=== npc_unit ===
==> npc_unit/wires.png <==
Bar = 20 um.
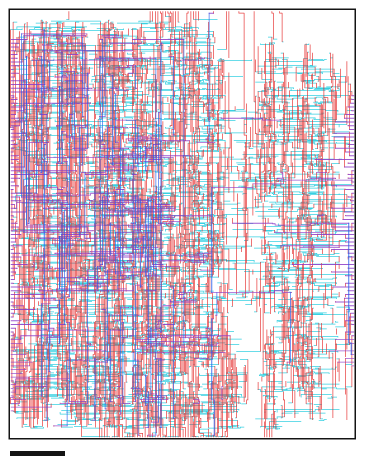
$ cat src/rtl/npc_unit.sv
// Fetch-PC register and next-PC selector for the 5-stage MIPS pipeline.
// Resolves D-stage branches/jumps, steers PC_F with delay-slot semantics and counts branches.
module npc_unit #(
    parameter logic [31:0] RESET_PC = 32'h0000_3000,
    parameter int unsigned CNT_W    = 32
) (
    input  logic             clk,
    input  logic             reset_n,
    input  logic             stall,
    input  logic             d_valid,
    input  logic [31:0]      pc_d,
    input  logic [3:0]       br_op,
    input  logic             beq_f,
    input  logic             bne_f,
    input  logic             blez_f,
    input  logic             bgtz_f,
    input  logic             bltz_f,
    input  logic             bgez_f,
    input  logic [15:0]      imm16,
    input  logic [25:0]      instr_idx,
    input  logic [31:0]      rs_val,
    output logic [31:0]      pc_f,
    output logic [31:0]      link_addr,
    output logic             redirect,
    output logic             pc_misalign,
    output logic [CNT_W-1:0] br_cnt,
    output logic [CNT_W-1:0] taken_cnt
);

    logic [31:0]      r_pc_f;
    logic [CNT_W-1:0] r_br_cnt;
    logic [CNT_W-1:0] r_taken_cnt;

    logic [31:0] w_pc_d_plus4;
    logic [31:0] w_pc_f_plus4;
    logic [31:0] w_tgt;
    logic [31:0] w_next_pc;
    logic        w_is_br;
    logic        w_take;
    logic        w_is_jmp;
    logic        w_redirect;

    function automatic logic [31:0] f_br_tgt(input logic [31:0] pc_plus4, input logic [15:0] imm);
        f_br_tgt = pc_plus4 + {{14{imm[15]}}, imm, 2'b00};
    endfunction

    function automatic logic [31:0] f_j_tgt(input logic [31:0] pc_plus4, input logic [25:0] idx);
        f_j_tgt = {pc_plus4[31:28], idx, 2'b00};
    endfunction

    assign w_pc_d_plus4 = pc_d + 32'd4;
    assign w_pc_f_plus4 = r_pc_f + 32'd4;

    // Decode the D-stage control transfer; opcodes 11..15 and bubbles fall through as "none".
    always_comb begin
        w_is_br  = 1'b0;
        w_take   = 1'b0;
        w_is_jmp = 1'b0;
        w_tgt    = w_pc_f_plus4;
        if (d_valid) begin
            case (br_op)
                4'd1: begin w_is_br = 1'b1; w_take = beq_f;  w_tgt = f_br_tgt(w_pc_d_plus4, imm16); end
                4'd2: begin w_is_br = 1'b1; w_take = bne_f;  w_tgt = f_br_tgt(w_pc_d_plus4, imm16); end
                4'd3: begin w_is_br = 1'b1; w_take = blez_f; w_tgt = f_br_tgt(w_pc_d_plus4, imm16); end
                4'd4: begin w_is_br = 1'b1; w_take = bgtz_f; w_tgt = f_br_tgt(w_pc_d_plus4, imm16); end
                4'd5: begin w_is_br = 1'b1; w_take = bltz_f; w_tgt = f_br_tgt(w_pc_d_plus4, imm16); end
                4'd6: begin w_is_br = 1'b1; w_take = bgez_f; w_tgt = f_br_tgt(w_pc_d_plus4, imm16); end
                4'd7, 4'd8: begin w_is_jmp = 1'b1; w_tgt = f_j_tgt(w_pc_d_plus4, instr_idx); end
                4'd9, 4'd10: begin w_is_jmp = 1'b1; w_tgt = rs_val; end
                default: begin
                    w_is_br  = 1'b0;
                    w_take   = 1'b0;
                    w_is_jmp = 1'b0;
                    w_tgt    = w_pc_f_plus4;
                end
            endcase
        end else begin
            w_is_br = 1'b0;
        end
    end

    assign w_redirect = w_take | w_is_jmp;
    assign w_next_pc  = w_redirect ? w_tgt : w_pc_f_plus4;

    // PC_F and statistics advance only on unstalled cycles; the delay slot is never squashed.
    always_ff @(posedge clk or negedge reset_n) begin
        if (!reset_n) begin
            r_pc_f      <= RESET_PC;
            r_br_cnt    <= {CNT_W{1'b0}};
            r_taken_cnt <= {CNT_W{1'b0}};
        end else if (!stall) begin
            r_pc_f      <= w_next_pc;
            r_br_cnt    <= r_br_cnt + {{(CNT_W-1){1'b0}}, w_is_br};
            r_taken_cnt <= r_taken_cnt + {{(CNT_W-1){1'b0}}, w_take};
        end else begin
            r_pc_f      <= r_pc_f;
            r_br_cnt    <= r_br_cnt;
            r_taken_cnt <= r_taken_cnt;
        end
    end

    assign pc_f        = r_pc_f;
    assign br_cnt      = r_br_cnt;
    assign taken_cnt   = r_taken_cnt;
    assign redirect    = w_redirect;
    assign link_addr   = pc_d + 32'd8;
    assign pc_misalign = (r_pc_f[1:0] != 2'b00);

endmodule
$ cat config.mk
export PLATFORM = sky130hd
export DESIGN_NAME = npc_unit
export DESIGN_NICKNAME = d
export VERILOG_FILES = /design/src/rtl/npc_unit.sv
export SDC_FILE = /design/constraint.sdc
export NUM_CORES = 1
export LEC_CHECK = 0
export CAP_MARGIN = 20
export CORE_ASPECT_RATIO = 1.25
export CORE_MARGIN = 2
export CORE_UTILIZATION = 43
export CTS_BUF_LIST = sky130_fd_sc_hd__clkbuf_16
export DETAILED_ROUTE_END_ITERATION = 10
export GPL_ROUTABILITY_DRIVEN = 1
export PLACE_DENSITY = 0.78
export SLEW_MARGIN = 20
export SYNTH_ARGS = -nofsm -noshare
export SYNTH_HDL_FRONTEND = slang
export SYNTH_SLANG_ARGS = --single-unit
$ cat constraint.sdc
create_clock -name clk -period 2.4 [get_ports clk]
set_input_delay 0.48 -clock clk [delete_from_list [all_inputs] [get_ports clk]]
set_output_delay 0.48 -clock clk [all_outputs]
set_load 0.005 [all_outputs]
==> out/results.txt <==
H-tree lvl count - 3
Post-synth area hogs - dfrtp_1 30%, xnor2_1 11%, ha_1 6.4%
status - finished, violations left
crit path buf inv count - 2
number of port buffers - 249
count of tool warnings - 33
PwrDens - 471.0 nW/um^2
layer with the highest usage - met2
register area - 2405 sq um
Adders+Majority by Area - 6.620%
worst min path class - input port to asynchronous set/reset pin
Worst setup EP type - register
post-cts sizing count - 313
setup bufs post-CTS - 65
layout cells sized above 1 - 40.27%
first-pass GRT wire length - 49570 um
area added between synthesis and finish - 88.05%
Main logic family - simple AND/OR/NAND/NOR gates
Largest delay share family, worst path - AND-OR/OR-AND gates
Final Cycle Share - 134.9%
number of global-route vias before repair - 9898
M1 GR Usage - 35.73%
Rows - 55
Psw - 0.002353 W
Slew HR - 35.73%
P_clk - 0.00177 W
Peak VDD IR - 0.0004432 V
Int Pwr - 0.004611 W
Top cells excl fill/tap - 265 x buf_4, 185 x clkdlybuf4s50_1, 94 x dfrtp_1
sequential cell area fraction in the yosys report - 30.59%
TritonCTS clock tree - done
CP startpoint - pc_d[4]
Clk pwr share - 25.4%
Remaining DRCs - 0
Mean Syn Cell Area - 8.285 sq um
Top pwr grp - combinational cells
Flops - 96
Num Clock Sinks - 96
multi-input gate share of total cell area - 45.07%
setup_tns - -16.99 ns
met2 wire len - 18390 um
met2 Resource Use GR - 58.24%
Final WS setup - -0.8378 ns
worst r2r dst - pc_f[22]
Post-synth EDFFs - 0
area fraction in mux cells - 1.225%
top routing layer used - met4
flop share of the area - 16.26%
CP Max Fanout - 3
Initial DRT Pass Iterations - 6
CP Launch Type - input port
final setup fails - 48
sw frac - 33.79%
Gate Count Post-Synth - 949
sequential power share - 30.9%
dpl ws - -1.385 ns
failing checks - negative setup slack
final tally of hold violations - 0
Core Util, Final - 82.01%
CP required - 2.62 ns
Syn Nets - 1110
## Picture notes: npc_unit/wires.png
legend:
  metal 4:
    colour: blue
    wire_length: 2880 um
  metal 3:
    colour: purple
    wire_length: 2940 um
  metal 1:
    colour: cyan
    wire_length: 13100 um
  metal 2:
    colour: red
    wire_length: 18400 um
Tot GR Track Use: 31.41%
Vias: 10400
routed wire length: 37300 um
wire per inst: 21.81 um


=== me_job_sequencer_flat ===
<file path="src/rtl/me_job_sequencer_if.sv">
// me_job_sequencer_if: host job/result handshake plus estimator start/completed
// handshake. The sequencer connects through the master modport. The host and
// the estimator side connect through the slave modport.
interface me_job_sequencer_if #(
  parameter int DIST_W     = 8,
  parameter int MV_W       = 4,
  parameter int FIFO_DEPTH = 4
);
  localparam int CNT_W = $clog2(FIFO_DEPTH + 1);

  logic              job_valid;
  logic              job_ready;
  logic              start;
  logic              completed;
  logic [DIST_W-1:0] best_dist;
  logic [MV_W-1:0]   motion_x;
  logic [MV_W-1:0]   motion_y;
  logic              res_valid;
  logic              res_ready;
  logic [DIST_W-1:0] res_dist;
  logic [MV_W-1:0]   res_mx;
  logic [MV_W-1:0]   res_my;
  logic              res_timeout;
  logic              busy;
  logic [CNT_W-1:0]  fifo_count;

  modport master (
    input  job_valid, completed, best_dist, motion_x, motion_y, res_ready,
    output job_ready, start, res_valid, res_dist, res_mx, res_my, res_timeout,
           busy, fifo_count
  );

  modport slave (
    output job_valid, completed, best_dist, motion_x, motion_y, res_ready,
    input  job_ready, start, res_valid, res_dist, res_mx, res_my, res_timeout,
           busy, fifo_count
  );
endinterface

</file>
<file path="src/rtl/me_job_sequencer.sv">
// me_job_sequencer: issues one motion-estimation job at a time to the
// estimator. It holds start high until completed or until the watchdog
// expires. It then enforces a low gap on start. Each outcome is queued in a
// first-word-fall-through result FIFO.
// Optional build macro ME_STATS_EN adds the push and timeout counters
// stat_jobs and stat_timeouts.
module me_job_sequencer #(
  parameter int DIST_W         = 8,
  parameter int MV_W           = 4,
  parameter int FIFO_DEPTH     = 4,
  parameter int TIMEOUT_CYCLES = 4096,
  parameter int GAP_CYCLES     = 2
) (
  input logic clock,
  input logic reset,
  me_job_sequencer_if.master bus
`ifdef ME_STATS_EN
  ,
  output logic [15:0] stat_jobs,
  output logic [15:0] stat_timeouts
`endif
);

  localparam int CNT_W = $clog2(FIFO_DEPTH + 1);
  localparam int PTR_W = $clog2(FIFO_DEPTH);
  localparam int TMR_W = $clog2(TIMEOUT_CYCLES + 1);
  localparam int GAP_W = $clog2(GAP_CYCLES + 1);
  localparam int ENT_W = DIST_W + 2 * MV_W + 1;

  localparam logic [TMR_W-1:0] TMR_LAST = TMR_W'(TIMEOUT_CYCLES - 1);
  localparam logic [GAP_W-1:0] GAP_LAST = GAP_W'(GAP_CYCLES - 1);
  localparam logic [CNT_W-1:0] CNT_FULL = CNT_W'(FIFO_DEPTH);

  typedef enum logic [1:0] {S_IDLE, S_RUN, S_GAP} state_t;

  state_t           r_state;
  logic             r_start;
  logic             r_busy;
  logic [TMR_W-1:0] r_timer;
  logic [GAP_W-1:0] r_gap;

  // An entry is packed as {dist, mx, my, timeout}.
  logic [ENT_W-1:0] r_mem [FIFO_DEPTH];
  logic [PTR_W-1:0] r_wr_ptr;
  logic [PTR_W-1:0] r_rd_ptr;
  logic [CNT_W-1:0] r_count;
  logic             r_res_valid;
  logic [ENT_W-1:0] r_head;

  logic             w_job_ready;
  logic             w_accept;
  logic             w_push;
  logic             w_pop;
  logic [ENT_W-1:0] w_push_entry;
  logic [PTR_W-1:0] w_rd_ptr_next;
  logic [CNT_W-1:0] w_count_kept;
  logic [CNT_W-1:0] w_count_next;

  // A job may start only when the FIFO has room for its result. The
  // estimator must also have dropped completed from any earlier job.
  assign w_job_ready = !reset && (r_state == S_IDLE) && (r_count != CNT_FULL) &&
                       !bus.completed;
  assign w_accept    = w_job_ready && bus.job_valid;

  // If completed and the watchdog expire on the same edge, completed wins.
  assign w_push       = !reset && (r_state == S_RUN) &&
                        (bus.completed || (r_timer == TMR_LAST));
  assign w_push_entry = bus.completed ?
                        {bus.best_dist, bus.motion_x, bus.motion_y, 1'b0} :
                        {{DIST_W{1'b1}}, {MV_W{1'b0}}, {MV_W{1'b0}}, 1'b1};

  assign w_pop         = r_res_valid && bus.res_ready;
  assign w_rd_ptr_next = r_rd_ptr + PTR_W'(w_pop);
  assign w_count_kept  = r_count - CNT_W'(w_pop);
  assign w_count_next  = w_count_kept + CNT_W'(w_push);

  // Job sequencing FSM; start and busy are registered alongside the state.
  always_ff @(posedge clock) begin
    if (reset) begin
      r_state <= S_IDLE;
      r_start <= 1'b0;
      r_busy  <= 1'b0;
      r_timer <= '0;
      r_gap   <= '0;
    end else begin
      case (r_state)
        S_IDLE: begin
          if (w_accept) begin
            r_state <= S_RUN;
            r_start <= 1'b1;
            r_busy  <= 1'b1;
            r_timer <= '0;
          end
        end
        S_RUN: begin
          if (w_push) begin
            r_state <= S_GAP;
            r_start <= 1'b0;
            r_gap   <= '0;
          end else begin
            r_timer <= r_timer + 1'b1;
          end
        end
        S_GAP: begin
          // A completed flag that stays high pins the sequencer here. This
          // keeps a stale flag from being mistaken for the next job's result.
          if ((r_gap >= GAP_LAST) && !bus.completed) begin
            r_state <= S_IDLE;
            r_busy  <= 1'b0;
          end else if (r_gap < GAP_LAST) begin
            r_gap <= r_gap + 1'b1;
          end
        end
        default: begin
          r_state <= S_IDLE;
          r_start <= 1'b0;
          r_busy  <= 1'b0;
        end
      endcase
    end
  end

  // Result storage array, written on push (no reset needed on contents).
  always_ff @(posedge clock) begin
    if (w_push) begin
      r_mem[r_wr_ptr] <= w_push_entry;
    end
  end

  // FIFO pointers, occupancy and registered head.
  // When the pushed entry becomes the head at once, the array is bypassed.
  // With nothing left to show, the head keeps the last popped value.
  always_ff @(posedge clock) begin
    if (reset) begin
      r_wr_ptr    <= '0;
      r_rd_ptr    <= '0;
      r_count     <= '0;
      r_res_valid <= 1'b0;
      r_head      <= '0;
    end else begin
      if (w_push) begin
        r_wr_ptr <= r_wr_ptr + 1'b1;
      end
      r_rd_ptr    <= w_rd_ptr_next;
      r_count     <= w_count_next;
      r_res_valid <= (w_count_next != '0);
      if (w_count_kept == '0) begin
        if (w_push) begin
          r_head <= w_push_entry;
        end
      end else begin
        r_head <= r_mem[w_rd_ptr_next];
      end
    end
  end

  a_no_push_when_full: assert property (@(posedge clock) disable iff (reset)
    w_push |-> (r_count != CNT_FULL));

  assign bus.job_ready   = w_job_ready;
  assign bus.start       = r_start;
  assign bus.busy        = r_busy;
  assign bus.fifo_count  = r_count;
  assign bus.res_valid   = r_res_valid;
  assign bus.res_dist    = r_head[ENT_W-1 -: DIST_W];
  assign bus.res_mx      = r_head[2*MV_W : MV_W+1];
  assign bus.res_my      = r_head[MV_W : 1];
  assign bus.res_timeout = r_head[0];

`ifdef ME_STATS_EN
  logic [15:0] r_stat_jobs;
  logic [15:0] r_stat_timeouts;

  // Saturating counters of pushed results and of watchdog aborts.
  always_ff @(posedge clock) begin
    if (reset) begin
      r_stat_jobs     <= '0;
      r_stat_timeouts <= '0;
    end else if (w_push) begin
      if (r_stat_jobs != 16'hFFFF) begin
        r_stat_jobs <= r_stat_jobs + 16'd1;
      end
      if (w_push_entry[0] && (r_stat_timeouts != 16'hFFFF)) begin
        r_stat_timeouts <= r_stat_timeouts + 16'd1;
      end
    end
  end

  assign stat_jobs     = r_stat_jobs;
  assign stat_timeouts = r_stat_timeouts;
`endif

endmodule

</file>
<file path="src/flat_wrapper.sv">
// flat-port wrapper written by rule: the top's interface ports become plain ports
module me_job_sequencer_flat 
#(
  parameter int DIST_W         = 8,
  parameter int MV_W           = 4,
  parameter int FIFO_DEPTH     = 4,
  parameter int TIMEOUT_CYCLES = 4096,
  parameter int GAP_CYCLES     = 2
)
  (clock, reset, bus_job_valid, bus_completed, bus_best_dist, bus_motion_x, bus_motion_y, bus_res_ready, bus_job_ready, bus_start, bus_res_valid, bus_res_dist, bus_res_mx, bus_res_my, bus_res_timeout, bus_busy, bus_fifo_count);
  me_job_sequencer_if #(.DIST_W(DIST_W), .MV_W(MV_W), .FIFO_DEPTH(FIFO_DEPTH)) bus_i ();
  input logic clock;
  input logic reset;
  input wire logic [$bits(bus_i.job_valid)-1:0] bus_job_valid;
  input wire logic [$bits(bus_i.completed)-1:0] bus_completed;
  input wire logic [$bits(bus_i.best_dist)-1:0] bus_best_dist;
  input wire logic [$bits(bus_i.motion_x)-1:0] bus_motion_x;
  input wire logic [$bits(bus_i.motion_y)-1:0] bus_motion_y;
  input wire logic [$bits(bus_i.res_ready)-1:0] bus_res_ready;
  output wire logic [$bits(bus_i.job_ready)-1:0] bus_job_ready;
  output wire logic [$bits(bus_i.start)-1:0] bus_start;
  output wire logic [$bits(bus_i.res_valid)-1:0] bus_res_valid;
  output wire logic [$bits(bus_i.res_dist)-1:0] bus_res_dist;
  output wire logic [$bits(bus_i.res_mx)-1:0] bus_res_mx;
  output wire logic [$bits(bus_i.res_my)-1:0] bus_res_my;
  output wire logic [$bits(bus_i.res_timeout)-1:0] bus_res_timeout;
  output wire logic [$bits(bus_i.busy)-1:0] bus_busy;
  output wire logic [$bits(bus_i.fifo_count)-1:0] bus_fifo_count;
  assign bus_i.job_valid = bus_job_valid;
  assign bus_i.completed = bus_completed;
  assign bus_i.best_dist = bus_best_dist;
  assign bus_i.motion_x = bus_motion_x;
  assign bus_i.motion_y = bus_motion_y;
  assign bus_i.res_ready = bus_res_ready;
  assign bus_job_ready = bus_i.job_ready;
  assign bus_start = bus_i.start;
  assign bus_res_valid = bus_i.res_valid;
  assign bus_res_dist = bus_i.res_dist;
  assign bus_res_mx = bus_i.res_mx;
  assign bus_res_my = bus_i.res_my;
  assign bus_res_timeout = bus_i.res_timeout;
  assign bus_busy = bus_i.busy;
  assign bus_fifo_count = bus_i.fifo_count;
  me_job_sequencer #(.DIST_W(DIST_W), .MV_W(MV_W), .FIFO_DEPTH(FIFO_DEPTH), .TIMEOUT_CYCLES(TIMEOUT_CYCLES), .GAP_CYCLES(GAP_CYCLES)) u_core (.clock(clock), .reset(reset), .bus(bus_i));
endmodule
</file>
<file path="config.mk">
export PLATFORM = sky130hd
export DESIGN_NAME = me_job_sequencer_flat
export DESIGN_NICKNAME = d
export VERILOG_FILES = /design/src/rtl/me_job_sequencer_if.sv /design/src/rtl/me_job_sequencer.sv /design/src/flat_wrapper.sv
export SDC_FILE = /design/constraint.sdc
export NUM_CORES = 1
export LEC_CHECK = 0
export CELL_PAD_IN_SITES_DETAIL_PLACEMENT = 0
export CELL_PAD_IN_SITES_GLOBAL_PLACEMENT = 2
export CORE_AREA = 3 3 81 159
export CTS_CLUSTER_DIAMETER = 60
export DETAILED_ROUTE_END_ITERATION = 10
export DIE_AREA = 0 0 84 162
export HOLD_SLACK_MARGIN = 0.15
export PLACE_DENSITY = 0.91
export SYNTH_ARGS = -nofsm -noshare
export SYNTH_HDL_FRONTEND = slang
export SYNTH_SLANG_ARGS = --single-unit
</file>
<file path="constraint.sdc">
create_clock -name clock -period 5 [get_ports clock]
set_clock_uncertainty 0.05 [all_clocks]
set_input_delay 1 -clock clock [delete_from_list [all_inputs] [get_ports clock]]
set_output_delay 1 -clock clock [all_outputs]
set_load 0.03 [all_outputs]
</file>
==> me_job_sequencer_flat/flops_by_reg.png <==
Other sequential cells in the stronger grey, the rest of the logic in the fainter grey.
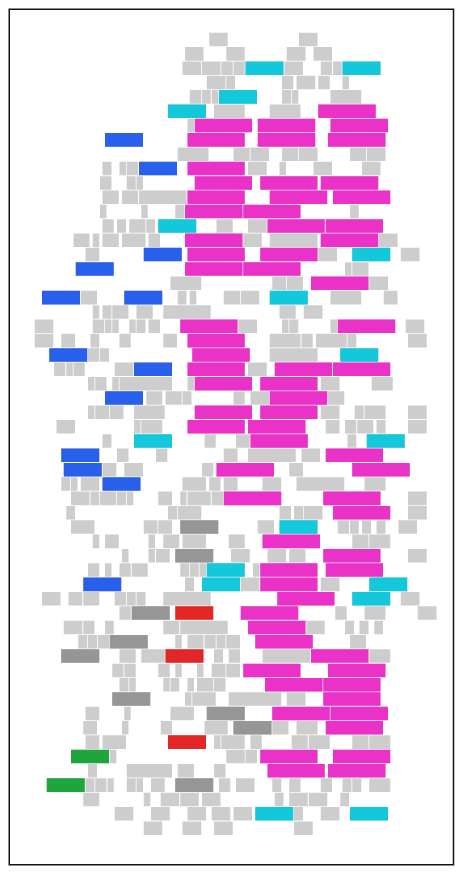
legend:
  `u_core.r_head`:
    colour: cyan
    flops: 17
  `u_core.r_gap`:
    colour: green
    flops: 2
  `u_core.r_mem`:
    colour: magenta
    flops: 68
  `u_core.bus.fifo_count`:
    colour: red
    flops: 3
  `u_core.r_timer`:
    colour: blue
    flops: 13
P_seq: 0.00108 W
flop share of the area: 49.80%
register area: 2923 sq um
Core Util, Final: 49.57%

==> me_job_sequencer_flat/io_placement.png <==
Pins as bars across the die edge, other pins in grey.
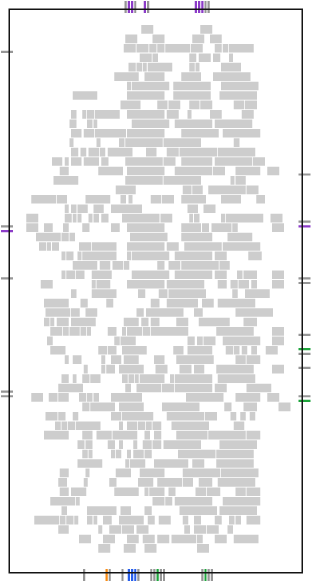
legend:
  `bus_motion_x`:
    colour: green
    pins: 4
    direction: input
    edge: 2 east, 2 south
  `bus_best_dist`:
    colour: purple
    pins: 8
    direction: input
    edge: 6 north, 1 east, 1 west
  `reset`:
    colour: orange
    pins: 1
    direction: input
    edge: south
  `bus_fifo_count`:
    colour: blue
    pins: 3
    direction: output
    edge: south
Die Wd: 84 um
Die Y: 162 um
number of port buffers: 44

==> out/results.txt <==
Worst setup EP type - output pin
highest clock rate - 273.1 MHz
Layout clock buffers - 10
layout cells sized above 1 - 14.09%
PwrDens - 419.2 nW/um^2
sequential cell area fraction in the yosys report - 58.78%
vias per cell - 5.590
#FFs+latches synth - 112
Crit path largest cell delay - 0.67 ns
Ports - 45
Total Power Consumption - 0.002460 W
Core Area - 11840 sq um
first-pass GRT wire length - 18130 um
Worst EP arrival - 2.61 ns
Routability Congestion - 0.7535
worst slew pin tran - 0.9404 ns
Reg2Reg Depth - 6
chip area - 13610 sq um
Reg-to-Reg Start - u_core.r_timer[0]
P_clk - 0.000654 W
Main synth FF type - edfxtp_1
Largest Register - u_core.r_mem
status - finished, final reports clean
routed wire length - 11410 um
WHS Endpoint - u_core.r_head[6]
Gate Count Post-Synth - 395
number of global-route vias before repair - 3502
CP Cell Sequence - clkdlybuf4s50_1 > buf_4 > nor3_1 > nand2_1 > nor2_1 > clkdlybuf4s50_1
worst min path class - register to register
met2 Resource Use GR - 33.03%
combinational fraction of design power - 29.5%
CP Launch Type - input port
XOR Share, Synth - 0.6794%
H-tree lvl count - 3
antenna viol nets, final - 0
grt total ovfl - 0
Layout fillers - 1060
Non-clk bufs - 58
Worst-path clk slew - 0.07 ns
multi-input gate share of total cell area - 32.21%
Cell Area, Placed - 5597 sq um
==> me_job_sequencer_flat/congestion.png <==
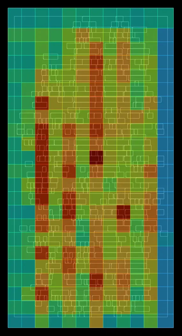
wire per inst: 19.28 um
met3 Usage GRT: 3.046%
M1 GR Usage: 18.25%


=== counter_sequencer_flat ===
==> counter_sequencer_flat/clk_routes.png <==
Bar = 20 um.
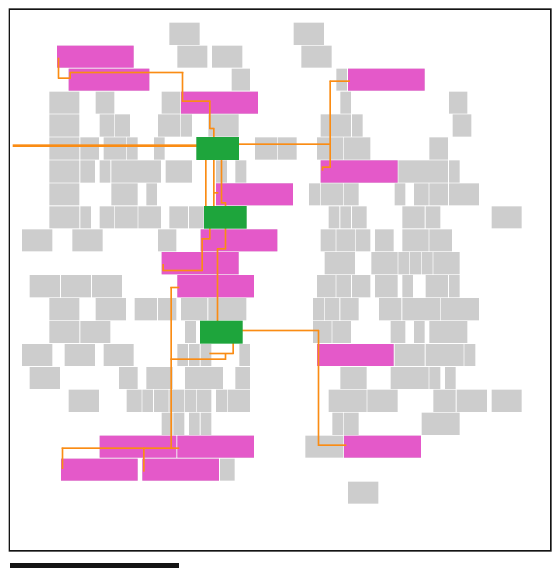
==> counter_sequencer_flat/io_placement.png <==
Pins as bars across the die edge, other pins in grey.
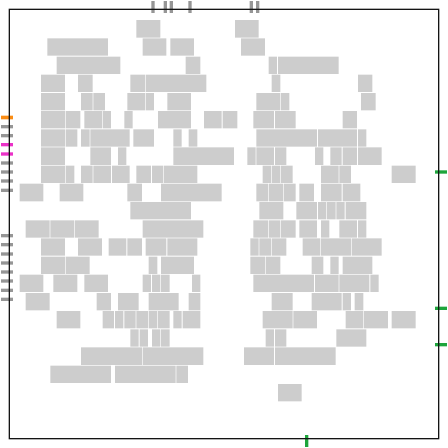
==> counter_sequencer_flat/congestion.png <==
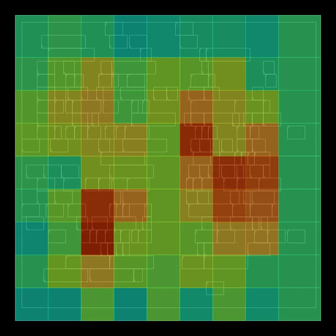
==> src/rtl/counter_sequencer_pkg.sv <==
// Shared encodings for the counter sequencer:
// operation/control codes and FSM states.
package counter_sequencer_pkg;

  localparam logic [1:0] OP_CLEAR = 2'd0;
  localparam logic [1:0] OP_ADD1  = 2'd1;
  localparam logic [1:0] OP_ADD2  = 2'd2;
  localparam logic [1:0] OP_SUB1  = 2'd3;

  typedef enum logic [1:0] {
    IDLE = 2'd0,
    RUN  = 2'd1,
    DONE = 2'd2
  } state_t;

  typedef struct packed {
    logic [1:0] op;
    logic [3:0] steps;
  } cmd_t;

endpackage

==> src/rtl/counter_sequencer_if.sv <==
// Request/grant and status bundle between the
// two requesters and the counter sequencer.
interface counter_sequencer_if;

  logic [1:0] Req;
  logic [1:0] Op0;
  logic [1:0] Op1;
  logic [3:0] Steps0;
  logic [3:0] Steps1;
  logic [1:0] Grant;
  logic [1:0] Done;
  logic [1:0] Control;
  logic [3:0] Count;
  logic       Busy;

  modport master (
    output Req, Op0, Op1, Steps0, Steps1,
    input  Grant, Done, Control, Count, Busy
  );

  modport slave (
    input  Req, Op0, Op1, Steps0, Steps1,
    output Grant, Done, Control, Count, Busy
  );

endinterface

==> src/rtl/counter_sequencer_mod_step.sv <==
// Combinational next-count logic: applies one
// operation to the count, wrapping at MODULUS.
module mod_step
  import counter_sequencer_pkg::*;
#(
  parameter int MODULUS = 9
) (
  input  logic [3:0] count,
  input  logic [1:0] op,
  output logic [3:0] count_nxt
);

  localparam logic [3:0] MAX = 4'(MODULUS - 1);
  localparam logic [4:0] MOD = 5'(MODULUS);

  logic [4:0] sum2;
  assign sum2 = {1'b0, count} + 5'd2;

  // Select the wrapped result for the applied op
  always_comb begin
    count_nxt = count;
    unique case (op)
      OP_CLEAR: count_nxt = 4'd0;
      OP_ADD1:  count_nxt = (count == MAX) ? 4'd0
                                           : count + 4'd1;
      OP_ADD2:  count_nxt = (sum2 >= MOD) ? 4'(sum2 - MOD)
                                          : sum2[3:0];
      OP_SUB1:  count_nxt = (count == 4'd0) ? MAX
                                            : count - 4'd1;
      default:  count_nxt = count;
    endcase
  end

endmodule

==> src/rtl/counter_sequencer.sv <==
// Two-requester round-robin sequencer that runs a
// latched op for Steps cycles on a modulo counter.
module counter_sequencer
  import counter_sequencer_pkg::*;
#(
  parameter int MODULUS = 9
) (
  input  logic                Clock,
  input  logic                Reset,
  counter_sequencer_if.slave  bus
);

  state_t     state, state_nxt;
  cmd_t       cmd;
  logic [3:0] rem;
  logic [3:0] count, count_nxt;
  logic [1:0] grant;
  logic       last;
  logic       any;
  logic       win;
  cmd_t       win_cmd;

  mod_step #(.MODULUS(MODULUS)) u_step (
    .count     (count),
    .op        (cmd.op),
    .count_nxt (count_nxt)
  );

  // Round-robin pick: on a tie the one not granted last wins
  always_comb begin
    any = |bus.Req;
    win = bus.Req[1];
    if (bus.Req == 2'b11) win = ~last;
    win_cmd = win ? '{op: bus.Op1, steps: bus.Steps1}
                  : '{op: bus.Op0, steps: bus.Steps0};
  end

  // State register
  always_ff @(posedge Clock or negedge Reset) begin
    if (!Reset) state <= IDLE;
    else        state <= state_nxt;
  end

  // Next state and per-state outputs
  always_comb begin
    state_nxt   = state;
    bus.Control = 2'd0;
    bus.Done    = 2'd0;
    bus.Busy    = (state != IDLE);
    unique case (state)
      IDLE: begin
        if (any)
          state_nxt = (win_cmd.steps != 4'd0) ? RUN : DONE;
      end
      RUN: begin
        bus.Control = cmd.op;
        if (rem == 4'd1) state_nxt = DONE;
      end
      DONE: begin
        bus.Done  = grant;
        state_nxt = IDLE;
      end
      default: state_nxt = IDLE;
    endcase
  end

  // Grant, pointer, latched command, step counter, count
  always_ff @(posedge Clock or negedge Reset) begin
    if (!Reset) begin
      grant <= 2'b00;
      last  <= 1'b1;
      cmd   <= '0;
      rem   <= 4'd0;
      count <= 4'd0;
    end else begin
      unique case (state)
        IDLE: begin
          if (any) begin
            grant <= win ? 2'b10 : 2'b01;
            last  <= win;
            cmd   <= win_cmd;
            rem   <= win_cmd.steps;
          end
        end
        RUN: begin
          count <= count_nxt;
          rem   <= rem - 4'd1;
        end
        DONE: grant <= 2'b00;
        default: grant <= 2'b00;
      endcase
    end
  end

  assign bus.Grant = grant;
  assign bus.Count = count;

endmodule
==> src/flat_wrapper.sv <==
// flat-port wrapper written by rule: the top's interface ports become plain ports
module counter_sequencer_flat import counter_sequencer_pkg::*;
#(
  parameter int MODULUS = 9
)
  (Clock, Reset, bus_Req, bus_Op0, bus_Op1, bus_Steps0, bus_Steps1, bus_Grant, bus_Done, bus_Control, bus_Count, bus_Busy);
  counter_sequencer_if bus_i ();
  input  logic Clock;
  input  logic Reset;
  input wire logic [$bits(bus_i.Req)-1:0] bus_Req;
  input wire logic [$bits(bus_i.Op0)-1:0] bus_Op0;
  input wire logic [$bits(bus_i.Op1)-1:0] bus_Op1;
  input wire logic [$bits(bus_i.Steps0)-1:0] bus_Steps0;
  input wire logic [$bits(bus_i.Steps1)-1:0] bus_Steps1;
  output wire logic [$bits(bus_i.Grant)-1:0] bus_Grant;
  output wire logic [$bits(bus_i.Done)-1:0] bus_Done;
  output wire logic [$bits(bus_i.Control)-1:0] bus_Control;
  output wire logic [$bits(bus_i.Count)-1:0] bus_Count;
  output wire logic [$bits(bus_i.Busy)-1:0] bus_Busy;
  assign bus_i.Req = bus_Req;
  assign bus_i.Op0 = bus_Op0;
  assign bus_i.Op1 = bus_Op1;
  assign bus_i.Steps0 = bus_Steps0;
  assign bus_i.Steps1 = bus_Steps1;
  assign bus_Grant = bus_i.Grant;
  assign bus_Done = bus_i.Done;
  assign bus_Control = bus_i.Control;
  assign bus_Count = bus_i.Count;
  assign bus_Busy = bus_i.Busy;
  counter_sequencer #(.MODULUS(MODULUS)) u_core (.Clock(Clock), .Reset(Reset), .bus(bus_i));
endmodule
==> config.mk <==
export PLATFORM = sky130hd
export DESIGN_NAME = counter_sequencer_flat
export DESIGN_NICKNAME = d
export VERILOG_FILES = /design/src/rtl/counter_sequencer_pkg.sv /design/src/rtl/counter_sequencer_if.sv /design/src/rtl/counter_sequencer_mod_step.sv /design/src/rtl/counter_sequencer.sv /design/src/flat_wrapper.sv
export SDC_FILE = /design/constraint.sdc
export NUM_CORES = 1
export LEC_CHECK = 0
export CAP_MARGIN = 20
export CORE_UTILIZATION = 31
export CTS_CLUSTER_SIZE = 20
export DETAILED_ROUTE_END_ITERATION = 16
export PLACE_DENSITY = 0.57
export SLEW_MARGIN = 20
export SYNTH_ARGS = -nofsm -noshare
export SYNTH_HDL_FRONTEND = slang
export SYNTH_SLANG_ARGS = --single-unit
==> constraint.sdc <==
create_clock -name Clock -period 2.6 [get_ports Clock]
set_clock_uncertainty 0.2 [all_clocks]
set_input_delay 0.26 -clock Clock [delete_from_list [all_inputs] [get_ports Clock]]
set_output_delay 0.26 -clock Clock [all_outputs]
set_load 0.005 [all_outputs]
==> out/results.txt <==
Max Slew Vio Count - 0
Core Area - 3689 sq um
cell area after layout - 1555 sq um
Final Cycle Share - 87.99%
Top pwr grp - combinational cells
status - finished, final reports clean
sequential cell area fraction in the yosys report - 31.58%
Crit path largest cell delay - 0.51 ns
#FFs+latches synth - 15
worst min path class - input port to asynchronous set/reset pin
H-tree lvl count - 1
chip area - 4099 sq um
Top cells excl fill/tap - 26 x clkdlybuf4s50_1, 15 x nand2_1, 14 x dfrtp_1
Min Hold Slack - 0.2483 ns
Basic Gates by Area - 22.77%
CP required - 2.52 ns
number of global-route vias before repair - 1154
Psw - 0.0007434 W
crit path capture - u_core.bus.Count[2]
Gate Count Post-Synth - 140
largest net degree at the start of global routing - 16
logic depth of the worst path, buffers included - 7
wire per inst - 13.93 um
vias per cell - 5.290
met1 WL - 1275 um
Initial DRT Pass Iterations - 4
crit path buf inv count - 1
worst r2r dst - u_core.bus.Count[2]
Notes on counter_sequencer_flat/clk_routes.png above:
legend:
  clock wires:
    colour: orange
    length: 217 um
  clock drivers:
    colour: green
    count: 3
  flip-flops:
    colour: magenta
    count: 15
routed clock nets: 4
P_clk: 0.000188 W
Latency at later pin: 0.24 ns

Notes on counter_sequencer_flat/io_placement.png above:
legend:
  `bus_Req`:
    colour: magenta
    pins: 2
    direction: input
    edge: west
  `Clock`:
    colour: orange
    pins: 1
    direction: input
    edge: west
  `bus_Count`:
    colour: green
    pins: 4
    direction: output
    edge: 3 east, 1 south
all pins by edge: 17 west, 6 north, 3 east, 1 south
number of port buffers: 26
Die Wd: 64.02 um

Notes on counter_sequencer_flat/congestion.png above:
M1 GR Usage: 17.20%
layer with the highest usage: met2
Core Util, Final: 42.16%
Tot GR Track Use: 15.63%


=== rf_write_arbiter ===
==> rf_write_arbiter/congestion.png <==
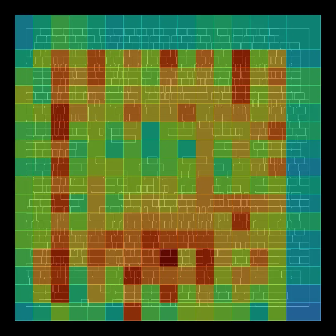
==> rf_write_arbiter/io_placement.png <==
Pins as bars across the die edge, other pins in grey.
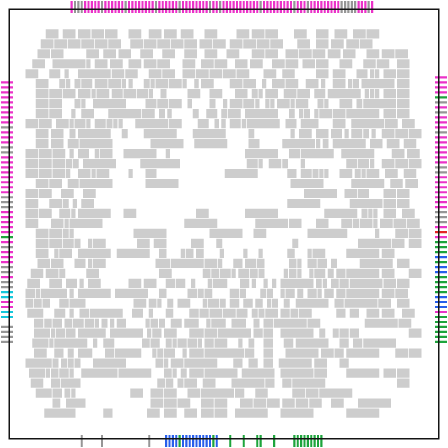
$ cat src/rtl/sparc_rf_pkg.sv
`default_nettype none
// ============================================================================
// Module      : sparc_rf_pkg
// Description : Shared constants and helpers for the integer register file
//               write path (geometry, %g0 address, round-robin increment).
// Revision    : 1.0 - initial release
// ============================================================================
package sparc_rf_pkg;

    localparam int             RF_AW   = 5;
    localparam int             RF_DW   = 32;
    localparam int             RF_NREG = 32;

    // %g0 reads as zero, so writes to it are dropped at the enable decode
    localparam logic [RF_AW-1:0] G0_ADDR = 5'd0;

    // Modulo-n increment of a round-robin pointer
    function automatic int unsigned onehot_ptr_next(input int unsigned ptr,
                                                    input int unsigned n);
        return (ptr + 1 >= n) ? 0 : ptr + 1;
    endfunction

endpackage : sparc_rf_pkg
`default_nettype wire

$ cat src/rtl/rf_onehot_dec.sv
`default_nettype none
// ============================================================================
// Module      : rf_onehot_dec
// Description : Combinational register-address to one-hot write-enable
//               decoder with a global enable.
// Revision    : 1.0 - initial release
// ============================================================================
module rf_onehot_dec
    import sparc_rf_pkg::*;
#(
    parameter int AW = RF_AW
) (
    input  logic               i_en,
    input  logic [AW-1:0]      i_addr,
    output logic [RF_NREG-1:0] o_onehot
);

    // One compare per register; all bits low when disabled
    for (genvar i = 0; i < RF_NREG; i++) begin : g_dec
        assign o_onehot[i] = i_en && (i_addr == AW'(i));
    end

endmodule : rf_onehot_dec
`default_nettype wire

$ cat src/rtl/rf_write_arbiter.sv
`default_nettype none
// ============================================================================
// Module      : rf_write_arbiter
// Description : Round-robin arbiter for the single register file write port.
//               One requester is granted per cycle (combinational Gnt); its
//               address/data are registered and decoded into a one-hot
//               write enable the following cycle. %g0 writes are granted
//               but produce no enable.
// Revision    : 1.0 - initial release
// ============================================================================
module rf_write_arbiter
    import sparc_rf_pkg::*;
#(
    parameter int NREQ = 4,
    parameter int AW   = RF_AW,
    parameter int DW   = RF_DW
) (
    input  logic                 Clk,
    input  logic                 Reset_n,
    input  logic [NREQ-1:0]      Req,
    input  logic [NREQ*AW-1:0]   ReqAddr,
    input  logic [NREQ*DW-1:0]   ReqData,
    input  logic                 Hold,
    output logic [NREQ-1:0]      Gnt,
    output logic [RF_NREG-1:0]   WrEn,
    output logic [AW-1:0]        WrAddr,
    output logic [DW-1:0]        WrData,
    output logic                 Busy
);

    localparam int                 c_ptr_w = (NREQ > 1) ? $clog2(NREQ) : 1;
    localparam logic [c_ptr_w:0]   c_nreq  = (c_ptr_w + 1)'(NREQ);

    logic [c_ptr_w-1:0]   r_ptr;
    logic [2*NREQ-1:0]    w_req_dbl;
    logic [NREQ-1:0]      w_req_rot;
    logic                 w_found;
    logic [c_ptr_w-1:0]   w_rot_idx;
    logic [c_ptr_w:0]     w_sum;
    logic [c_ptr_w-1:0]   w_winner;
    logic                 w_valid;
    logic [NREQ-1:0]      w_gnt;
    logic [AW-1:0]        w_sel_addr;
    logic [DW-1:0]        w_sel_data;
    logic                 w_dec_en;
    logic [RF_NREG-1:0]   w_dec;

    // Rotate requests so the pointer's requester sits at bit 0
    assign w_req_dbl = {Req, Req};
    assign w_req_rot = w_req_dbl[r_ptr +: NREQ];

    // First set bit of the rotated request vector
    always_comb begin
        w_found   = 1'b0;
        w_rot_idx = '0;
        for (int k = 0; k < NREQ; k++) begin
            if (!w_found && w_req_rot[k]) begin
                w_found   = 1'b1;
                w_rot_idx = c_ptr_w'(k);
            end
        end
    end

    // Rotate the found index back into requester numbering
    assign w_sum    = {1'b0, r_ptr} + {1'b0, w_rot_idx};
    assign w_winner = (w_sum >= c_nreq) ? c_ptr_w'(w_sum - c_nreq) : c_ptr_w'(w_sum);

    // Hold and reset both block the grant within the current cycle
    assign w_valid = w_found && !Hold && Reset_n;

    // One-hot grant of the winner
    always_comb begin
        w_gnt = '0;
        if (w_valid) begin
            w_gnt[w_winner] = 1'b1;
        end
    end
    assign Gnt = w_gnt;

    assign w_sel_addr = ReqAddr[w_winner*AW +: AW];
    assign w_sel_data = ReqData[w_winner*DW +: DW];

    // %g0 still wins the port but never raises an enable
    assign w_dec_en = w_valid && (w_sel_addr != AW'(G0_ADDR));

    rf_onehot_dec #(
        .AW (AW)
    ) u_dec (
        .i_en     (w_dec_en),
        .i_addr   (w_sel_addr),
        .o_onehot (w_dec)
    );

    // Output registers and round-robin pointer update on each grant
    always_ff @(posedge Clk or negedge Reset_n) begin
        if (!Reset_n) begin
            r_ptr  <= '0;
            WrEn   <= '0;
            WrAddr <= '0;
            WrData <= '0;
            Busy   <= 1'b0;
        end else begin
            WrEn <= w_dec;
            Busy <= |w_dec;
            if (w_valid) begin
                WrAddr <= w_sel_addr;
                WrData <= w_sel_data;
                r_ptr  <= c_ptr_w'(onehot_ptr_next(32'(w_winner), NREQ));
            end
        end
    end

endmodule : rf_write_arbiter
`default_nettype wire

$ cat config.mk
export PLATFORM = sky130hd
export DESIGN_NAME = rf_write_arbiter
export DESIGN_NICKNAME = d
export VERILOG_FILES = /design/src/rtl/sparc_rf_pkg.sv /design/src/rtl/rf_onehot_dec.sv /design/src/rtl/rf_write_arbiter.sv
export SDC_FILE = /design/constraint.sdc
export NUM_CORES = 1
export LEC_CHECK = 0
export CORE_MARGIN = 4
export CORE_UTILIZATION = 40
export DETAILED_ROUTE_END_ITERATION = 7
export HOLD_SLACK_MARGIN = 0.02
export PLACE_DENSITY = 0.81
export RECOVER_POWER = 50
export SETUP_SLACK_MARGIN = 0.05
export SLEW_MARGIN = 10
export SYNTH_ARGS = -nofsm -noshare
export SYNTH_HDL_FRONTEND = slang
export SYNTH_SLANG_ARGS = --single-unit
$ cat constraint.sdc
create_clock -name Clk -period 4.35 [get_ports Clk]
set_input_delay 0.87 -clock Clk [delete_from_list [all_inputs] [get_ports Clk]]
set_output_delay 0.87 -clock Clk [all_outputs]
set_load 0.05 [all_outputs]
==> out/results.txt <==
Worst EP arrival - 3.26 ns
dpl ws - -0.1084 ns
met1 WL - 6297 um
Flops - 72
Core Area - 11470 sq um
met3 Usage GRT - 6.425%
top routing layer used - met4
Non-clk bufs - 240
multi-input gate share of total cell area - 36.35%
CP startpoint - Req[3]
area added between synthesis and finish - 58.24%
Num Clock Sinks - 72
crit path capture - Gnt[1]
vias per cell - 5.814
wire length on met3 - 1613 um
P_clk - 0.000873 W
# Cells Yosys - 514
failing checks - max-capacitance violations, max-slew violations
initial antenna violation count - 0
maxcap violations - 1
worst slew pin tran - 1.997 ns
Warnings, synthesis - 0
worst r2r dst - WrEn[7]
mi-comb count - 388
Mean Syn Cell Area - 9.187 sq um
CP Max Fanout - 4
Max Slew Vio Count - 37
status - finished, violations left
About rf_write_arbiter/congestion.png:
wire per inst: 18.99 um
M1 GR Usage: 29.41%
Core Util, Final: 65.16%
layer with the highest usage: met2

About rf_write_arbiter/io_placement.png:
legend:
  `Gnt`:
    colour: cyan
    pins: 4
    direction: output
    edge: west
  `Busy`:
    colour: red
    pins: 1
    direction: output
    edge: east
  `ReqAddr`:
    colour: blue
    pins: 20
    direction: input
    edge: 14 south, 6 east
  `ReqData`:
    colour: magenta
    pins: 128
    direction: input
    edge: 72 north, 32 west, 24 east
  `WrEn`:
    colour: green
    pins: 32
    direction: output
    edge: 16 south, 15 east, 1 west
all pins by edge: 90 north, 54 east, 52 west, 33 south
Die Wd: 116.7 um
Die Y: 116.7 um
number of port buffers: 228


=== cpu_trace_monitor ===
### src/rtl/cpu_trace_pkg.sv
// Shared types for the CPU trace monitor: record layout, field widths and FSM state codes.
package cpu_trace_pkg;
  localparam int PC_W   = 32;
  localparam int DATA_W = 32;
  localparam int FLAG_W = 2;

  typedef struct packed {
    logic [PC_W-1:0]   pc;
    logic [DATA_W-1:0] f;
    logic [DATA_W-1:0] mem;
    logic [FLAG_W-1:0] flags; // {OF,ZF}
  } trace_rec_t;

  typedef logic [1:0] state_t;
  localparam state_t ST_IDLE = 2'd0;
  localparam state_t ST_RUN  = 2'd1;
  localparam state_t ST_HALT = 2'd2;
endpackage

### src/rtl/trace_fifo.sv
// Trace record FIFO; a push into a full FIFO is accepted only when a pop frees a slot the same cycle.
module trace_fifo import cpu_trace_pkg::*; #(
  parameter int DEPTH = 16
) (
  input  logic                         clk_i,
  input  logic                         rst_i,
  input  logic                         push_i,
  input  logic                         pop_i,
  input  trace_rec_t                   rec_i,
  output trace_rec_t                   head_o,
  output logic                         full_o,
  output logic                         empty_o,
  output logic [$clog2(DEPTH+1)-1:0]   count_o
);
  localparam int AW = (DEPTH > 1) ? $clog2(DEPTH) : 1;
  localparam int CW = $clog2(DEPTH+1);

  trace_rec_t    mem_q [DEPTH];
  logic [AW-1:0] wr_ptr_q, wr_ptr_d, rd_ptr_q, rd_ptr_d;
  logic [CW-1:0] count_q, count_d;
  logic          do_push, do_pop;

  assign empty_o = (count_q == '0);
  assign full_o  = (count_q == CW'(DEPTH));
  assign do_pop  = pop_i && !empty_o;
  assign do_push = push_i && (!full_o || do_pop);

  // Power-of-two depth lets the pointers wrap by plain overflow.
  always_comb begin
    wr_ptr_d = do_push ? wr_ptr_q + AW'(1) : wr_ptr_q;
    rd_ptr_d = do_pop  ? rd_ptr_q + AW'(1) : rd_ptr_q;
    count_d  = count_q + CW'(do_push) - CW'(do_pop);
  end

  always_ff @(posedge clk_i) begin
    if (rst_i) begin
      wr_ptr_q <= '0;
      rd_ptr_q <= '0;
      count_q  <= '0;
    end else begin
      wr_ptr_q <= wr_ptr_d;
      rd_ptr_q <= rd_ptr_d;
      count_q  <= count_d;
    end
  end

  always_ff @(posedge clk_i) begin
    if (do_push) mem_q[wr_ptr_q] <= rec_i;
  end

  assign head_o  = empty_o ? '0 : mem_q[rd_ptr_q];
  assign count_o = count_q;
endmodule

### src/rtl/cpu_trace_monitor.sv
// Captures a trace record whenever the CPU PC changes and queues it for a ready/valid consumer.
// Optional halt detection is compiled in with `define TRACE_HALT_DETECT_EN.
module cpu_trace_monitor import cpu_trace_pkg::*; #(
  parameter int DEPTH       = 16,
  parameter int HALT_CYCLES = 8
) (
  input  logic                       clk,
  input  logic                       rst,
  input  logic [31:0]                PC,
  input  logic [31:0]                F,
  input  logic [31:0]                Mem,
  input  logic                       ZF,
  input  logic                       OF,
  output logic                       tr_valid,
  input  logic                       tr_ready,
  output logic [31:0]                tr_pc,
  output logic [31:0]                tr_f,
  output logic [31:0]                tr_mem,
  output logic [1:0]                 tr_flags,
  output logic [$clog2(DEPTH+1)-1:0] tr_count,
  output logic [15:0]                drop_cnt,
  output logic                       overflow,
  output logic                       halted
);
  trace_rec_t  rec_in, head;
  state_t      state_q, state_d;
  logic [31:0] prev_pc_q;
  logic [15:0] drop_cnt_q, drop_cnt_d;
  logic        overflow_q, overflow_d;
  logic        capture, pop, full, empty, drop;

  assign rec_in = '{pc: PC, f: F, mem: Mem, flags: {OF, ZF}};

`ifdef TRACE_HALT_DETECT_EN
  logic [15:0] halt_cnt_q, halt_cnt_d;
  logic        pc_same;
  assign pc_same = (PC == prev_pc_q);

  always_comb begin
    state_d    = state_q;
    halt_cnt_d = halt_cnt_q;
    capture    = 1'b0;
    case (state_q)
      ST_IDLE: begin
        capture = 1'b1;
        state_d = ST_RUN;
      end
      ST_RUN: begin
        capture    = !pc_same;
        halt_cnt_d = pc_same ? halt_cnt_q + 16'd1 : '0;
        if (pc_same && halt_cnt_d == 16'(HALT_CYCLES)) state_d = ST_HALT;
      end
      default: ; // HALT is left only through rst
    endcase
  end

  always_ff @(posedge clk) begin
    if (rst) halt_cnt_q <= '0;
    else     halt_cnt_q <= halt_cnt_d;
  end

  assign halted = (state_q == ST_HALT);
`else
  always_comb begin
    state_d = state_q;
    capture = 1'b0;
    case (state_q)
      ST_IDLE: begin
        capture = 1'b1;
        state_d = ST_RUN;
      end
      ST_RUN:  capture = (PC != prev_pc_q);
      default: ;
    endcase
  end

  logic unused_halt_cfg;
  assign unused_halt_cfg = ^HALT_CYCLES;
  assign halted = 1'b0;
`endif

  assign tr_valid = !empty;
  assign pop      = tr_valid && tr_ready;
  assign drop     = capture && full && !pop;

  always_comb begin
    drop_cnt_d = drop_cnt_q;
    overflow_d = overflow_q;
    if (drop) begin
      overflow_d = 1'b1;
      if (drop_cnt_q != 16'hFFFF) drop_cnt_d = drop_cnt_q + 16'd1;
    end
  end

  always_ff @(posedge clk) begin
    if (rst) begin
      state_q    <= ST_IDLE;
      prev_pc_q  <= '0;
      drop_cnt_q <= '0;
      overflow_q <= 1'b0;
    end else begin
      state_q    <= state_d;
      prev_pc_q  <= PC;
      drop_cnt_q <= drop_cnt_d;
      overflow_q <= overflow_d;
    end
  end

  trace_fifo #(.DEPTH(DEPTH)) u_fifo (
    .clk_i   (clk),
    .rst_i   (rst),
    .push_i  (capture),
    .pop_i   (pop),
    .rec_i   (rec_in),
    .head_o  (head),
    .full_o  (full),
    .empty_o (empty),
    .count_o (tr_count)
  );

  assign tr_pc    = head.pc;
  assign tr_f     = head.f;
  assign tr_mem   = head.mem;
  assign tr_flags = head.flags;
  assign drop_cnt = drop_cnt_q;
  assign overflow = overflow_q;
endmodule

### config.mk
export PLATFORM = sky130hd
export DESIGN_NAME = cpu_trace_monitor
export DESIGN_NICKNAME = d
export VERILOG_FILES = /design/src/rtl/cpu_trace_pkg.sv /design/src/rtl/trace_fifo.sv /design/src/rtl/cpu_trace_monitor.sv
export SDC_FILE = /design/constraint.sdc
export NUM_CORES = 1
export LEC_CHECK = 0
export CORE_MARGIN = 5
export CORE_UTILIZATION = 45
export DETAILED_ROUTE_END_ITERATION = 10
export GPL_TIMING_DRIVEN = 0
export PLACE_DENSITY = 0.73
export SETUP_SLACK_MARGIN = 0.05
export SLEW_MARGIN = 30
export SYNTH_ARGS = -nofsm -noshare
export SYNTH_HDL_FRONTEND = slang
export SYNTH_HIERARCHICAL = 1
export SYNTH_SLANG_ARGS = --single-unit
### constraint.sdc
create_clock -name clk -period 12.33 [get_ports clk]
set_input_delay 3.0825 -clock clk [delete_from_list [all_inputs] [get_ports clk]]
set_output_delay 3.0825 -clock clk [all_outputs]
set_load 0.02 [all_outputs]
==> cpu_trace_monitor/congestion.png <==
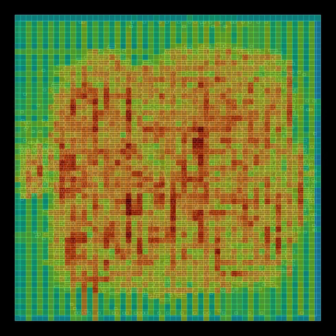
met3 Usage GRT: 5.162%
Core Util, Final: 54.60%
wire per inst: 31.68 um
M1 GR Usage: 29.96%
Tot GR Track Use: 22.21%

==> out/results.txt <==
status - finished, final reports clean
Initial DRC Count - 4161
sequential cell area fraction in the yosys report - 78.52%
Largest register FFs - 1568
Worst setup EP type - output pin
inverter count - 18
chip area - 144500 sq um
Initial DRT Pass Iterations - 5
Warnings, synthesis - 6
Adders+Majority by Area - 0.2759%
synthesized cell area - 61670 sq um
vias per cell - 6.160
CP required - 9.25 ns
Die Y - 380.2 um
CP Launch Type - register
Main logic family - multiplexers
Final WS setup - 4.678 ns
H-tree lvl count - 4
CP Max Fanout - 10
grt total ovfl - 0
Post-synth area hogs - edfxtp_1 76%, mux4_2 14%, dfxtp_1 2.2%
Cell Area, Placed - 69170 sq um
CP Cell Sequence - clkbuf_1 > clkbuf_1 > buf_2 > mux4_2 > a22o_1 > a221o_1 > clkdlybuf4s50_1
CTS max path bufs - 3
final cell count without fillers - 5107
cell count of the worst hold path - 2
Main synth FF type - edfxtp_1
slowest CP cell - clkbuf_1
fp util - 45.41%
Max Slew Vio Count - 0
worst r2r dst - u_fifo/mem_q[1][14]
largest net degree at the start of global routing - 20
Worst path most repeated cell - clkbuf_1
Routability Congestion - 0.7908
final setup fails - 0
Clk pwr share - 29.0%
Total Power Consumption - 0.01594 W
Layout clock buffers - 198
met2 wire len - 79180 um
Post-synth EDFFs - 1568
logic area - 12580 sq um
Worst EP arrival - 4.57 ns
register area - 48430 sq um
Flops - 1635
met1 WL - 60390 um
yosys synthesis chip area - 61670 sq um
Yosys top cell by area - edfxtp_1

=== complex_mix_core ===
**src/rtl/mix_pkg.sv**
```systemverilog
`default_nettype none
// ============================================================================
//  Module      : mix_pkg
//  Description : Shared types and per-lane coefficients for the mixing core.
//  Revision    : 1.0 - initial release
// ============================================================================
package mix_pkg;

  // Core control states
  typedef enum logic [1:0] {
    IDLE = 2'd0,
    RUN  = 2'd1,
    DONE = 2'd2
  } mix_state_t;

  // Odd per-lane multiplier (odd keeps each lane map invertible mod 2^WIDTH)
  function automatic int mix_mul(input int i);
    return 2 * i + 3;
  endfunction

  // Per-lane additive constant
  function automatic int mix_add(input int i);
    return i;
  endfunction

endpackage
`default_nettype wire

```
**src/rtl/mix_round.sv**
```systemverilog
`default_nettype none
// ============================================================================
//  Module      : mix_round
//  Description : One combinational mixing round: in-order chained add/sub
//                across the lanes followed by a per-lane multiply-add.
//  Revision    : 1.0 - initial release
// ============================================================================
module mix_round
  import mix_pkg::*;
#(
  parameter int WIDTH = 32,
  parameter int LANES = 8
) (
  input  logic [LANES*WIDTH-1:0] vec_in,
  output logic [LANES*WIDTH-1:0] vec_out
);

  // Chain updates lanes in place, so lane i sees already-updated lanes below
  // it, while lanes 0 and 1 still see the pre-round values of the top lanes.
  function automatic logic [LANES*WIDTH-1:0] apply_round(
    input logic [LANES*WIDTH-1:0] v_in
  );
    logic [LANES*WIDTH-1:0] v;
    logic [WIDTH-1:0]       cur;
    logic [WIDTH-1:0]       prev1;
    logic [WIDTH-1:0]       prev2;
    v = v_in;
    for (int i = 0; i < LANES; i++) begin
      cur   = v[i*WIDTH +: WIDTH];
      prev1 = v[((i + LANES - 1) % LANES)*WIDTH +: WIDTH];
      prev2 = v[((i + LANES - 2) % LANES)*WIDTH +: WIDTH];
      v[i*WIDTH +: WIDTH] = cur + prev1 - prev2;
    end
    for (int i = 0; i < LANES; i++) begin
      v[i*WIDTH +: WIDTH] = v[i*WIDTH +: WIDTH] * WIDTH'(mix_mul(i))
                          + WIDTH'(mix_add(i));
    end
    return v;
  endfunction

  // Single-cycle round, no pipelining
  assign vec_out = apply_round(vec_in);

endmodule
`default_nettype wire

```
**src/rtl/complex_mix_core.sv**
```systemverilog
`default_nettype none
// ============================================================================
//  Module      : complex_mix_core
//  Description : Handshaked multi-round mixing engine. Loads a lane vector,
//                applies ROUNDS mixing rounds (one per clock) and presents the
//                result until the consumer takes it.
//  Revision    : 1.0 - initial release
// ============================================================================
module complex_mix_core
  import mix_pkg::*;
#(
  parameter int WIDTH  = 32,
  parameter int LANES  = 8,
  parameter int ROUNDS = 4
) (
  input  logic                         clk,
  input  logic                         rst_n,
  input  logic                         in_valid,
  output logic                         in_ready,
  input  logic [LANES*WIDTH-1:0]       in_data,
  input  logic                         abort,
  output logic                         out_valid,
  input  logic                         out_ready,
  output logic [LANES*WIDTH-1:0]       out_data,
  output logic [$clog2(ROUNDS+1)-1:0]  round_idx
);

  localparam int RW = $clog2(ROUNDS + 1);
  localparam logic [RW-1:0] LAST_IDX = RW'(ROUNDS - 1);

  mix_state_t             state_q, state_d;
  logic [LANES*WIDTH-1:0] lanes_q, lanes_d;
  logic [RW-1:0]          round_idx_q, round_idx_d;
  logic                   in_ready_q, in_ready_d;
  logic                   out_valid_q, out_valid_d;
  logic [LANES*WIDTH-1:0] round_out;

  mix_round #(
    .WIDTH (WIDTH),
    .LANES (LANES)
  ) u_round (
    .vec_in  (lanes_q),
    .vec_out (round_out)
  );

  // Next-state, lane and counter updates; handshake flags follow next state
  always_comb begin
    state_d     = state_q;
    lanes_d     = lanes_q;
    round_idx_d = round_idx_q;
    case (state_q)
      IDLE: begin
        if (in_valid) begin
          lanes_d     = in_data;
          round_idx_d = '0;
          state_d     = RUN;
        end
      end
      RUN: begin
        lanes_d     = round_out;
        round_idx_d = round_idx_q + RW'(1);
        if (round_idx_q == LAST_IDX) begin
          state_d = DONE;
        end
      end
      DONE: begin
        if (out_ready) begin
          state_d     = IDLE;
          round_idx_d = '0;
        end
      end
      default: begin
        state_d     = IDLE;
        round_idx_d = '0;
      end
    endcase
    // Cancel wins over everything except in IDLE, where it is a no-op
    if (abort && (state_q != IDLE)) begin
      state_d     = IDLE;
      round_idx_d = '0;
    end
    in_ready_d  = (state_d == IDLE);
    out_valid_d = (state_d == DONE);
  end

  // State, lane and handshake registers with asynchronous reset
  always_ff @(posedge clk or negedge rst_n) begin
    if (!rst_n) begin
      state_q     <= IDLE;
      lanes_q     <= '0;
      round_idx_q <= '0;
      in_ready_q  <= 1'b1;
      out_valid_q <= 1'b0;
    end else begin
      state_q     <= state_d;
      lanes_q     <= lanes_d;
      round_idx_q <= round_idx_d;
      in_ready_q  <= in_ready_d;
      out_valid_q <= out_valid_d;
    end
  end

  assign in_ready  = in_ready_q;
  assign out_valid = out_valid_q;
  assign out_data  = lanes_q;
  assign round_idx = round_idx_q;

endmodule
`default_nettype wire

```
**config.mk**
```make
export PLATFORM = sky130hd
export DESIGN_NAME = complex_mix_core
export DESIGN_NICKNAME = d
export VERILOG_FILES = /design/src/rtl/mix_pkg.sv /design/src/rtl/mix_round.sv /design/src/rtl/complex_mix_core.sv
export SDC_FILE = /design/constraint.sdc
export NUM_CORES = 2
export LEC_CHECK = 0
export CAP_MARGIN = 40
export CORE_MARGIN = 1
export CORE_UTILIZATION = 40
export DETAILED_ROUTE_END_ITERATION = 16
export DONT_BUFFER_PORTS = 1
export PLACE_DENSITY_LB_ADDON = 0.15
export SLEW_MARGIN = 20
export SYNTH_ARGS = -nofsm -noshare
export SYNTH_HDL_FRONTEND = slang
export SYNTH_SLANG_ARGS = --single-unit
```
**constraint.sdc**
```tcl
create_clock -name clk -period 20.5 [get_ports clk]
set_clock_uncertainty 0.15 [all_clocks]
set_input_delay 5.125 -clock clk [delete_from_list [all_inputs] [get_ports clk]]
set_output_delay 5.125 -clock clk [all_outputs]
set_load 0.005 [all_outputs]
```
==> complex_mix_core/congestion.png <==
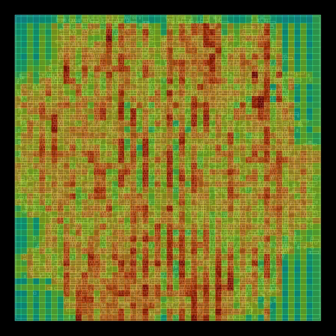
Core Util, Final: 44.05%
wire per inst: 23.40 um
Tot GR Track Use: 28.33%
met2 Resource Use GR: 44.93%
M1 GR Usage: 40.33%

==> out/results.txt <==
status - finished, final reports clean
post-cts sizing count - 2
XOR Share, Synth - 8.725%
reg-to-reg setup timing slack - 1.11 ns
Post-synth EDFFs - 0
Reg-to-Reg Start - out_data[192]
CTS Root Cell - clkbuf_16
Flops - 263
CP Launch Type - register
Crit Path Class - register to register
Latency at later pin - 0.62 ns
top routing layer used - met5
CP required - 20.89 ns
mi-comb count - 4411
post-cts hold-fix buffer tally - 0
Initial DRT Pass Iterations - 6
setup_tns - 0 ns
routed wire length - 174100 um
maxcap violations - 0

=== gravity_drop_ctrl_flat ===
==> gravity_drop_ctrl_flat/flops_by_reg.png <==
Other sequential cells in the stronger grey, the rest of the logic in the fainter grey.
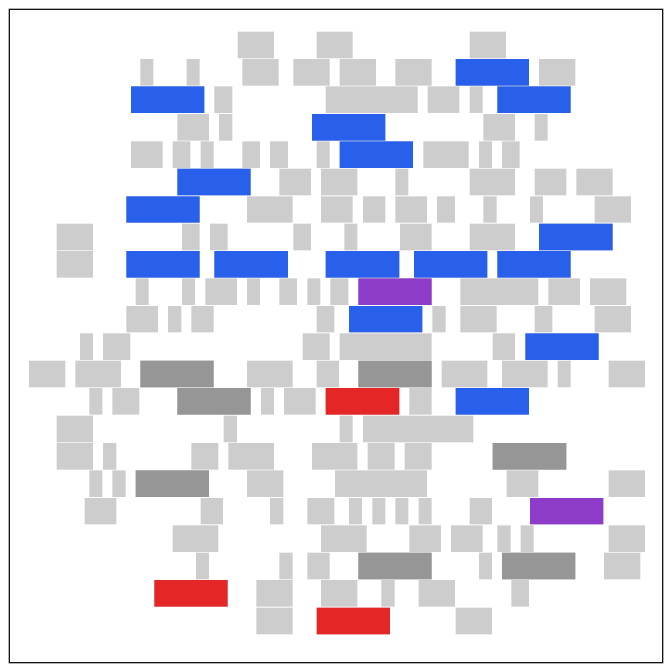
==> gravity_drop_ctrl_flat/clk_routes.png <==
Bar = 20 um.
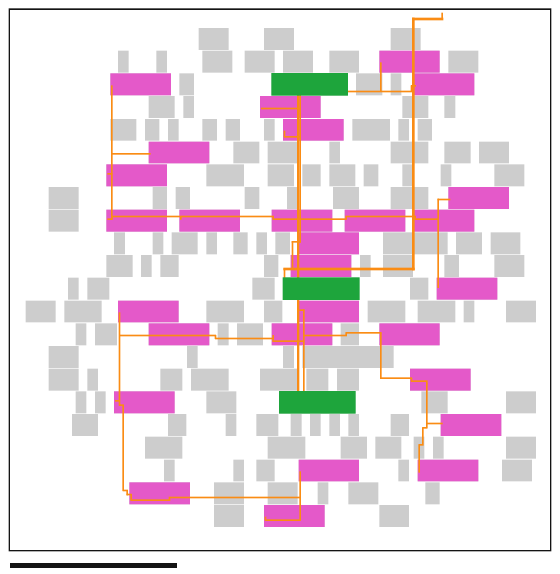
### src/rtl/gravity_drop_ctrl_pkg.sv
// gravity_drop_ctrl_pkg: shared tetris_pkg with FSM states, tick/level widths and threshold function
package tetris_pkg;
  typedef enum logic [1:0] {COUNT, REQ, CLEAR} state_t;
  localparam int SEC_W = 3;
  localparam int LEVEL_W = 3;
  localparam int TH_BASE = 4;
  function automatic int thr_sat(input int lvl, input int base);
    return (base - lvl < 1) ? 1 : base - lvl;
  endfunction
endpackage

### src/rtl/gravity_drop_ctrl_if.sv
// gravity_drop_ctrl_if: drop request/acknowledge handshake between gravity control and game FSM
interface gravity_drop_ctrl_if;
  logic drop_req;
  logic drop_ack;
  modport master(output drop_req, input drop_ack);
  modport slave(input drop_req, output drop_ack);
endinterface

### src/rtl/gravity_drop_ctrl.sv
// gravity_drop_ctrl: level-paced drop requests from timer ticks; soft drop enabled by GRAVITY_SOFT_DROP_EN
module gravity_drop_ctrl
  import tetris_pkg::*;
#(
  parameter int CNT_W = 16
) (
  input  logic               clk,
  input  logic               rst,
  input  logic [SEC_W-1:0]   sec,
  output logic               force_reset,
  input  logic [LEVEL_W-1:0] level,
  input  logic               pause,
  input  logic               soft_drop,
  gravity_drop_ctrl_if.master drop,
  output logic [CNT_W-1:0]   drop_count,
  output logic               overrun
);
  state_t state_q, state_d;
  logic [SEC_W-1:0] thr_q, thr_d, sec_q, sec_d;
  logic [CNT_W-1:0] cnt_q, cnt_d;
  logic req_q, req_d, fr_q, fr_d, ovr_q, ovr_d, skip_q, skip_d, wrap;
`ifndef GRAVITY_SOFT_DROP_EN
  logic unused_soft_drop;
  assign unused_soft_drop = soft_drop;
`endif
  always_comb begin
`ifdef GRAVITY_SOFT_DROP_EN
    thr_d = soft_drop ? SEC_W'(1) : SEC_W'(thr_sat(int'(level), TH_BASE));
`else
    thr_d = SEC_W'(thr_sat(int'(level), TH_BASE));
`endif
    // a backwards step in sec is a missed wrap unless the timer was just zeroed by us
    wrap = state_q == COUNT && !pause && !skip_q && sec < sec_q;
    state_d = state_q == COUNT ? ((!pause && (sec >= thr_q || wrap)) ? REQ : COUNT)
            : state_q == REQ   ? (drop.drop_ack ? CLEAR : REQ)
            : COUNT;
    skip_d = state_q == CLEAR || (state_q == COUNT && pause);
    cnt_d = cnt_q + CNT_W'(state_q == REQ && drop.drop_ack);
    req_d = state_d == REQ;
    fr_d = state_d == CLEAR || (state_d == COUNT && pause);
    ovr_d = wrap;
    sec_d = sec;
  end
  always_ff @(posedge clk) begin
    if (rst) begin
      state_q <= COUNT;
      thr_q <= SEC_W'(TH_BASE);
      sec_q <= '0;
      cnt_q <= '0;
      req_q <= 1'b0;
      fr_q <= 1'b1;
      ovr_q <= 1'b0;
      skip_q <= 1'b1;
    end else begin
      state_q <= state_d;
      thr_q <= thr_d;
      sec_q <= sec_d;
      cnt_q <= cnt_d;
      req_q <= req_d;
      fr_q <= fr_d;
      ovr_q <= ovr_d;
      skip_q <= skip_d;
    end
  end
  assign drop.drop_req = req_q;
  assign force_reset = fr_q;
  assign drop_count = cnt_q;
  assign overrun = ovr_q;
endmodule

### src/flat_wrapper.sv
// flat-port wrapper written by rule: the top's interface ports become plain ports
module gravity_drop_ctrl_flat import tetris_pkg::*;
#(
  parameter int CNT_W = 16
)
  (clk, rst, sec, force_reset, level, pause, soft_drop, drop_count, overrun, drop_drop_req, drop_drop_ack);
  gravity_drop_ctrl_if drop_i ();
  input  logic clk;
  input  logic rst;
  input  logic [SEC_W-1:0] sec;
  output logic force_reset;
  input  logic [LEVEL_W-1:0] level;
  input  logic pause;
  input  logic soft_drop;
  output logic [CNT_W-1:0] drop_count;
  output logic overrun;
  output wire logic [$bits(drop_i.drop_req)-1:0] drop_drop_req;
  input wire logic [$bits(drop_i.drop_ack)-1:0] drop_drop_ack;
  assign drop_drop_req = drop_i.drop_req;
  assign drop_i.drop_ack = drop_drop_ack;
  gravity_drop_ctrl #(.CNT_W(CNT_W)) u_core (.clk(clk), .rst(rst), .sec(sec), .force_reset(force_reset), .level(level), .pause(pause), .soft_drop(soft_drop), .drop(drop_i), .drop_count(drop_count), .overrun(overrun));
endmodule
### config.mk
export PLATFORM = sky130hd
export DESIGN_NAME = gravity_drop_ctrl_flat
export DESIGN_NICKNAME = d
export VERILOG_FILES = /design/src/rtl/gravity_drop_ctrl_pkg.sv /design/src/rtl/gravity_drop_ctrl_if.sv /design/src/rtl/gravity_drop_ctrl.sv /design/src/flat_wrapper.sv
export SDC_FILE = /design/constraint.sdc
export NUM_CORES = 1
export LEC_CHECK = 0
export CAP_MARGIN = 10
export CELL_PAD_IN_SITES_DETAIL_PLACEMENT = 1
export CELL_PAD_IN_SITES_GLOBAL_PLACEMENT = 2
export CORE_UTILIZATION = 31
export CTS_BUF_LIST = sky130_fd_sc_hd__clkbuf_16
export DETAILED_ROUTE_END_ITERATION = 8
export PLACE_DENSITY = 0.81
export SYNTH_ARGS = -nofsm -noshare
export SYNTH_HDL_FRONTEND = slang
export SYNTH_SLANG_ARGS = --single-unit
### constraint.sdc
create_clock -name clk -period 5.2 [get_ports clk]
set_clock_uncertainty 0.2 [all_clocks]
set_input_delay 1.04 -clock clk [delete_from_list [all_inputs] [get_ports clk]]
set_output_delay 1.04 -clock clk [all_outputs]
set_load 0.02 [all_outputs]
==> out/results.txt <==
status - finished, final reports clean
Unique cell types - 30
area fraction in mux cells - 0%
Worst setup EP type - register
logic area - 600.6 sq um
synthesized cell area - 1217 sq um
Mean Syn Cell Area - 9.437 sq um
met2 wire len - 1196 um
Die Y - 64.67 um
Layout fillers - 440
CP Max Fanout - 7
Antenna Cells - 0
Tot GR Track Use - 14.42%
Yosys top cell by area - dfxtp_1
chip area - 4182 sq um
yosys aoi share - 8.325%
CTS Root Cell - clkbuf_16
P_seq - 0.000224 W
antenna viol nets, final - 0
layout cells sized above 1 - 6.962%
post-synthesis cell type with the largest instance count - dfxtp_1
final net count - 178
first-pass GRT wire length - 4602 um
Cell Area, Placed - 1546 sq um
Warnings, synthesis - 0
Placed Instances - 202
M1 GR Usage - 16.77%
met2 Resource Use GR - 25.00%
Vias - 965
highest clock rate - 323.2 MHz
initial antenna violation count - 0
Crit path largest cell delay - 0.50 ns
CP startpoint - drop_drop_ack
Notes on gravity_drop_ctrl_flat/flops_by_reg.png above:
legend:
  `u_core.drop_count`:
    colour: blue
    flops: 16
  `u_core.sec_q`:
    colour: red
    flops: 3
  `u_core.state_q`:
    colour: purple
    flops: 2
not coloured: 7
register area: 560.5 sq um
Core Util, Final: 44.44%
flop share of the area: 33.94%

Notes on gravity_drop_ctrl_flat/clk_routes.png above:
legend:
  clock drivers:
    colour: green
    count: 3
  clock wires:
    colour: orange
    length: 349 um
  flip-flops:
    colour: magenta
    count: 28
routed clock nets: 4
Clk pwr share: 46.3%
P_clk: 0.000227 W


=== lsu_arbiter ===
--- src/rtl/lsu_arbiter.sv ---
`default_nettype none
// ============================================================================
// Module   : lsu_arbiter
// Brief    : Two-port arbiter in front of the single LSU data port. Port 0
//            (pipeline MEM stage) has fixed priority; a wait counter forces a
//            port 1 (debug/DMA) grant after MAX_WAIT consecutive refusals.
//            Registered load data is routed back to the issuing port.
// Revision : 1.0 - initial release
// ============================================================================
module lsu_arbiter #(
  parameter int MAX_WAIT = 4,
  parameter int CNT_W    = 4
) (
  input  logic        i_clk,
  input  logic        i_reset,
  input  logic        i_p0_req,
  input  logic [31:0] i_p0_addr,
  input  logic [31:0] i_p0_wdata,
  input  logic        i_p0_wren,
  input  logic [2:0]  i_p0_func3,
  output logic        o_p0_gnt,
  output logic        o_p0_stall,
  output logic        o_p0_rvalid,
  output logic [31:0] o_p0_rdata,
  input  logic        i_p1_req,
  input  logic [31:0] i_p1_addr,
  input  logic [31:0] i_p1_wdata,
  input  logic        i_p1_wren,
  input  logic [2:0]  i_p1_func3,
  output logic        o_p1_gnt,
  output logic        o_p1_rvalid,
  output logic [31:0] o_p1_rdata,
  output logic [31:0] o_lsu_addr,
  output logic [31:0] o_lsu_st_data,
  output logic        o_lsu_wren,
  output logic        o_lsu_rden,
  output logic [2:0]  o_lsu_func3,
  input  logic [31:0] i_lsu_ld_data
);

  localparam logic [CNT_W-1:0] C_MAX_WAIT = CNT_W'(MAX_WAIT);

  logic [CNT_W-1:0] wait_cnt_q, wait_cnt_d;
  logic             resp_vld_q, resp_vld_d;
  logic             resp_port_q, resp_port_d;

  logic w_forced;
  logic w_gnt0;
  logic w_gnt1;
  logic w_sel_wren;

  // Grant decision: forced p1 grant beats p0 priority; nothing granted in reset
  always_comb begin
    w_forced = (wait_cnt_q == C_MAX_WAIT) & i_p1_req;
    w_gnt1   = i_reset & (w_forced | (~i_p0_req & i_p1_req));
    w_gnt0   = i_reset & i_p0_req & ~w_forced;
  end

  // LSU command mux: granted port's fields, all zero when idle
  always_comb begin
    o_lsu_addr    = 32'd0;
    o_lsu_st_data = 32'd0;
    o_lsu_func3   = 3'd0;
    w_sel_wren    = 1'b0;
    if (w_gnt0) begin
      o_lsu_addr    = i_p0_addr;
      o_lsu_st_data = i_p0_wdata;
      o_lsu_func3   = i_p0_func3;
      w_sel_wren    = i_p0_wren;
    end else if (w_gnt1) begin
      o_lsu_addr    = i_p1_addr;
      o_lsu_st_data = i_p1_wdata;
      o_lsu_func3   = i_p1_func3;
      w_sel_wren    = i_p1_wren;
    end
    o_lsu_wren = (w_gnt0 | w_gnt1) & w_sel_wren;
    o_lsu_rden = (w_gnt0 | w_gnt1) & ~w_sel_wren;
  end

  // Handshake outputs and response routing; in-flight data is masked in reset
  always_comb begin
    o_p0_gnt    = w_gnt0;
    o_p1_gnt    = w_gnt1;
    o_p0_stall  = i_p0_req & ~w_gnt0;
    o_p0_rvalid = i_reset & resp_vld_q & ~resp_port_q;
    o_p1_rvalid = i_reset & resp_vld_q & resp_port_q;
    o_p0_rdata  = o_p0_rvalid ? i_lsu_ld_data : 32'd0;
    o_p1_rdata  = o_p1_rvalid ? i_lsu_ld_data : 32'd0;
  end

  // Next state: refusal counter and load-response tracking, cleared in reset
  always_comb begin
    wait_cnt_d  = wait_cnt_q;
    resp_vld_d  = 1'b0;
    resp_port_d = 1'b0;
    if (!i_reset) begin
      wait_cnt_d = '0;
    end else begin
      if (w_gnt1 || !i_p1_req) begin
        wait_cnt_d = '0;
      end else if (wait_cnt_q != C_MAX_WAIT) begin
        wait_cnt_d = wait_cnt_q + CNT_W'(1);
      end
      resp_vld_d  = o_lsu_rden;
      resp_port_d = w_gnt1;
    end
  end

  // State registers
  always_ff @(posedge i_clk) begin
    wait_cnt_q  <= wait_cnt_d;
    resp_vld_q  <= resp_vld_d;
    resp_port_q <= resp_port_d;
  end

endmodule
`default_nettype wire

--- config.mk ---
export PLATFORM = sky130hd
export DESIGN_NAME = lsu_arbiter
export DESIGN_NICKNAME = d
export VERILOG_FILES = /design/src/rtl/lsu_arbiter.sv
export SDC_FILE = /design/constraint.sdc
export NUM_CORES = 1
export LEC_CHECK = 0
export CAP_MARGIN = 20
export CORE_AREA = 2 2 120 122
export DETAILED_ROUTE_END_ITERATION = 16
export DIE_AREA = 0 0 122 124
export PLACE_DENSITY = 0.52
export RECOVER_POWER = 100
export SLEW_MARGIN = 30
export SYNTH_ARGS = -nofsm -noshare
export SYNTH_HDL_FRONTEND = slang
export SYNTH_SLANG_ARGS = --single-unit
--- constraint.sdc ---
create_clock -name i_clk -period 1.7 [get_ports i_clk]
set_clock_uncertainty 0.15 [all_clocks]
set_input_delay 0.255 -clock i_clk [delete_from_list [all_inputs] [get_ports i_clk]]
set_output_delay 0.255 -clock i_clk [all_outputs]
set_load 0.01 [all_outputs]
==> lsu_arbiter/io_placement.png <==
Pins as bars across the die edge, other pins in grey.
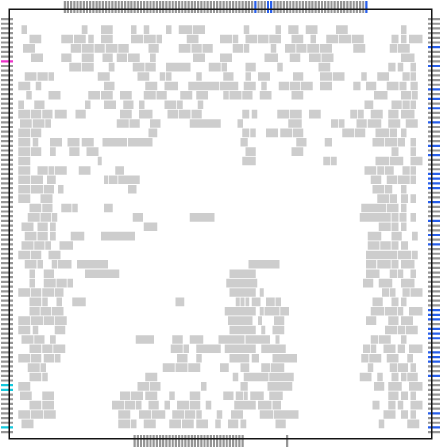
legend:
  `i_p1_func3`:
    colour: cyan
    pins: 3
    direction: input
    edge: west
  `i_lsu_ld_data`:
    colour: blue
    pins: 32
    direction: input
    edge: 28 east, 4 north
  `i_p0_wren`:
    colour: magenta
    pins: 1
    direction: input
    edge: west
all pins by edge: 96 north, 89 east, 89 west, 36 south
Die Y: 124 um
number of port buffers: 309
Die Wd: 122 um

==> lsu_arbiter/clk_routes.png <==
Bar = 20 um.
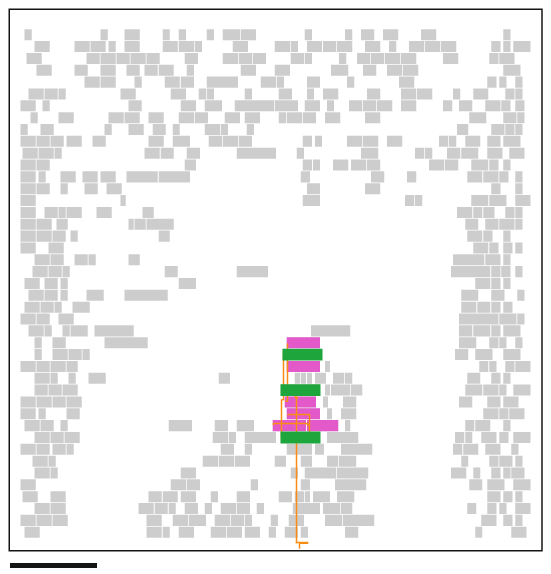
legend:
  clock drivers:
    colour: green
    count: 3
  flip-flops:
    colour: magenta
    count: 6
  clock wires:
    colour: orange
    length: 107 um
routed clock nets: 4
P_clk: 0.000368 W
Latency at later pin: 0.22 ns
Clk pwr share: 24.8%

==> lsu_arbiter/wires.png <==
Bar = 20 um.
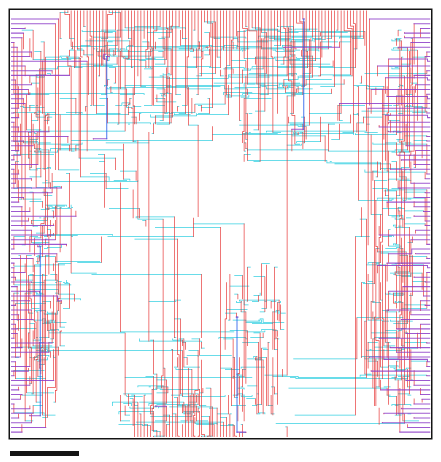
legend:
  metal 2:
    colour: red
    wire_length: 6990 um
  metal 4:
    colour: blue
    wire_length: 138 um
  metal 1:
    colour: cyan
    wire_length: 4110 um
  metal 3:
    colour: purple
    wire_length: 1190 um
wire per inst: 17.70 um
Tot GR Track Use: 13.69%
routed wire length: 12430 um

==> out/results.txt <==
status - finished, violations left
failing checks - negative setup slack
Post-synth EDFFs - 0
Clock-cell share - 1.521%
Crit Path Class - register to output pin
CP startpoint - wait_cnt_q[1]
CP Max Fanout - 5
Non-clk bufs - 353
area fraction in mux cells - 0.6926%
min Tclk post-route - 2.243 ns
initial antenna violation count - 0
TritonCTS clock tree - done
chip area - 15130 sq um
count of tool warnings - 30
Cell Area, Placed - 4878 sq um
sw frac - 27.25%
NonClk Buf Share - 65.38%
CTS Buf Count - 3
Post-synth area hogs - a22o_1 42%, and2_1 28%, dfxtp_1 8.3%
yosys aoi share - 44.07%
Adders+Majority by Area - 1.732%
worst min path class - input port to register
synthesized cell area - 1445 sq um
fp util - 10.53%
dominant kind of cell by area - buffers
Flops - 6
Routability Congestion - 0.7879
met3 Usage GRT - 2.976%
final cell count without fillers - 702
setup bufs post-CTS - 8
Core Util, Final - 35.99%
Worst setup EP type - output pin
final setup fails - 84
Largest regs - wait_cnt_q (4), resp_port_q (1), resp_vld_q (1)
post-cts hold-fix buffer tally - 0
crit path capture - o_lsu_addr[16]
Num Clock Sinks - 6
Warnings, synthesis - 0
slowest CP cell - dfxtp_2
Initial DRC Count - 39
grt total ovfl - 0
Largest Register - wait_cnt_q
WHS Endpoint - resp_port_q
combinational fraction of design power - 65.1%
register area - 125.1 sq um
Placed Instances - 677
cell area after layout - 4937 sq um
Final WS setup - -0.5426 ns
well tap count - 180
met1 WL - 4113 um
yosys synthesis chip area - 1445 sq um
Reg2Reg Depth - 7

=== sar_adc_logic_flat ===
==> sar_adc_logic_flat/congestion.png <==
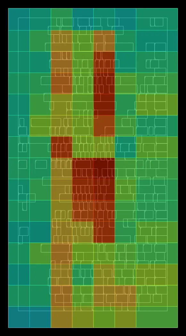
==> sar_adc_logic_flat/io_placement.png <==
Pins as bars across the die edge, other pins in grey.
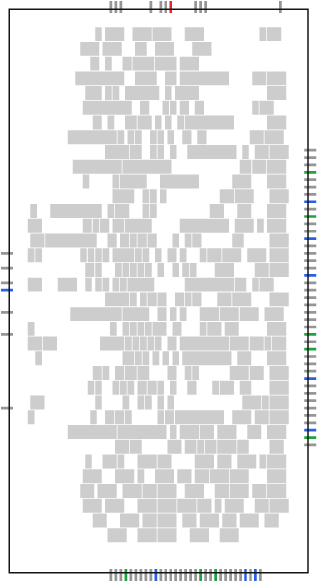
==> src/rtl/sar_adc_logic_if.sv <==
`default_nettype none
// ============================================================================
// Module      : sar_adc_logic_if
// Description : Signal bundle between the SAR control logic (master) and the
//               analog front end / result consumer (slave).
// Revision    : 1.0 - initial release
// ============================================================================
interface sar_adc_logic_if;
  logic       cnvst;
  logic       cmp_out;
  logic [7:0] sar;
  logic       eoc;
  logic       cmp_clk;
  logic       s_clk;
  logic       s_clk_not;
  logic [8:0] fine_sca1_top;
  logic [8:0] fine_sca1_btm;
  logic [8:0] fine_sca2_top;
  logic [8:0] fine_sca2_btm;
  logic [8:0] fine_sca1_top_not;
  logic [8:0] fine_sca1_btm_not;
  logic [8:0] fine_sca2_top_not;
  logic [8:0] fine_sca2_btm_not;
  logic       fine_switch_S;
  logic       fine_switch_S_not;

  modport master (
    input  cnvst, cmp_out,
    output sar, eoc, cmp_clk, s_clk, s_clk_not,
    output fine_sca1_top, fine_sca1_btm, fine_sca2_top, fine_sca2_btm,
    output fine_sca1_top_not, fine_sca1_btm_not, fine_sca2_top_not, fine_sca2_btm_not,
    output fine_switch_S, fine_switch_S_not
  );

  modport slave (
    output cnvst, cmp_out,
    input  sar, eoc, cmp_clk, s_clk, s_clk_not,
    input  fine_sca1_top, fine_sca1_btm, fine_sca2_top, fine_sca2_btm,
    input  fine_sca1_top_not, fine_sca1_btm_not, fine_sca2_top_not, fine_sca2_btm_not,
    input  fine_switch_S, fine_switch_S_not
  );
endinterface
`default_nettype wire

==> src/rtl/sar_adc_logic.sv <==
`default_nettype none
// ============================================================================
// Module      : sar_adc_logic
// Description : Control logic for an 8-bit differential charge-redistribution
//               SAR ADC: start detect, sampling phase, 8 MSB-first binary
//               search decisions, CDAC switch drive and end-of-conversion.
// Revision    : 1.0 - initial release
// ============================================================================
module sar_adc_logic #(
  parameter int SAMPLE_CYCLES = 3
) (
  input  logic            clk,
  input  logic            rst_n,
  sar_adc_logic_if.master bus
);

  localparam logic [2:0] ST_IDLE    = 3'd0;
  localparam logic [2:0] ST_SAMPLE  = 3'd1;
  localparam logic [2:0] ST_BIT_CMP = 3'd2;
  localparam logic [2:0] ST_BIT_DEC = 3'd3;
  localparam logic [2:0] ST_DONE    = 3'd4;

  localparam int             CNT_W    = (SAMPLE_CYCLES > 2) ? $clog2(SAMPLE_CYCLES) : 1;
  localparam logic [CNT_W-1:0] SMP_LAST = CNT_W'(SAMPLE_CYCLES - 1);

  logic [2:0]       state_q;
  logic [2:0]       state_d;
  logic             cnvst_prev_q;
  logic [7:0]       sar_q;
  logic [2:0]       idx_q;
  logic [CNT_W-1:0] smp_cnt_q;
  // Set by the first conversion; until then the negative array stays parked
  // on the bottom reference so the post-reset switch state is fully defined.
  logic             armed_q;

  logic             start_w;
  logic             smp_last_w;
  logic             s_clk_w;
  logic             switch_s_w;
  logic             cmp_clk_w;
  logic             eoc_w;
  logic [8:0]       sca1_top_w;
  logic [8:0]       sca1_btm_w;
  logic [8:0]       sca2_top_w;
  logic [8:0]       sca2_btm_w;

  assign start_w    = bus.cnvst & ~cnvst_prev_q;
  assign smp_last_w = (smp_cnt_q == SMP_LAST);

  // State register.
  always_ff @(posedge clk or negedge rst_n) begin
    if (!rst_n) begin
      state_q <= ST_IDLE;
    end else begin
      state_q <= state_d;
    end
  end

  // Next-state logic: start edge, sample length, bit index exhaustion.
  always_comb begin
    state_d = state_q;
    case (state_q)
      ST_IDLE:    if (start_w) state_d = ST_SAMPLE;
      ST_SAMPLE:  if (smp_last_w) state_d = ST_BIT_CMP;
      ST_BIT_CMP: state_d = ST_BIT_DEC;
      ST_BIT_DEC: state_d = (idx_q == 3'd0) ? ST_DONE : ST_BIT_CMP;
      ST_DONE:    state_d = ST_IDLE;
      default:    state_d = ST_IDLE;
    endcase
  end

  // Datapath: start edge detector, sample counter, successive-approximation register.
  always_ff @(posedge clk or negedge rst_n) begin
    if (!rst_n) begin
      cnvst_prev_q <= 1'b0;
      sar_q        <= 8'h00;
      idx_q        <= 3'd7;
      smp_cnt_q    <= '0;
      armed_q      <= 1'b0;
    end else begin
      cnvst_prev_q <= bus.cnvst;
      case (state_q)
        ST_IDLE: begin
          if (start_w) begin
            sar_q     <= 8'h00;
            idx_q     <= 3'd7;
            smp_cnt_q <= '0;
            armed_q   <= 1'b1;
          end
        end
        ST_SAMPLE: begin
          smp_cnt_q <= smp_cnt_q + CNT_W'(1);
          if (smp_last_w) begin
            sar_q[7] <= 1'b1;
          end
        end
        ST_BIT_DEC: begin
          sar_q[idx_q] <= bus.cmp_out;
          if (idx_q != 3'd0) begin
            sar_q[idx_q - 3'd1] <= 1'b1;
            idx_q               <= idx_q - 3'd1;
          end
        end
        default: ;
      endcase
    end
  end

  // Output decode from registered state only; no path from cmp_out or cnvst.
  always_comb begin
    s_clk_w    = (state_q == ST_SAMPLE);
    // Top-plate switch opens one cycle before the bottom plate.
    switch_s_w = (state_q == ST_SAMPLE) && !smp_last_w;
    cmp_clk_w  = (state_q == ST_BIT_CMP);
    eoc_w      = (state_q == ST_DONE);
    // Index 0 is the dummy LSB cap: always on the bottom reference.
    sca1_top_w = {sar_q, 1'b0};
    sca1_btm_w = {~sar_q, 1'b1};
    if (s_clk_w || !armed_q) begin
      sca2_top_w = 9'h000;
      sca2_btm_w = 9'h1FF;
    end else begin
      sca2_top_w = {~sar_q, 1'b0};
      sca2_btm_w = {sar_q, 1'b1};
    end
  end

  assign bus.sar               = sar_q;
  assign bus.eoc               = eoc_w;
  assign bus.cmp_clk           = cmp_clk_w;
  assign bus.s_clk             = s_clk_w;
  assign bus.s_clk_not         = ~s_clk_w;
  assign bus.fine_switch_S     = switch_s_w;
  assign bus.fine_switch_S_not = ~switch_s_w;
  assign bus.fine_sca1_top     = sca1_top_w;
  assign bus.fine_sca1_btm     = sca1_btm_w;
  assign bus.fine_sca2_top     = sca2_top_w;
  assign bus.fine_sca2_btm     = sca2_btm_w;
  assign bus.fine_sca1_top_not = ~sca1_top_w;
  assign bus.fine_sca1_btm_not = ~sca1_btm_w;
  assign bus.fine_sca2_top_not = ~sca2_top_w;
  assign bus.fine_sca2_btm_not = ~sca2_btm_w;

endmodule
`default_nettype wire

==> src/flat_wrapper.sv <==
// flat-port wrapper written by rule: the top's interface ports become plain ports
module sar_adc_logic_flat 
#(
  parameter int SAMPLE_CYCLES = 3
)
  (clk, rst_n, bus_cnvst, bus_cmp_out, bus_sar, bus_eoc, bus_cmp_clk, bus_s_clk, bus_s_clk_not, bus_fine_sca1_top, bus_fine_sca1_btm, bus_fine_sca2_top, bus_fine_sca2_btm, bus_fine_sca1_top_not, bus_fine_sca1_btm_not, bus_fine_sca2_top_not, bus_fine_sca2_btm_not, bus_fine_switch_S, bus_fine_switch_S_not);
  sar_adc_logic_if bus_i ();
  input  logic clk;
  input  logic rst_n;
  input wire logic [$bits(bus_i.cnvst)-1:0] bus_cnvst;
  input wire logic [$bits(bus_i.cmp_out)-1:0] bus_cmp_out;
  output wire logic [$bits(bus_i.sar)-1:0] bus_sar;
  output wire logic [$bits(bus_i.eoc)-1:0] bus_eoc;
  output wire logic [$bits(bus_i.cmp_clk)-1:0] bus_cmp_clk;
  output wire logic [$bits(bus_i.s_clk)-1:0] bus_s_clk;
  output wire logic [$bits(bus_i.s_clk_not)-1:0] bus_s_clk_not;
  output wire logic [$bits(bus_i.fine_sca1_top)-1:0] bus_fine_sca1_top;
  output wire logic [$bits(bus_i.fine_sca1_btm)-1:0] bus_fine_sca1_btm;
  output wire logic [$bits(bus_i.fine_sca2_top)-1:0] bus_fine_sca2_top;
  output wire logic [$bits(bus_i.fine_sca2_btm)-1:0] bus_fine_sca2_btm;
  output wire logic [$bits(bus_i.fine_sca1_top_not)-1:0] bus_fine_sca1_top_not;
  output wire logic [$bits(bus_i.fine_sca1_btm_not)-1:0] bus_fine_sca1_btm_not;
  output wire logic [$bits(bus_i.fine_sca2_top_not)-1:0] bus_fine_sca2_top_not;
  output wire logic [$bits(bus_i.fine_sca2_btm_not)-1:0] bus_fine_sca2_btm_not;
  output wire logic [$bits(bus_i.fine_switch_S)-1:0] bus_fine_switch_S;
  output wire logic [$bits(bus_i.fine_switch_S_not)-1:0] bus_fine_switch_S_not;
  assign bus_i.cnvst = bus_cnvst;
  assign bus_i.cmp_out = bus_cmp_out;
  assign bus_sar = bus_i.sar;
  assign bus_eoc = bus_i.eoc;
  assign bus_cmp_clk = bus_i.cmp_clk;
  assign bus_s_clk = bus_i.s_clk;
  assign bus_s_clk_not = bus_i.s_clk_not;
  assign bus_fine_sca1_top = bus_i.fine_sca1_top;
  assign bus_fine_sca1_btm = bus_i.fine_sca1_btm;
  assign bus_fine_sca2_top = bus_i.fine_sca2_top;
  assign bus_fine_sca2_btm = bus_i.fine_sca2_btm;
  assign bus_fine_sca1_top_not = bus_i.fine_sca1_top_not;
  assign bus_fine_sca1_btm_not = bus_i.fine_sca1_btm_not;
  assign bus_fine_sca2_top_not = bus_i.fine_sca2_top_not;
  assign bus_fine_sca2_btm_not = bus_i.fine_sca2_btm_not;
  assign bus_fine_switch_S = bus_i.fine_switch_S;
  assign bus_fine_switch_S_not = bus_i.fine_switch_S_not;
  sar_adc_logic #(.SAMPLE_CYCLES(SAMPLE_CYCLES)) u_core (.clk(clk), .rst_n(rst_n), .bus(bus_i));
endmodule
==> config.mk <==
export PLATFORM = sky130hd
export DESIGN_NAME = sar_adc_logic_flat
export DESIGN_NICKNAME = d
export VERILOG_FILES = /design/src/rtl/sar_adc_logic_if.sv /design/src/rtl/sar_adc_logic.sv /design/src/flat_wrapper.sv
export SDC_FILE = /design/constraint.sdc
export NUM_CORES = 1
export LEC_CHECK = 0
export ABC_AREA = 1
export CAP_MARGIN = 25
export CORE_ASPECT_RATIO = 2
export CORE_MARGIN = 3
export CORE_UTILIZATION = 35
export DETAILED_ROUTE_END_ITERATION = 10
export GPL_TIMING_DRIVEN = 0
export HOLD_SLACK_MARGIN = 0.06
export PLACE_DENSITY = 0.8
export SLEW_MARGIN = 20
export SYNTH_ARGS = -nofsm -noshare
export SYNTH_HDL_FRONTEND = slang
export SYNTH_SLANG_ARGS = --single-unit
==> constraint.sdc <==
create_clock -name clk -period 3.8 [get_ports clk]
set_input_delay 0.57 -clock clk [delete_from_list [all_inputs] [get_ports clk]]
set_output_delay 0.57 -clock clk [all_outputs]
set_load 0.02 [all_outputs]
==> out/results.txt <==
status - finished, final reports clean
NonClk Buf Share - 46.31%
Adders+Majority by Area - 2.246%
Reg2Reg Depth - 10
Gate Count Post-Synth - 241
H-tree lvl count - 1
hold_sp - u_core.smp_cnt_q[0]
Largest delay share family, worst path - buffers and inverters
logic depth of the worst path, buffers included - 9
Ports - 90
number of global-route vias before repair - 1575
Initial DRT Pass Iterations - 4
Tot GR Track Use - 15.09%
RSZ-0062 raised after global routing - no
layout cells sized above 1 - 25.30%
Basic Gates by Area - 33.98%
count of tool warnings - 27
CP startpoint - u_core.state_q[2]
met2 wire len - 2469 um
slowest CP cell - clkdlybuf4s50_1
Main synth FF type - dfrtp_1
Unique cell types - 27
logic area - 694.4 sq um
hpwl dp - 3514 um
Crit Path Class - register to output pin
Worst EP arrival - 2.05 ns
CTS Buf Count - 3
met3 Usage GRT - 1.151%
cell area after layout - 2629 sq um
Worst setup EP type - output pin
post-cts hold-fix buffer tally - 0
setup_tns - 0 ns
min Tclk post-route - 2.623 ns
vias per cell - 4.437
Main logic family - simple AND/OR/NAND/NOR gates
sequential cell area fraction in the yosys report - 27.17%
Placed Instances - 383
## Picture notes: sar_adc_logic_flat/congestion.png
Core Util, Final: 57.17%
met2 Resource Use GR: 30.34%
M1 GR Usage: 13.74%

## Picture notes: sar_adc_logic_flat/io_placement.png
legend:
  `bus_fine_sca2_btm`:
    colour: blue
    pins: 9
    direction: output
    edge: 5 east, 3 south, 1 west
  `bus_sar`:
    colour: green
    pins: 8
    direction: output
    edge: 5 east, 3 south
  `bus_fine_switch_S`:
    colour: red
    pins: 1
    direction: output
    edge: north
all pins by edge: 41 east, 31 south, 11 north, 7 west
number of port buffers: 81
Die Y: 103.7 um
Die Wd: 54.87 um


=== cache_refill_ctrl ===
==> cache_refill_ctrl/flops_by_reg.png <==
Other sequential cells in the stronger grey, the rest of the logic in the fainter grey.
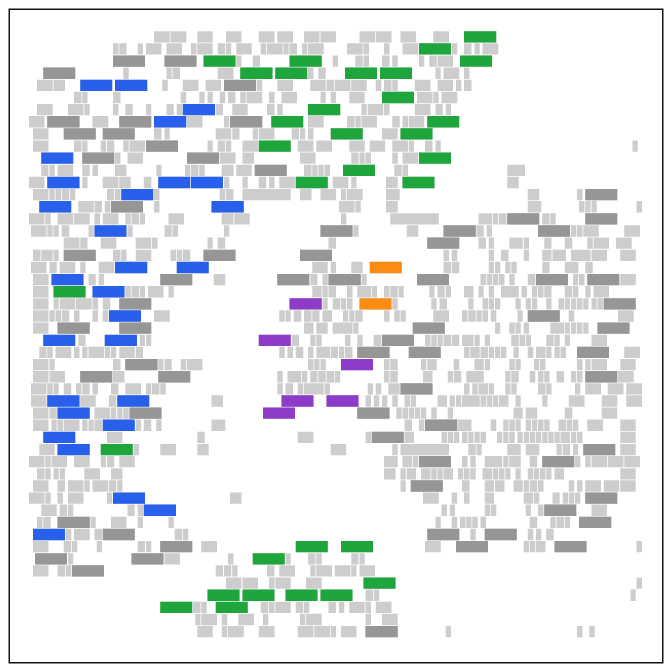
==> cache_refill_ctrl/layer_met4.png <==
Cells faint in the background.
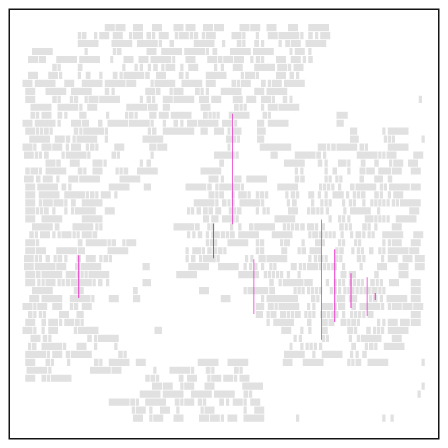
[config.mk]
export PLATFORM = sky130hd
export DESIGN_NAME = cache_refill_ctrl
export DESIGN_NICKNAME = d
export VERILOG_FILES = /design/src/rtl/cache_refill_ctrl.sv
export SDC_FILE = /design/constraint.sdc
export NUM_CORES = 1
export LEC_CHECK = 0
export ABC_AREA = 1
export CORE_MARGIN = 4
export CORE_UTILIZATION = 30
export CTS_BUF_LIST = sky130_fd_sc_hd__clkbuf_4
export DETAILED_ROUTE_END_ITERATION = 10
export PLACE_DENSITY = 0.67
export RECOVER_POWER = 50
export SETUP_SLACK_MARGIN = 0.5
export SLEW_MARGIN = 20
export SYNTH_ARGS = -nofsm -noshare
export SYNTH_HDL_FRONTEND = slang
export SYNTH_SLANG_ARGS = --single-unit
[constraint.sdc]
create_clock -name clk -period 3.77 [get_ports clk]
set_clock_uncertainty 0.05 [all_clocks]
set_input_delay 0.377 -clock clk [delete_from_list [all_inputs] [get_ports clk]]
set_output_delay 0.377 -clock clk [all_outputs]
set_load 0.02 [all_outputs]
[src/rtl/cache_refill_ctrl.sv]
// Miss-refill controller: takes one cache miss, issues a block read to memory,
// and streams the returned beats back to the cache as indexed fill writes.
module cache_refill_ctrl #(
  parameter int unsigned ADDR_W      = 32,
  parameter int unsigned BLOCK_WORDS = 4,
  parameter int unsigned TIMEOUT     = 64,
  parameter int unsigned CNT_W       = 32
) (
  input  logic                           clk,
  input  logic                           rst_n,
  input  logic                           miss_valid,
  output logic                           miss_ready,
  input  logic [ADDR_W-1:0]              miss_addr,
  output logic                           mem_req_valid,
  input  logic                           mem_req_ready,
  output logic [ADDR_W-1:0]              mem_req_addr,
  input  logic                           mem_rsp_valid,
  input  logic [31:0]                    mem_rsp_data,
  output logic                           fill_valid,
  output logic [ADDR_W-1:0]              fill_addr,
  output logic [$clog2(BLOCK_WORDS)-1:0] fill_idx,
  output logic [31:0]                    fill_data,
  output logic                           fill_done,
  output logic                           fill_abort,
  output logic                           err_timeout,
  output logic [CNT_W-1:0]               refill_count,
  output logic                           busy
);

  localparam int unsigned IDX_W = $clog2(BLOCK_WORDS);
  localparam int unsigned OFF_W = IDX_W + 2;
  localparam int unsigned TMR_W = $clog2(TIMEOUT);

  localparam logic [ADDR_W-1:0] OFF_MASK  = ADDR_W'((64'd1 << OFF_W) - 64'd1);
  localparam logic [IDX_W-1:0]  LAST_BEAT = IDX_W'(BLOCK_WORDS - 1);
  localparam logic [TMR_W-1:0]  TMR_LAST  = TMR_W'(TIMEOUT - 1);

  typedef enum logic [1:0] {
    IDLE = 2'd0,
    REQ  = 2'd1,
    WAIT = 2'd2,
    DONE = 2'd3
  } state_t;

  state_t            state;
  logic [ADDR_W-1:0] blk_addr;
  logic [IDX_W-1:0]  beat_cnt;
  logic [TMR_W-1:0]  timer;

  // Handshake outputs are pure decodes of the registered state.
  assign miss_ready    = (state == IDLE);
  assign mem_req_valid = (state == REQ);
  assign busy          = (state != IDLE);
  assign mem_req_addr  = blk_addr;

  always_ff @(posedge clk) begin
    if (!rst_n) begin
      state        <= IDLE;
      blk_addr     <= '0;
      beat_cnt     <= '0;
      timer        <= '0;
      fill_valid   <= 1'b0;
      fill_addr    <= '0;
      fill_idx     <= '0;
      fill_data    <= '0;
      fill_done    <= 1'b0;
      fill_abort   <= 1'b0;
      err_timeout  <= 1'b0;
      refill_count <= '0;
    end else begin
      fill_valid <= 1'b0;
      fill_done  <= 1'b0;
      fill_abort <= 1'b0;

      case (state)
        IDLE: begin
          if (miss_valid) begin
            blk_addr <= miss_addr & ~OFF_MASK;
            state    <= REQ;
          end
        end

        REQ: begin
          if (mem_req_ready) begin
            beat_cnt <= '0;
            timer    <= '0;
            state    <= WAIT;
          end
        end

        WAIT: begin
          // A beat always wins over the timeout on the same cycle.
          if (mem_rsp_valid) begin
            fill_valid <= 1'b1;
            fill_addr  <= blk_addr;
            fill_idx   <= beat_cnt;
            fill_data  <= mem_rsp_data;
            beat_cnt   <= beat_cnt + IDX_W'(1);
            timer      <= '0;
            if (beat_cnt == LAST_BEAT) begin
              fill_done <= 1'b1;
              state     <= DONE;
            end
          end else if (timer == TMR_LAST) begin
            fill_abort  <= 1'b1;
            err_timeout <= 1'b1;
            state       <= IDLE;
          end else begin
            timer <= timer + TMR_W'(1);
          end
        end

        DONE: begin
          if (refill_count != '1) begin
            refill_count <= refill_count + CNT_W'(1);
          end
          state <= IDLE;
        end

        default: state <= IDLE;
      endcase
    end
  end

endmodule

==> out/results.txt <==
Latency at later pin - 0.55 ns
flop share of the area - 33.75%
Mean Syn Cell Area - 7.036 sq um
Slew HR - 27.36%
layout cells sized above 1 - 5.765%
RSZ-0062 raised after global routing - no
Comb group - 0.000415 W
Rows - 50
Clk pwr share - 35.2%
Int Pwr - 0.002146 W
Final Cycle Share - 72.68%
Worst-path clk slew - 0.15 ns
Adders+Majority by Area - 0.6562%
worst slew pin tran - 1.087 ns
Final WS setup - 1.030 ns
Num Clock Sinks - 136
post-synthesis cell type with the largest instance count - nand2_1
sequential cell area fraction in the yosys report - 47.59%
Synth async-reset ratio - 0%
reg-to-reg setup timing slack - 1.03 ns
yosys synthesis chip area - 5720 sq um
number of global-route vias before repair - 5410
Remaining DRCs - 0
met2 wire len - 7807 um
Top pwr grp - registers
Peak VDD IR - 0.0002155 V
Core Area - 18710 sq um
highest clock rate - 364.9 MHz
Non-clk bufs - 199
Worst EP arrival - 3.15 ns
Placed Instances - 1208
sw frac - 28.70%
Antenna Cells - 0
count of tool warnings - 30
status - finished, final reports clean
dpl ws - 1.112 ns
worst min path class - input port to register
wire per inst - 13.71 um
Yosys top cell by area - dfxtp_1
setup_tns - 0 ns
Flops - 136
M1 GR Usage - 18.66%
fp util - 30.58%
logic depth of the worst path, buffers included - 9
Clock-cell share - 3.800%
setup bufs post-CTS - 0
yosys aoi share - 10.52%
CP startpoint - state[0]
dominant kind of cell by area - registers
final net count - 1065
About cache_refill_ctrl/flops_by_reg.png:
legend:
  `fill_data`:
    colour: green
    flops: 32
  `state`:
    colour: orange
    flops: 2
  `timer`:
    colour: purple
    flops: 6
    where: centre
  `mem_req_addr`:
    colour: blue
    flops: 28
register area: 2723 sq um
P_seq: 0.00153 W
Core Util, Final: 43.12%

About cache_refill_ctrl/layer_met4.png:
main direction: vertical
nets with wire on the layer: 5
wire length on this layer: 173 um
routed wire length: 17000 um
Vias: 5736


=== demux_12_2bits_rr ===
## src/rtl/demux_12_2bits_rr_pkg.sv

```systemverilog
// Shared encodings and defaults for the 2-bit 1:2 round-robin demultiplexer.
// The guarded defines let other blocks pick up the same lane encodings.
`ifndef DEMUX_12_2BITS_RR_DEFS
`define DEMUX_12_2BITS_RR_DEFS
`define DEMUX_LANE0  1'b0
`define DEMUX_LANE1  1'b1
`define DEMUX_DATA_W 2
`define DEMUX_CNT_W  4
`endif

package demux_12_2bits_rr_pkg;
   localparam int NUM_LANES = 2;

   typedef enum logic {
      LANE0 = `DEMUX_LANE0,
      LANE1 = `DEMUX_LANE1
   } rr_state_e;

   function automatic rr_state_e rr_next(input rr_state_e s);
      return (s == LANE0) ? LANE1 : LANE0;
   endfunction
endpackage

```

## src/rtl/demux_lane_buffer.sv

```systemverilog
// One-entry output buffer for a demux lane: data register, full flag and a
// wrapping count of words handed to the consumer.
module demux_lane_buffer #(
   parameter int DATA_W = `DEMUX_DATA_W,
   parameter int CNT_W  = `DEMUX_CNT_W
) (
   input  logic              clk,
   input  logic              reset_L,
   input  logic              load,
   input  logic [DATA_W-1:0] data,
   input  logic              ready_out,
   output logic [DATA_W-1:0] data_out,
   output logic              valid_out,
   output logic [CNT_W-1:0]  word_count
);
   logic [DATA_W-1:0] r_data;
   logic              r_valid;
   logic [CNT_W-1:0]  r_cnt;
   logic              w_drain;

   assign w_drain = r_valid && ready_out;

   // A load on the draining edge wins, so the flag stays set with new data.
   always_ff @(posedge clk or negedge reset_L) begin
      if (!reset_L) begin
         r_data  <= '0;
         r_valid <= 1'b0;
         r_cnt   <= '0;
      end else begin
         if (load) begin
            r_data  <= data;
            r_valid <= 1'b1;
         end else if (w_drain) begin
            r_valid <= 1'b0;
         end
         if (w_drain)
            r_cnt <= r_cnt + CNT_W'(1);
      end
   end

   assign data_out   = r_data;
   assign valid_out  = r_valid;
   assign word_count = r_cnt;
endmodule

```

## src/rtl/demux_12_2bits_rr.sv

```systemverilog
// 1:2 demultiplexer for the 2-bit datapath: lane picked by sel_ext or by a
// round-robin state that only advances on an accepted word.
module demux_12_2bits_rr
   import demux_12_2bits_rr_pkg::*;
#(
   parameter int DATA_W = `DEMUX_DATA_W,
   parameter int CNT_W  = `DEMUX_CNT_W
) (
   input  logic              clk,
   input  logic              reset_L,
   input  logic [DATA_W-1:0] data_in,
   input  logic              valid_in,
   output logic              ready_in,
   input  logic              sel_ext,
   input  logic              alt_mode,
   output logic [DATA_W-1:0] data_out0,
   output logic              valid_out0,
   input  logic              ready_out0,
   output logic [DATA_W-1:0] data_out1,
   output logic              valid_out1,
   input  logic              ready_out1,
   output logic [CNT_W-1:0]  word_count0,
   output logic [CNT_W-1:0]  word_count1
);
   logic [NUM_LANES-1:0]             w_load;
   logic [NUM_LANES-1:0]             w_valid;
   logic [NUM_LANES-1:0]             w_ready;
   logic [NUM_LANES-1:0][DATA_W-1:0] w_data;
   logic [NUM_LANES-1:0][CNT_W-1:0]  w_cnt;
   logic                             w_tgt;
   logic                             w_accept;
   rr_state_e                        r_state;

   assign w_ready  = {ready_out1, ready_out0};
   assign w_tgt    = alt_mode ? (r_state == LANE1) : sel_ext;
   assign ready_in = !w_valid[w_tgt] || w_ready[w_tgt];
   assign w_accept = valid_in && ready_in;

   for (genvar g = 0; g < NUM_LANES; g++) begin : g_lane
      assign w_load[g] = w_accept && (w_tgt == 1'(g));
      demux_lane_buffer #(.DATA_W(DATA_W), .CNT_W(CNT_W)) u_buf (
         .clk        (clk),
         .reset_L    (reset_L),
         .load       (w_load[g]),
         .data       (data_in),
         .ready_out  (w_ready[g]),
         .data_out   (w_data[g]),
         .valid_out  (w_valid[g]),
         .word_count (w_cnt[g])
      );
   end

   // State holds while alt_mode=0 so re-enabling resumes where it left off.
   always_ff @(posedge clk or negedge reset_L) begin
      if (!reset_L)
         r_state <= LANE0;
      else if (alt_mode && w_accept)
         r_state <= rr_next(r_state);
   end

   assign data_out0   = w_data[0];
   assign data_out1   = w_data[1];
   assign valid_out0  = w_valid[0];
   assign valid_out1  = w_valid[1];
   assign word_count0 = w_cnt[0];
   assign word_count1 = w_cnt[1];
endmodule

```

## config.mk

```make
export PLATFORM = sky130hd
export DESIGN_NAME = demux_12_2bits_rr
export DESIGN_NICKNAME = d
export VERILOG_FILES = /design/src/rtl/demux_12_2bits_rr_pkg.sv /design/src/rtl/demux_lane_buffer.sv /design/src/rtl/demux_12_2bits_rr.sv
export SDC_FILE = /design/constraint.sdc
export NUM_CORES = 1
export LEC_CHECK = 0
export ABC_AREA = 0
export CORE_MARGIN = 1.5
export CORE_UTILIZATION = 42
export DETAILED_ROUTE_END_ITERATION = 10
export PLACE_DENSITY = 0.82
export RECOVER_POWER = 50
export SYNTH_ARGS = -nofsm -noshare
export SYNTH_HDL_FRONTEND = slang
export SYNTH_SLANG_ARGS = --single-unit
```

## constraint.sdc

```tcl
create_clock -name clk -period 1.7 [get_ports clk]
set_input_delay 0.34 -clock clk [delete_from_list [all_inputs] [get_ports clk]]
set_output_delay 0.34 -clock clk [all_outputs]
set_load 0.03 [all_outputs]
```

==> demux_12_2bits_rr/io_placement.png <==
Pins as bars across the die edge, other pins in grey.
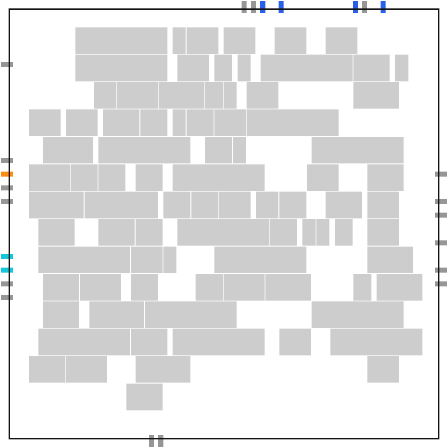
legend:
  `alt_mode`:
    colour: orange
    pins: 1
    direction: input
    edge: west
  `data_out0`:
    colour: cyan
    pins: 2
    direction: output
    edge: west
  `word_count1`:
    colour: blue
    pins: 4
    direction: output
    edge: north
all pins by edge: 9 west, 7 north, 6 east, 2 south
number of port buffers: 23
Die Y: 42.47 um

==> out/results.txt <==
Tot GR Track Use - 16.43%
Latency at later pin - 0.27 ns
vias per cell - 4.752
yosys aoi share - 2.294%
setup_tns - 0 ns
Warnings, synthesis - 0
Routability Congestion - 0.7537
Yosys top cell by area - dfrtp_1
Leak Pwr - 0.5032 nW
combinational fraction of design power - 51.7%
maxcap violations - 0
Rows - 14
number of global-route vias before repair - 496
final setup fails - 0
Placed Instances - 96
status - finished, final reports clean

=== hrm_io_ctrl_flat ===
==> src/rtl/hrm_io_ctrl_if.sv <==
// hrm_io_ctrl_if
//
// Host-side byte streams of the hrmcpu I/O controller.
//
// Signals:
//   in_valid / in_data / in_ready    host -> controller byte stream (feeds CPU INBOX)
//   out_valid / out_data / out_ready controller -> host byte stream (drains CPU OUTBOX)
//
// Modports:
//   master  the host logic (UART / loader) side
//   slave   the controller side (hrm_io_ctrl)

interface hrm_io_ctrl_if;
    logic       in_valid;
    logic [7:0] in_data;
    logic       in_ready;
    logic       out_valid;
    logic [7:0] out_data;
    logic       out_ready;

    modport master (
        output in_valid, in_data, out_ready,
        input  in_ready, out_valid, out_data
    );

    modport slave (
        input  in_valid, in_data, out_ready,
        output in_ready, out_valid, out_data
    );
endinterface

==> src/rtl/hrm_io_ctrl.sv <==
// hrm_io_ctrl
//
// Host-side controller between the board host logic (UART / loader) and the
// hrmcpu core. Bytes from the host stream are written one at a time into the
// CPU INBOX, bytes in the CPU OUTBOX are popped and offered to the host, and
// the CPU is sequenced either free-running or single-stepped.
//
// Optional feature: define HRM_IO_CTRL_CNT_EN to build the transferred-byte
// counters. Without it in_count/out_count read 0 and cnt_clr is ignored.
//
// Parameters:
//   CNT_W          width of the in/out byte counters
//
// Ports:
//   clk            system clock, rising edge
//   i_rst_n        asynchronous active-low reset
//   host           host byte streams (hrm_io_ctrl_if.slave)
//   run_mode       1 = free run, 0 = debug / single step
//   step_req       level; each rising edge requests one instruction step
//   cnt_clr        synchronous clear of both counters
//   in_count       bytes written to the INBOX
//   out_count      bytes popped from the OUTBOX
//   cpu_in_data    INBOX write data
//   cpu_in_wr      INBOX write strobe
//   cpu_in_full    INBOX full
//   cpu_out_data   OUTBOX head data (first-word fall-through)
//   cpu_out_rd     OUTBOX pop strobe
//   cpu_out_empty  OUTBOX empty
//   cpu_debug      CPU halt / step mode
//   cpu_nxtInstr   single-step pulse

module hrm_io_ctrl #(
    parameter int CNT_W = 16
) (
    input  logic             clk,
    input  logic             i_rst_n,
    hrm_io_ctrl_if.slave     host,
    input  logic             run_mode,
    input  logic             step_req,
    input  logic             cnt_clr,
    output logic [CNT_W-1:0] in_count,
    output logic [CNT_W-1:0] out_count,
    output logic [7:0]       cpu_in_data,
    output logic             cpu_in_wr,
    input  logic             cpu_in_full,
    input  logic [7:0]       cpu_out_data,
    output logic             cpu_out_rd,
    input  logic             cpu_out_empty,
    output logic             cpu_debug,
    output logic             cpu_nxtInstr
);

    localparam logic [1:0] ST_IDLE  = 2'd0;
    localparam logic [1:0] ST_GUARD = 2'd1;
    localparam logic [1:0] ST_HOLD  = 2'd2;

    logic [7:0] ib;
    logic       ib_full;
    logic [1:0] ob_state;
    logic       out_valid_q;
    logic [7:0] out_data_q;
    logic       step_q;

    assign host.in_ready  = !ib_full;
    assign host.out_valid = out_valid_q;
    assign host.out_data  = out_data_q;

    // Inbox path: a one-entry holding register. The !cpu_in_wr term keeps
    // strobes at least one idle cycle apart, so a full flag that has not yet
    // caught up with the previous write is never trusted.
    always_ff @(posedge clk or negedge i_rst_n) begin
        if (!i_rst_n) begin
            ib          <= 8'h00;
            ib_full     <= 1'b0;
            cpu_in_wr   <= 1'b0;
            cpu_in_data <= 8'h00;
        end else begin
            cpu_in_wr <= 1'b0;
            if (ib_full && !cpu_in_full && !cpu_in_wr) begin
                cpu_in_wr   <= 1'b1;
                cpu_in_data <= ib;
                ib_full     <= 1'b0;
            end else if (host.in_valid && !ib_full) begin
                ib      <= host.in_data;
                ib_full <= 1'b1;
            end
        end
    end

    // Outbox path: the GUARD state waits one cycle after each pop so that
    // cpu_out_empty reflects the pop before the next IDLE decision.
    always_ff @(posedge clk or negedge i_rst_n) begin
        if (!i_rst_n) begin
            ob_state    <= ST_IDLE;
            out_valid_q <= 1'b0;
            out_data_q  <= 8'h00;
            cpu_out_rd  <= 1'b0;
        end else begin
            case (ob_state)
                ST_IDLE: begin
                    if (!cpu_out_empty) begin
                        out_data_q <= cpu_out_data;
                        cpu_out_rd <= 1'b1;
                        ob_state   <= ST_GUARD;
                    end
                end
                ST_GUARD: begin
                    cpu_out_rd  <= 1'b0;
                    out_valid_q <= 1'b1;
                    ob_state    <= ST_HOLD;
                end
                ST_HOLD: begin
                    if (host.out_ready) begin
                        out_valid_q <= 1'b0;
                        ob_state    <= ST_IDLE;
                    end
                end
                default: begin
                    cpu_out_rd  <= 1'b0;
                    out_valid_q <= 1'b0;
                    ob_state    <= ST_IDLE;
                end
            endcase
        end
    end

    // Run control: step edges are only honoured while run_mode is low in the
    // same cycle; edges seen during free run are dropped, not remembered.
    always_ff @(posedge clk or negedge i_rst_n) begin
        if (!i_rst_n) begin
            cpu_debug    <= 1'b1;
            step_q       <= 1'b0;
            cpu_nxtInstr <= 1'b0;
        end else begin
            cpu_debug    <= !run_mode;
            step_q       <= step_req;
            cpu_nxtInstr <= step_req && !step_q && !run_mode;
        end
    end

`ifdef HRM_IO_CTRL_CNT_EN
    // Byte counters; a clear wins over an increment in the same cycle.
    always_ff @(posedge clk or negedge i_rst_n) begin
        if (!i_rst_n) begin
            in_count  <= '0;
            out_count <= '0;
        end else if (cnt_clr) begin
            in_count  <= '0;
            out_count <= '0;
        end else begin
            if (cpu_in_wr) begin
                in_count <= in_count + CNT_W'(1);
            end
            if (cpu_out_rd) begin
                out_count <= out_count + CNT_W'(1);
            end
        end
    end
`else
    logic unused_cnt_clr;

    assign unused_cnt_clr = cnt_clr;
    assign in_count       = '0;
    assign out_count      = '0;
`endif

endmodule

==> src/flat_wrapper.sv <==
// flat-port wrapper written by rule: the top's interface ports become plain ports
module hrm_io_ctrl_flat 
#(
    parameter int CNT_W = 16
)
  (clk, i_rst_n, run_mode, step_req, cnt_clr, in_count, out_count, cpu_in_data, cpu_in_wr, cpu_in_full, cpu_out_data, cpu_out_rd, cpu_out_empty, cpu_debug, cpu_nxtInstr, host_in_valid, host_in_data, host_out_ready, host_in_ready, host_out_valid, host_out_data);
  hrm_io_ctrl_if host_i ();
  input  logic clk;
  input  logic i_rst_n;
  input  logic run_mode;
  input  logic step_req;
  input  logic cnt_clr;
  output logic [CNT_W-1:0] in_count;
  output logic [CNT_W-1:0] out_count;
  output logic [7:0] cpu_in_data;
  output logic cpu_in_wr;
  input  logic cpu_in_full;
  input  logic [7:0] cpu_out_data;
  output logic cpu_out_rd;
  input  logic cpu_out_empty;
  output logic cpu_debug;
  output logic cpu_nxtInstr;
  input wire logic [$bits(host_i.in_valid)-1:0] host_in_valid;
  input wire logic [$bits(host_i.in_data)-1:0] host_in_data;
  input wire logic [$bits(host_i.out_ready)-1:0] host_out_ready;
  output wire logic [$bits(host_i.in_ready)-1:0] host_in_ready;
  output wire logic [$bits(host_i.out_valid)-1:0] host_out_valid;
  output wire logic [$bits(host_i.out_data)-1:0] host_out_data;
  assign host_i.in_valid = host_in_valid;
  assign host_i.in_data = host_in_data;
  assign host_i.out_ready = host_out_ready;
  assign host_in_ready = host_i.in_ready;
  assign host_out_valid = host_i.out_valid;
  assign host_out_data = host_i.out_data;
  hrm_io_ctrl #(.CNT_W(CNT_W)) u_core (.clk(clk), .i_rst_n(i_rst_n), .host(host_i), .run_mode(run_mode), .step_req(step_req), .cnt_clr(cnt_clr), .in_count(in_count), .out_count(out_count), .cpu_in_data(cpu_in_data), .cpu_in_wr(cpu_in_wr), .cpu_in_full(cpu_in_full), .cpu_out_data(cpu_out_data), .cpu_out_rd(cpu_out_rd), .cpu_out_empty(cpu_out_empty), .cpu_debug(cpu_debug), .cpu_nxtInstr(cpu_nxtInstr));
endmodule
==> config.mk <==
export PLATFORM = sky130hd
export DESIGN_NAME = hrm_io_ctrl_flat
export DESIGN_NICKNAME = d
export VERILOG_FILES = /design/src/rtl/hrm_io_ctrl_if.sv /design/src/rtl/hrm_io_ctrl.sv /design/src/flat_wrapper.sv
export SDC_FILE = /design/constraint.sdc
export NUM_CORES = 1
export LEC_CHECK = 0
export CAP_MARGIN = 5
export CELL_PAD_IN_SITES_DETAIL_PLACEMENT = 0
export CELL_PAD_IN_SITES_GLOBAL_PLACEMENT = 2
export CORE_ASPECT_RATIO = 0.9
export CORE_UTILIZATION = 25
export CTS_CLUSTER_DIAMETER = 200
export DETAILED_ROUTE_END_ITERATION = 12
export HOLD_SLACK_MARGIN = 0.03
export PLACE_DENSITY_LB_ADDON = 0.3
export SYNTH_ARGS = -nofsm -noshare
export SYNTH_HDL_FRONTEND = slang
export SYNTH_SLANG_ARGS = --single-unit
==> constraint.sdc <==
create_clock -name clk -period 3.6 [get_ports clk]
set_input_delay 0.54 -clock clk [delete_from_list [all_inputs] [get_ports clk]]
set_output_delay 0.54 -clock clk [all_outputs]
set_load 0.01 [all_outputs]
==> hrm_io_ctrl_flat/clk_routes.png <==
Bar = 20 um.
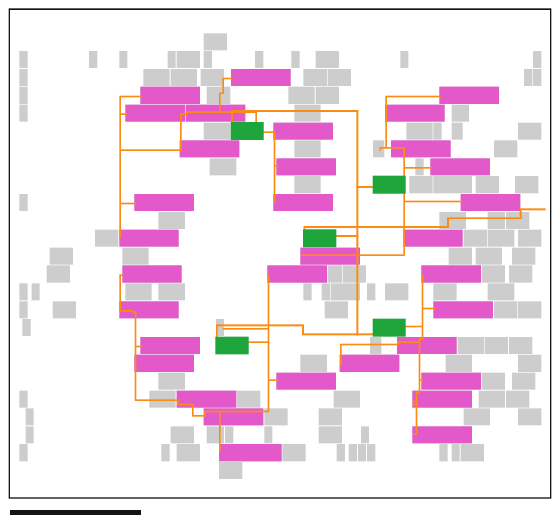
legend:
  flip-flops:
    colour: magenta
    count: 33
  clock drivers:
    colour: green
    count: 5
  clock wires:
    colour: orange
    length: 408 um
routed clock nets: 6
Clk pwr share: 18.4%
clock skew: 0.005699 ns

==> hrm_io_ctrl_flat/io_placement.png <==
Pins as bars across the die edge, other pins in grey.
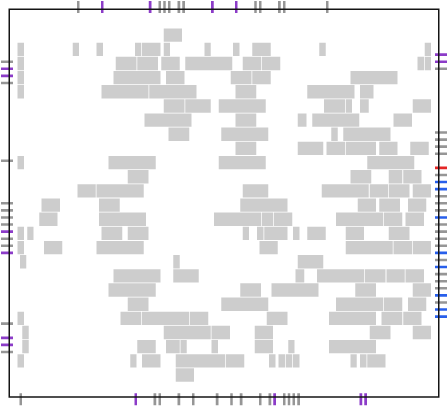
legend:
  `cpu_out_data`:
    colour: blue
    pins: 8
    direction: input
    edge: east
  `out_count`:
    colour: purple
    pins: 16
    direction: output
    edge: 6 west, 4 south, 4 north, 2 east
  `clk`:
    colour: red
    pins: 1
    direction: input
    edge: east
number of port buffers: 45
Die Wd: 82.21 um
Die Y: 74.19 um

==> out/results.txt <==
XOR Share, Synth - 0%
Peak VDD IR - 0.0002969 V
logic depth of the worst path, buffers included - 3
Psw - 0.0003897 W
Ports - 79
crit path buf inv count - 1
Top cell area share - 55.32%
Yosys top cell by area - dfrtp_1
setup_tns - 0 ns
P_seq - 0.000609 W
Top cells excl fill/tap - 45 x clkdlybuf4s50_1, 32 x conb_1, 32 x dfrtp_1
NonClk Buf Share - 23.60%
final net count - 181
met2 wire len - 1170 um
initial antenna violation count - 0
area added between synthesis and finish - 34.05%
status - finished, final reports clean
Worst EP arrival - 2.09 ns
CTS Buf Count - 5
largest net degree at the start of global routing - 34
Largest delay share family, worst path - simple AND/OR/NAND/NOR gates
min Tclk post-route - 1.927 ns
Max Slew Vio Count - 0
antenna viol nets, final - 0
CTS Root Cell - clkbuf_8
layout cells sized above 1 - 23.57%
Total Power Consumption - 0.001389 W
slowest CP cell - nor2b_1
Antenna Cells - 0
hold_sp - u_core.step_q
vias per cell - 3.746
register area - 827.0 sq um
count of tool warnings - 27
Reg-to-Reg Start - u_core.ib_full
met3 Usage GRT - 4.908%
crit path capture - u_core.ib[5]


==> notes/layouts.md <==
Pictures saved along the way, in no particular order.

Clock distribution.
panel A
Bar = 20 um.
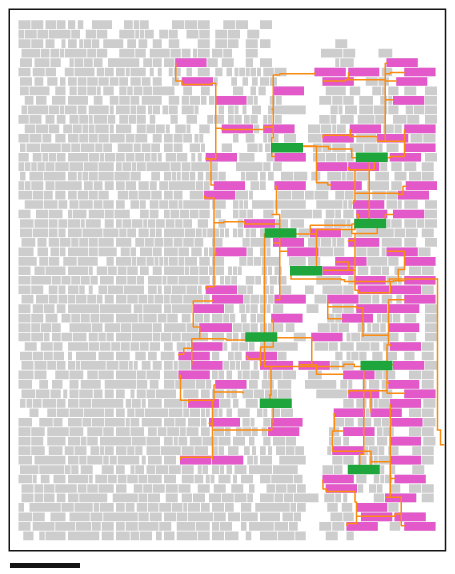
panel B
Bar = 100 um.
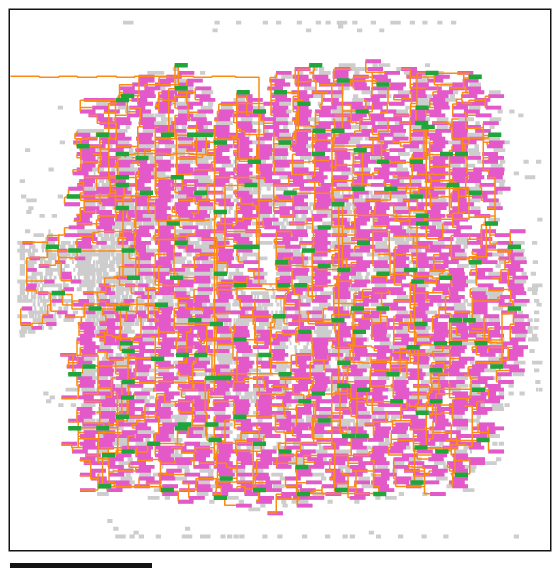
panel C
Bar = 50 um.
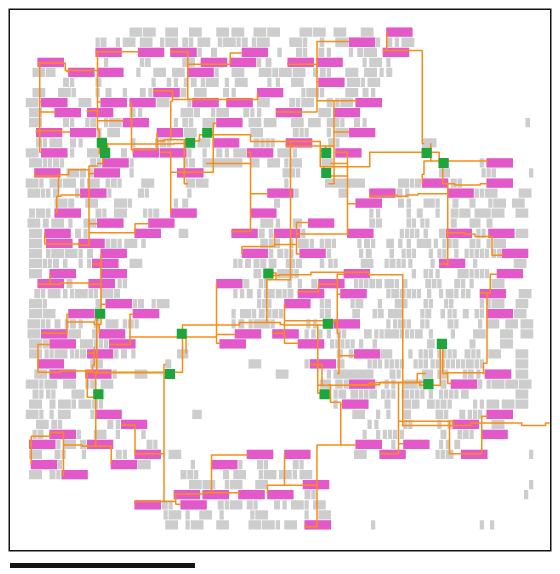
panel D
Bar = 10 um.
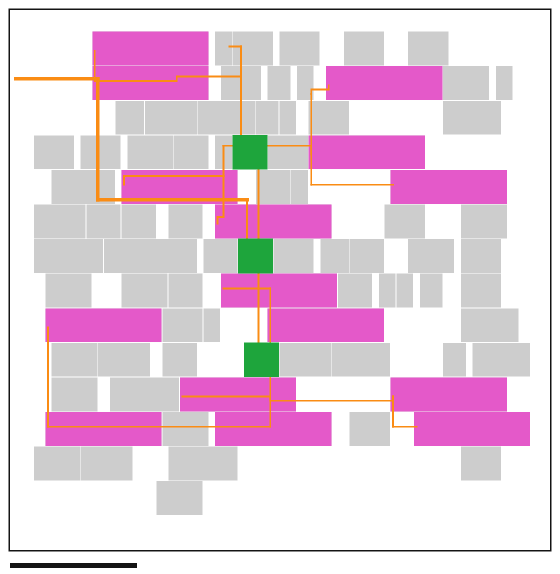
panel E
Bar = 20 um.
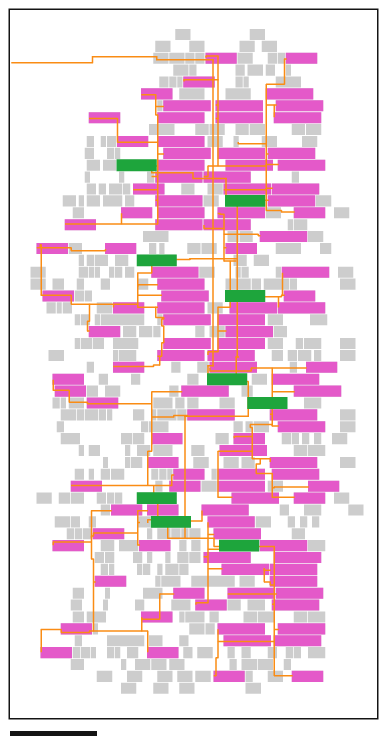
panel F
Bar = 20 um.
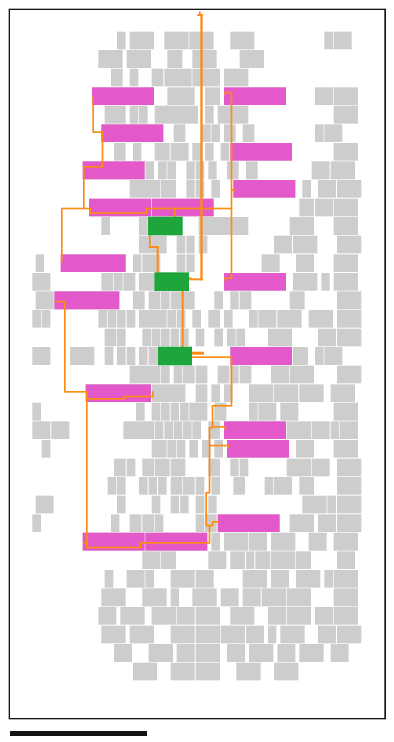
- largest die: panel B
- most sequential cells: panel B
- demux_12_2bits_rr = panel D
- sar_adc_logic_flat = panel F
- cpu_trace_monitor = panel B
- cache_refill_ctrl = panel C
- me_job_sequencer_flat = panel E
- npc_unit = panel A

Key to panel F:
legend:
  clock drivers:
    colour: green
    count: 3
  clock wires:
    colour: orange
    length: 286 um
  flip-flops:
    colour: magenta
    count: 18
routed clock nets: 4


## Gallery

Wiring by layer.
Plate I
Bar = 20 um.
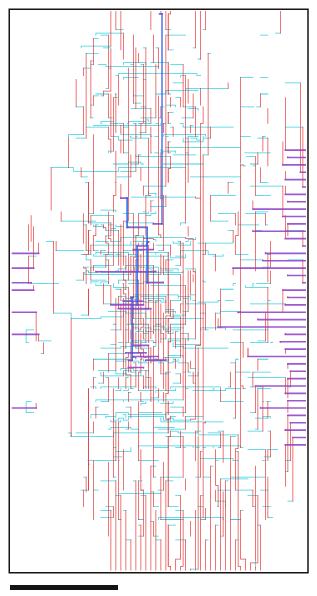
Plate II
Bar = 20 um.
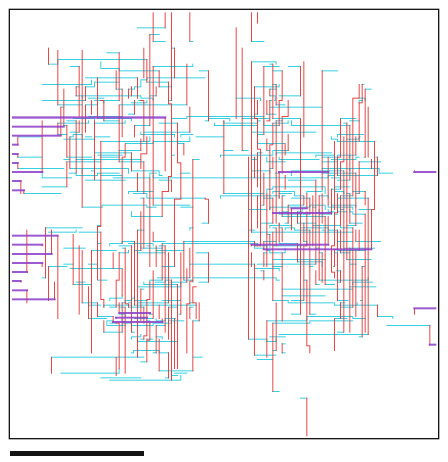
Plate III
Bar = 10 um.
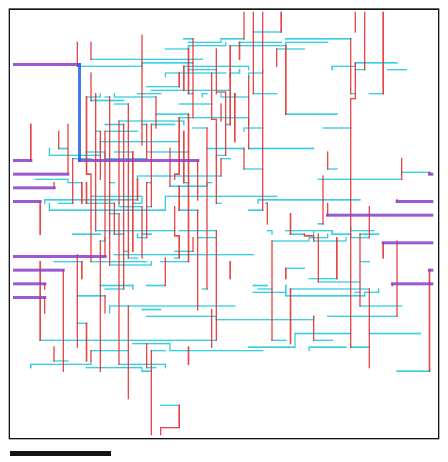
Plate IV
Bar = 20 um.
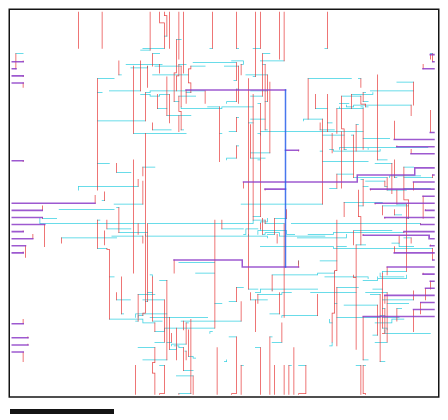
Plate V
Bar = 20 um.
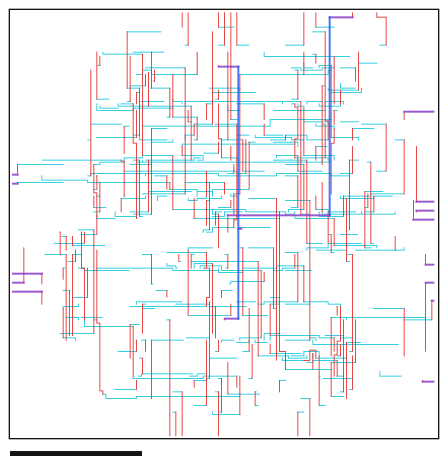
gravity_drop_ctrl_flat: Plate V
sar_adc_logic_flat: Plate I
hrm_io_ctrl_flat: Plate IV
counter_sequencer_flat: Plate II
demux_12_2bits_rr: Plate III

Key to Plate II:
legend:
  metal 3:
    colour: purple
    wire_length: 149 um
  metal 1:
    colour: cyan
    wire_length: 1280 um
  metal 2:
    colour: red
    wire_length: 1600 um

No activity file was given, so power comes from the tool's default toggle rates.
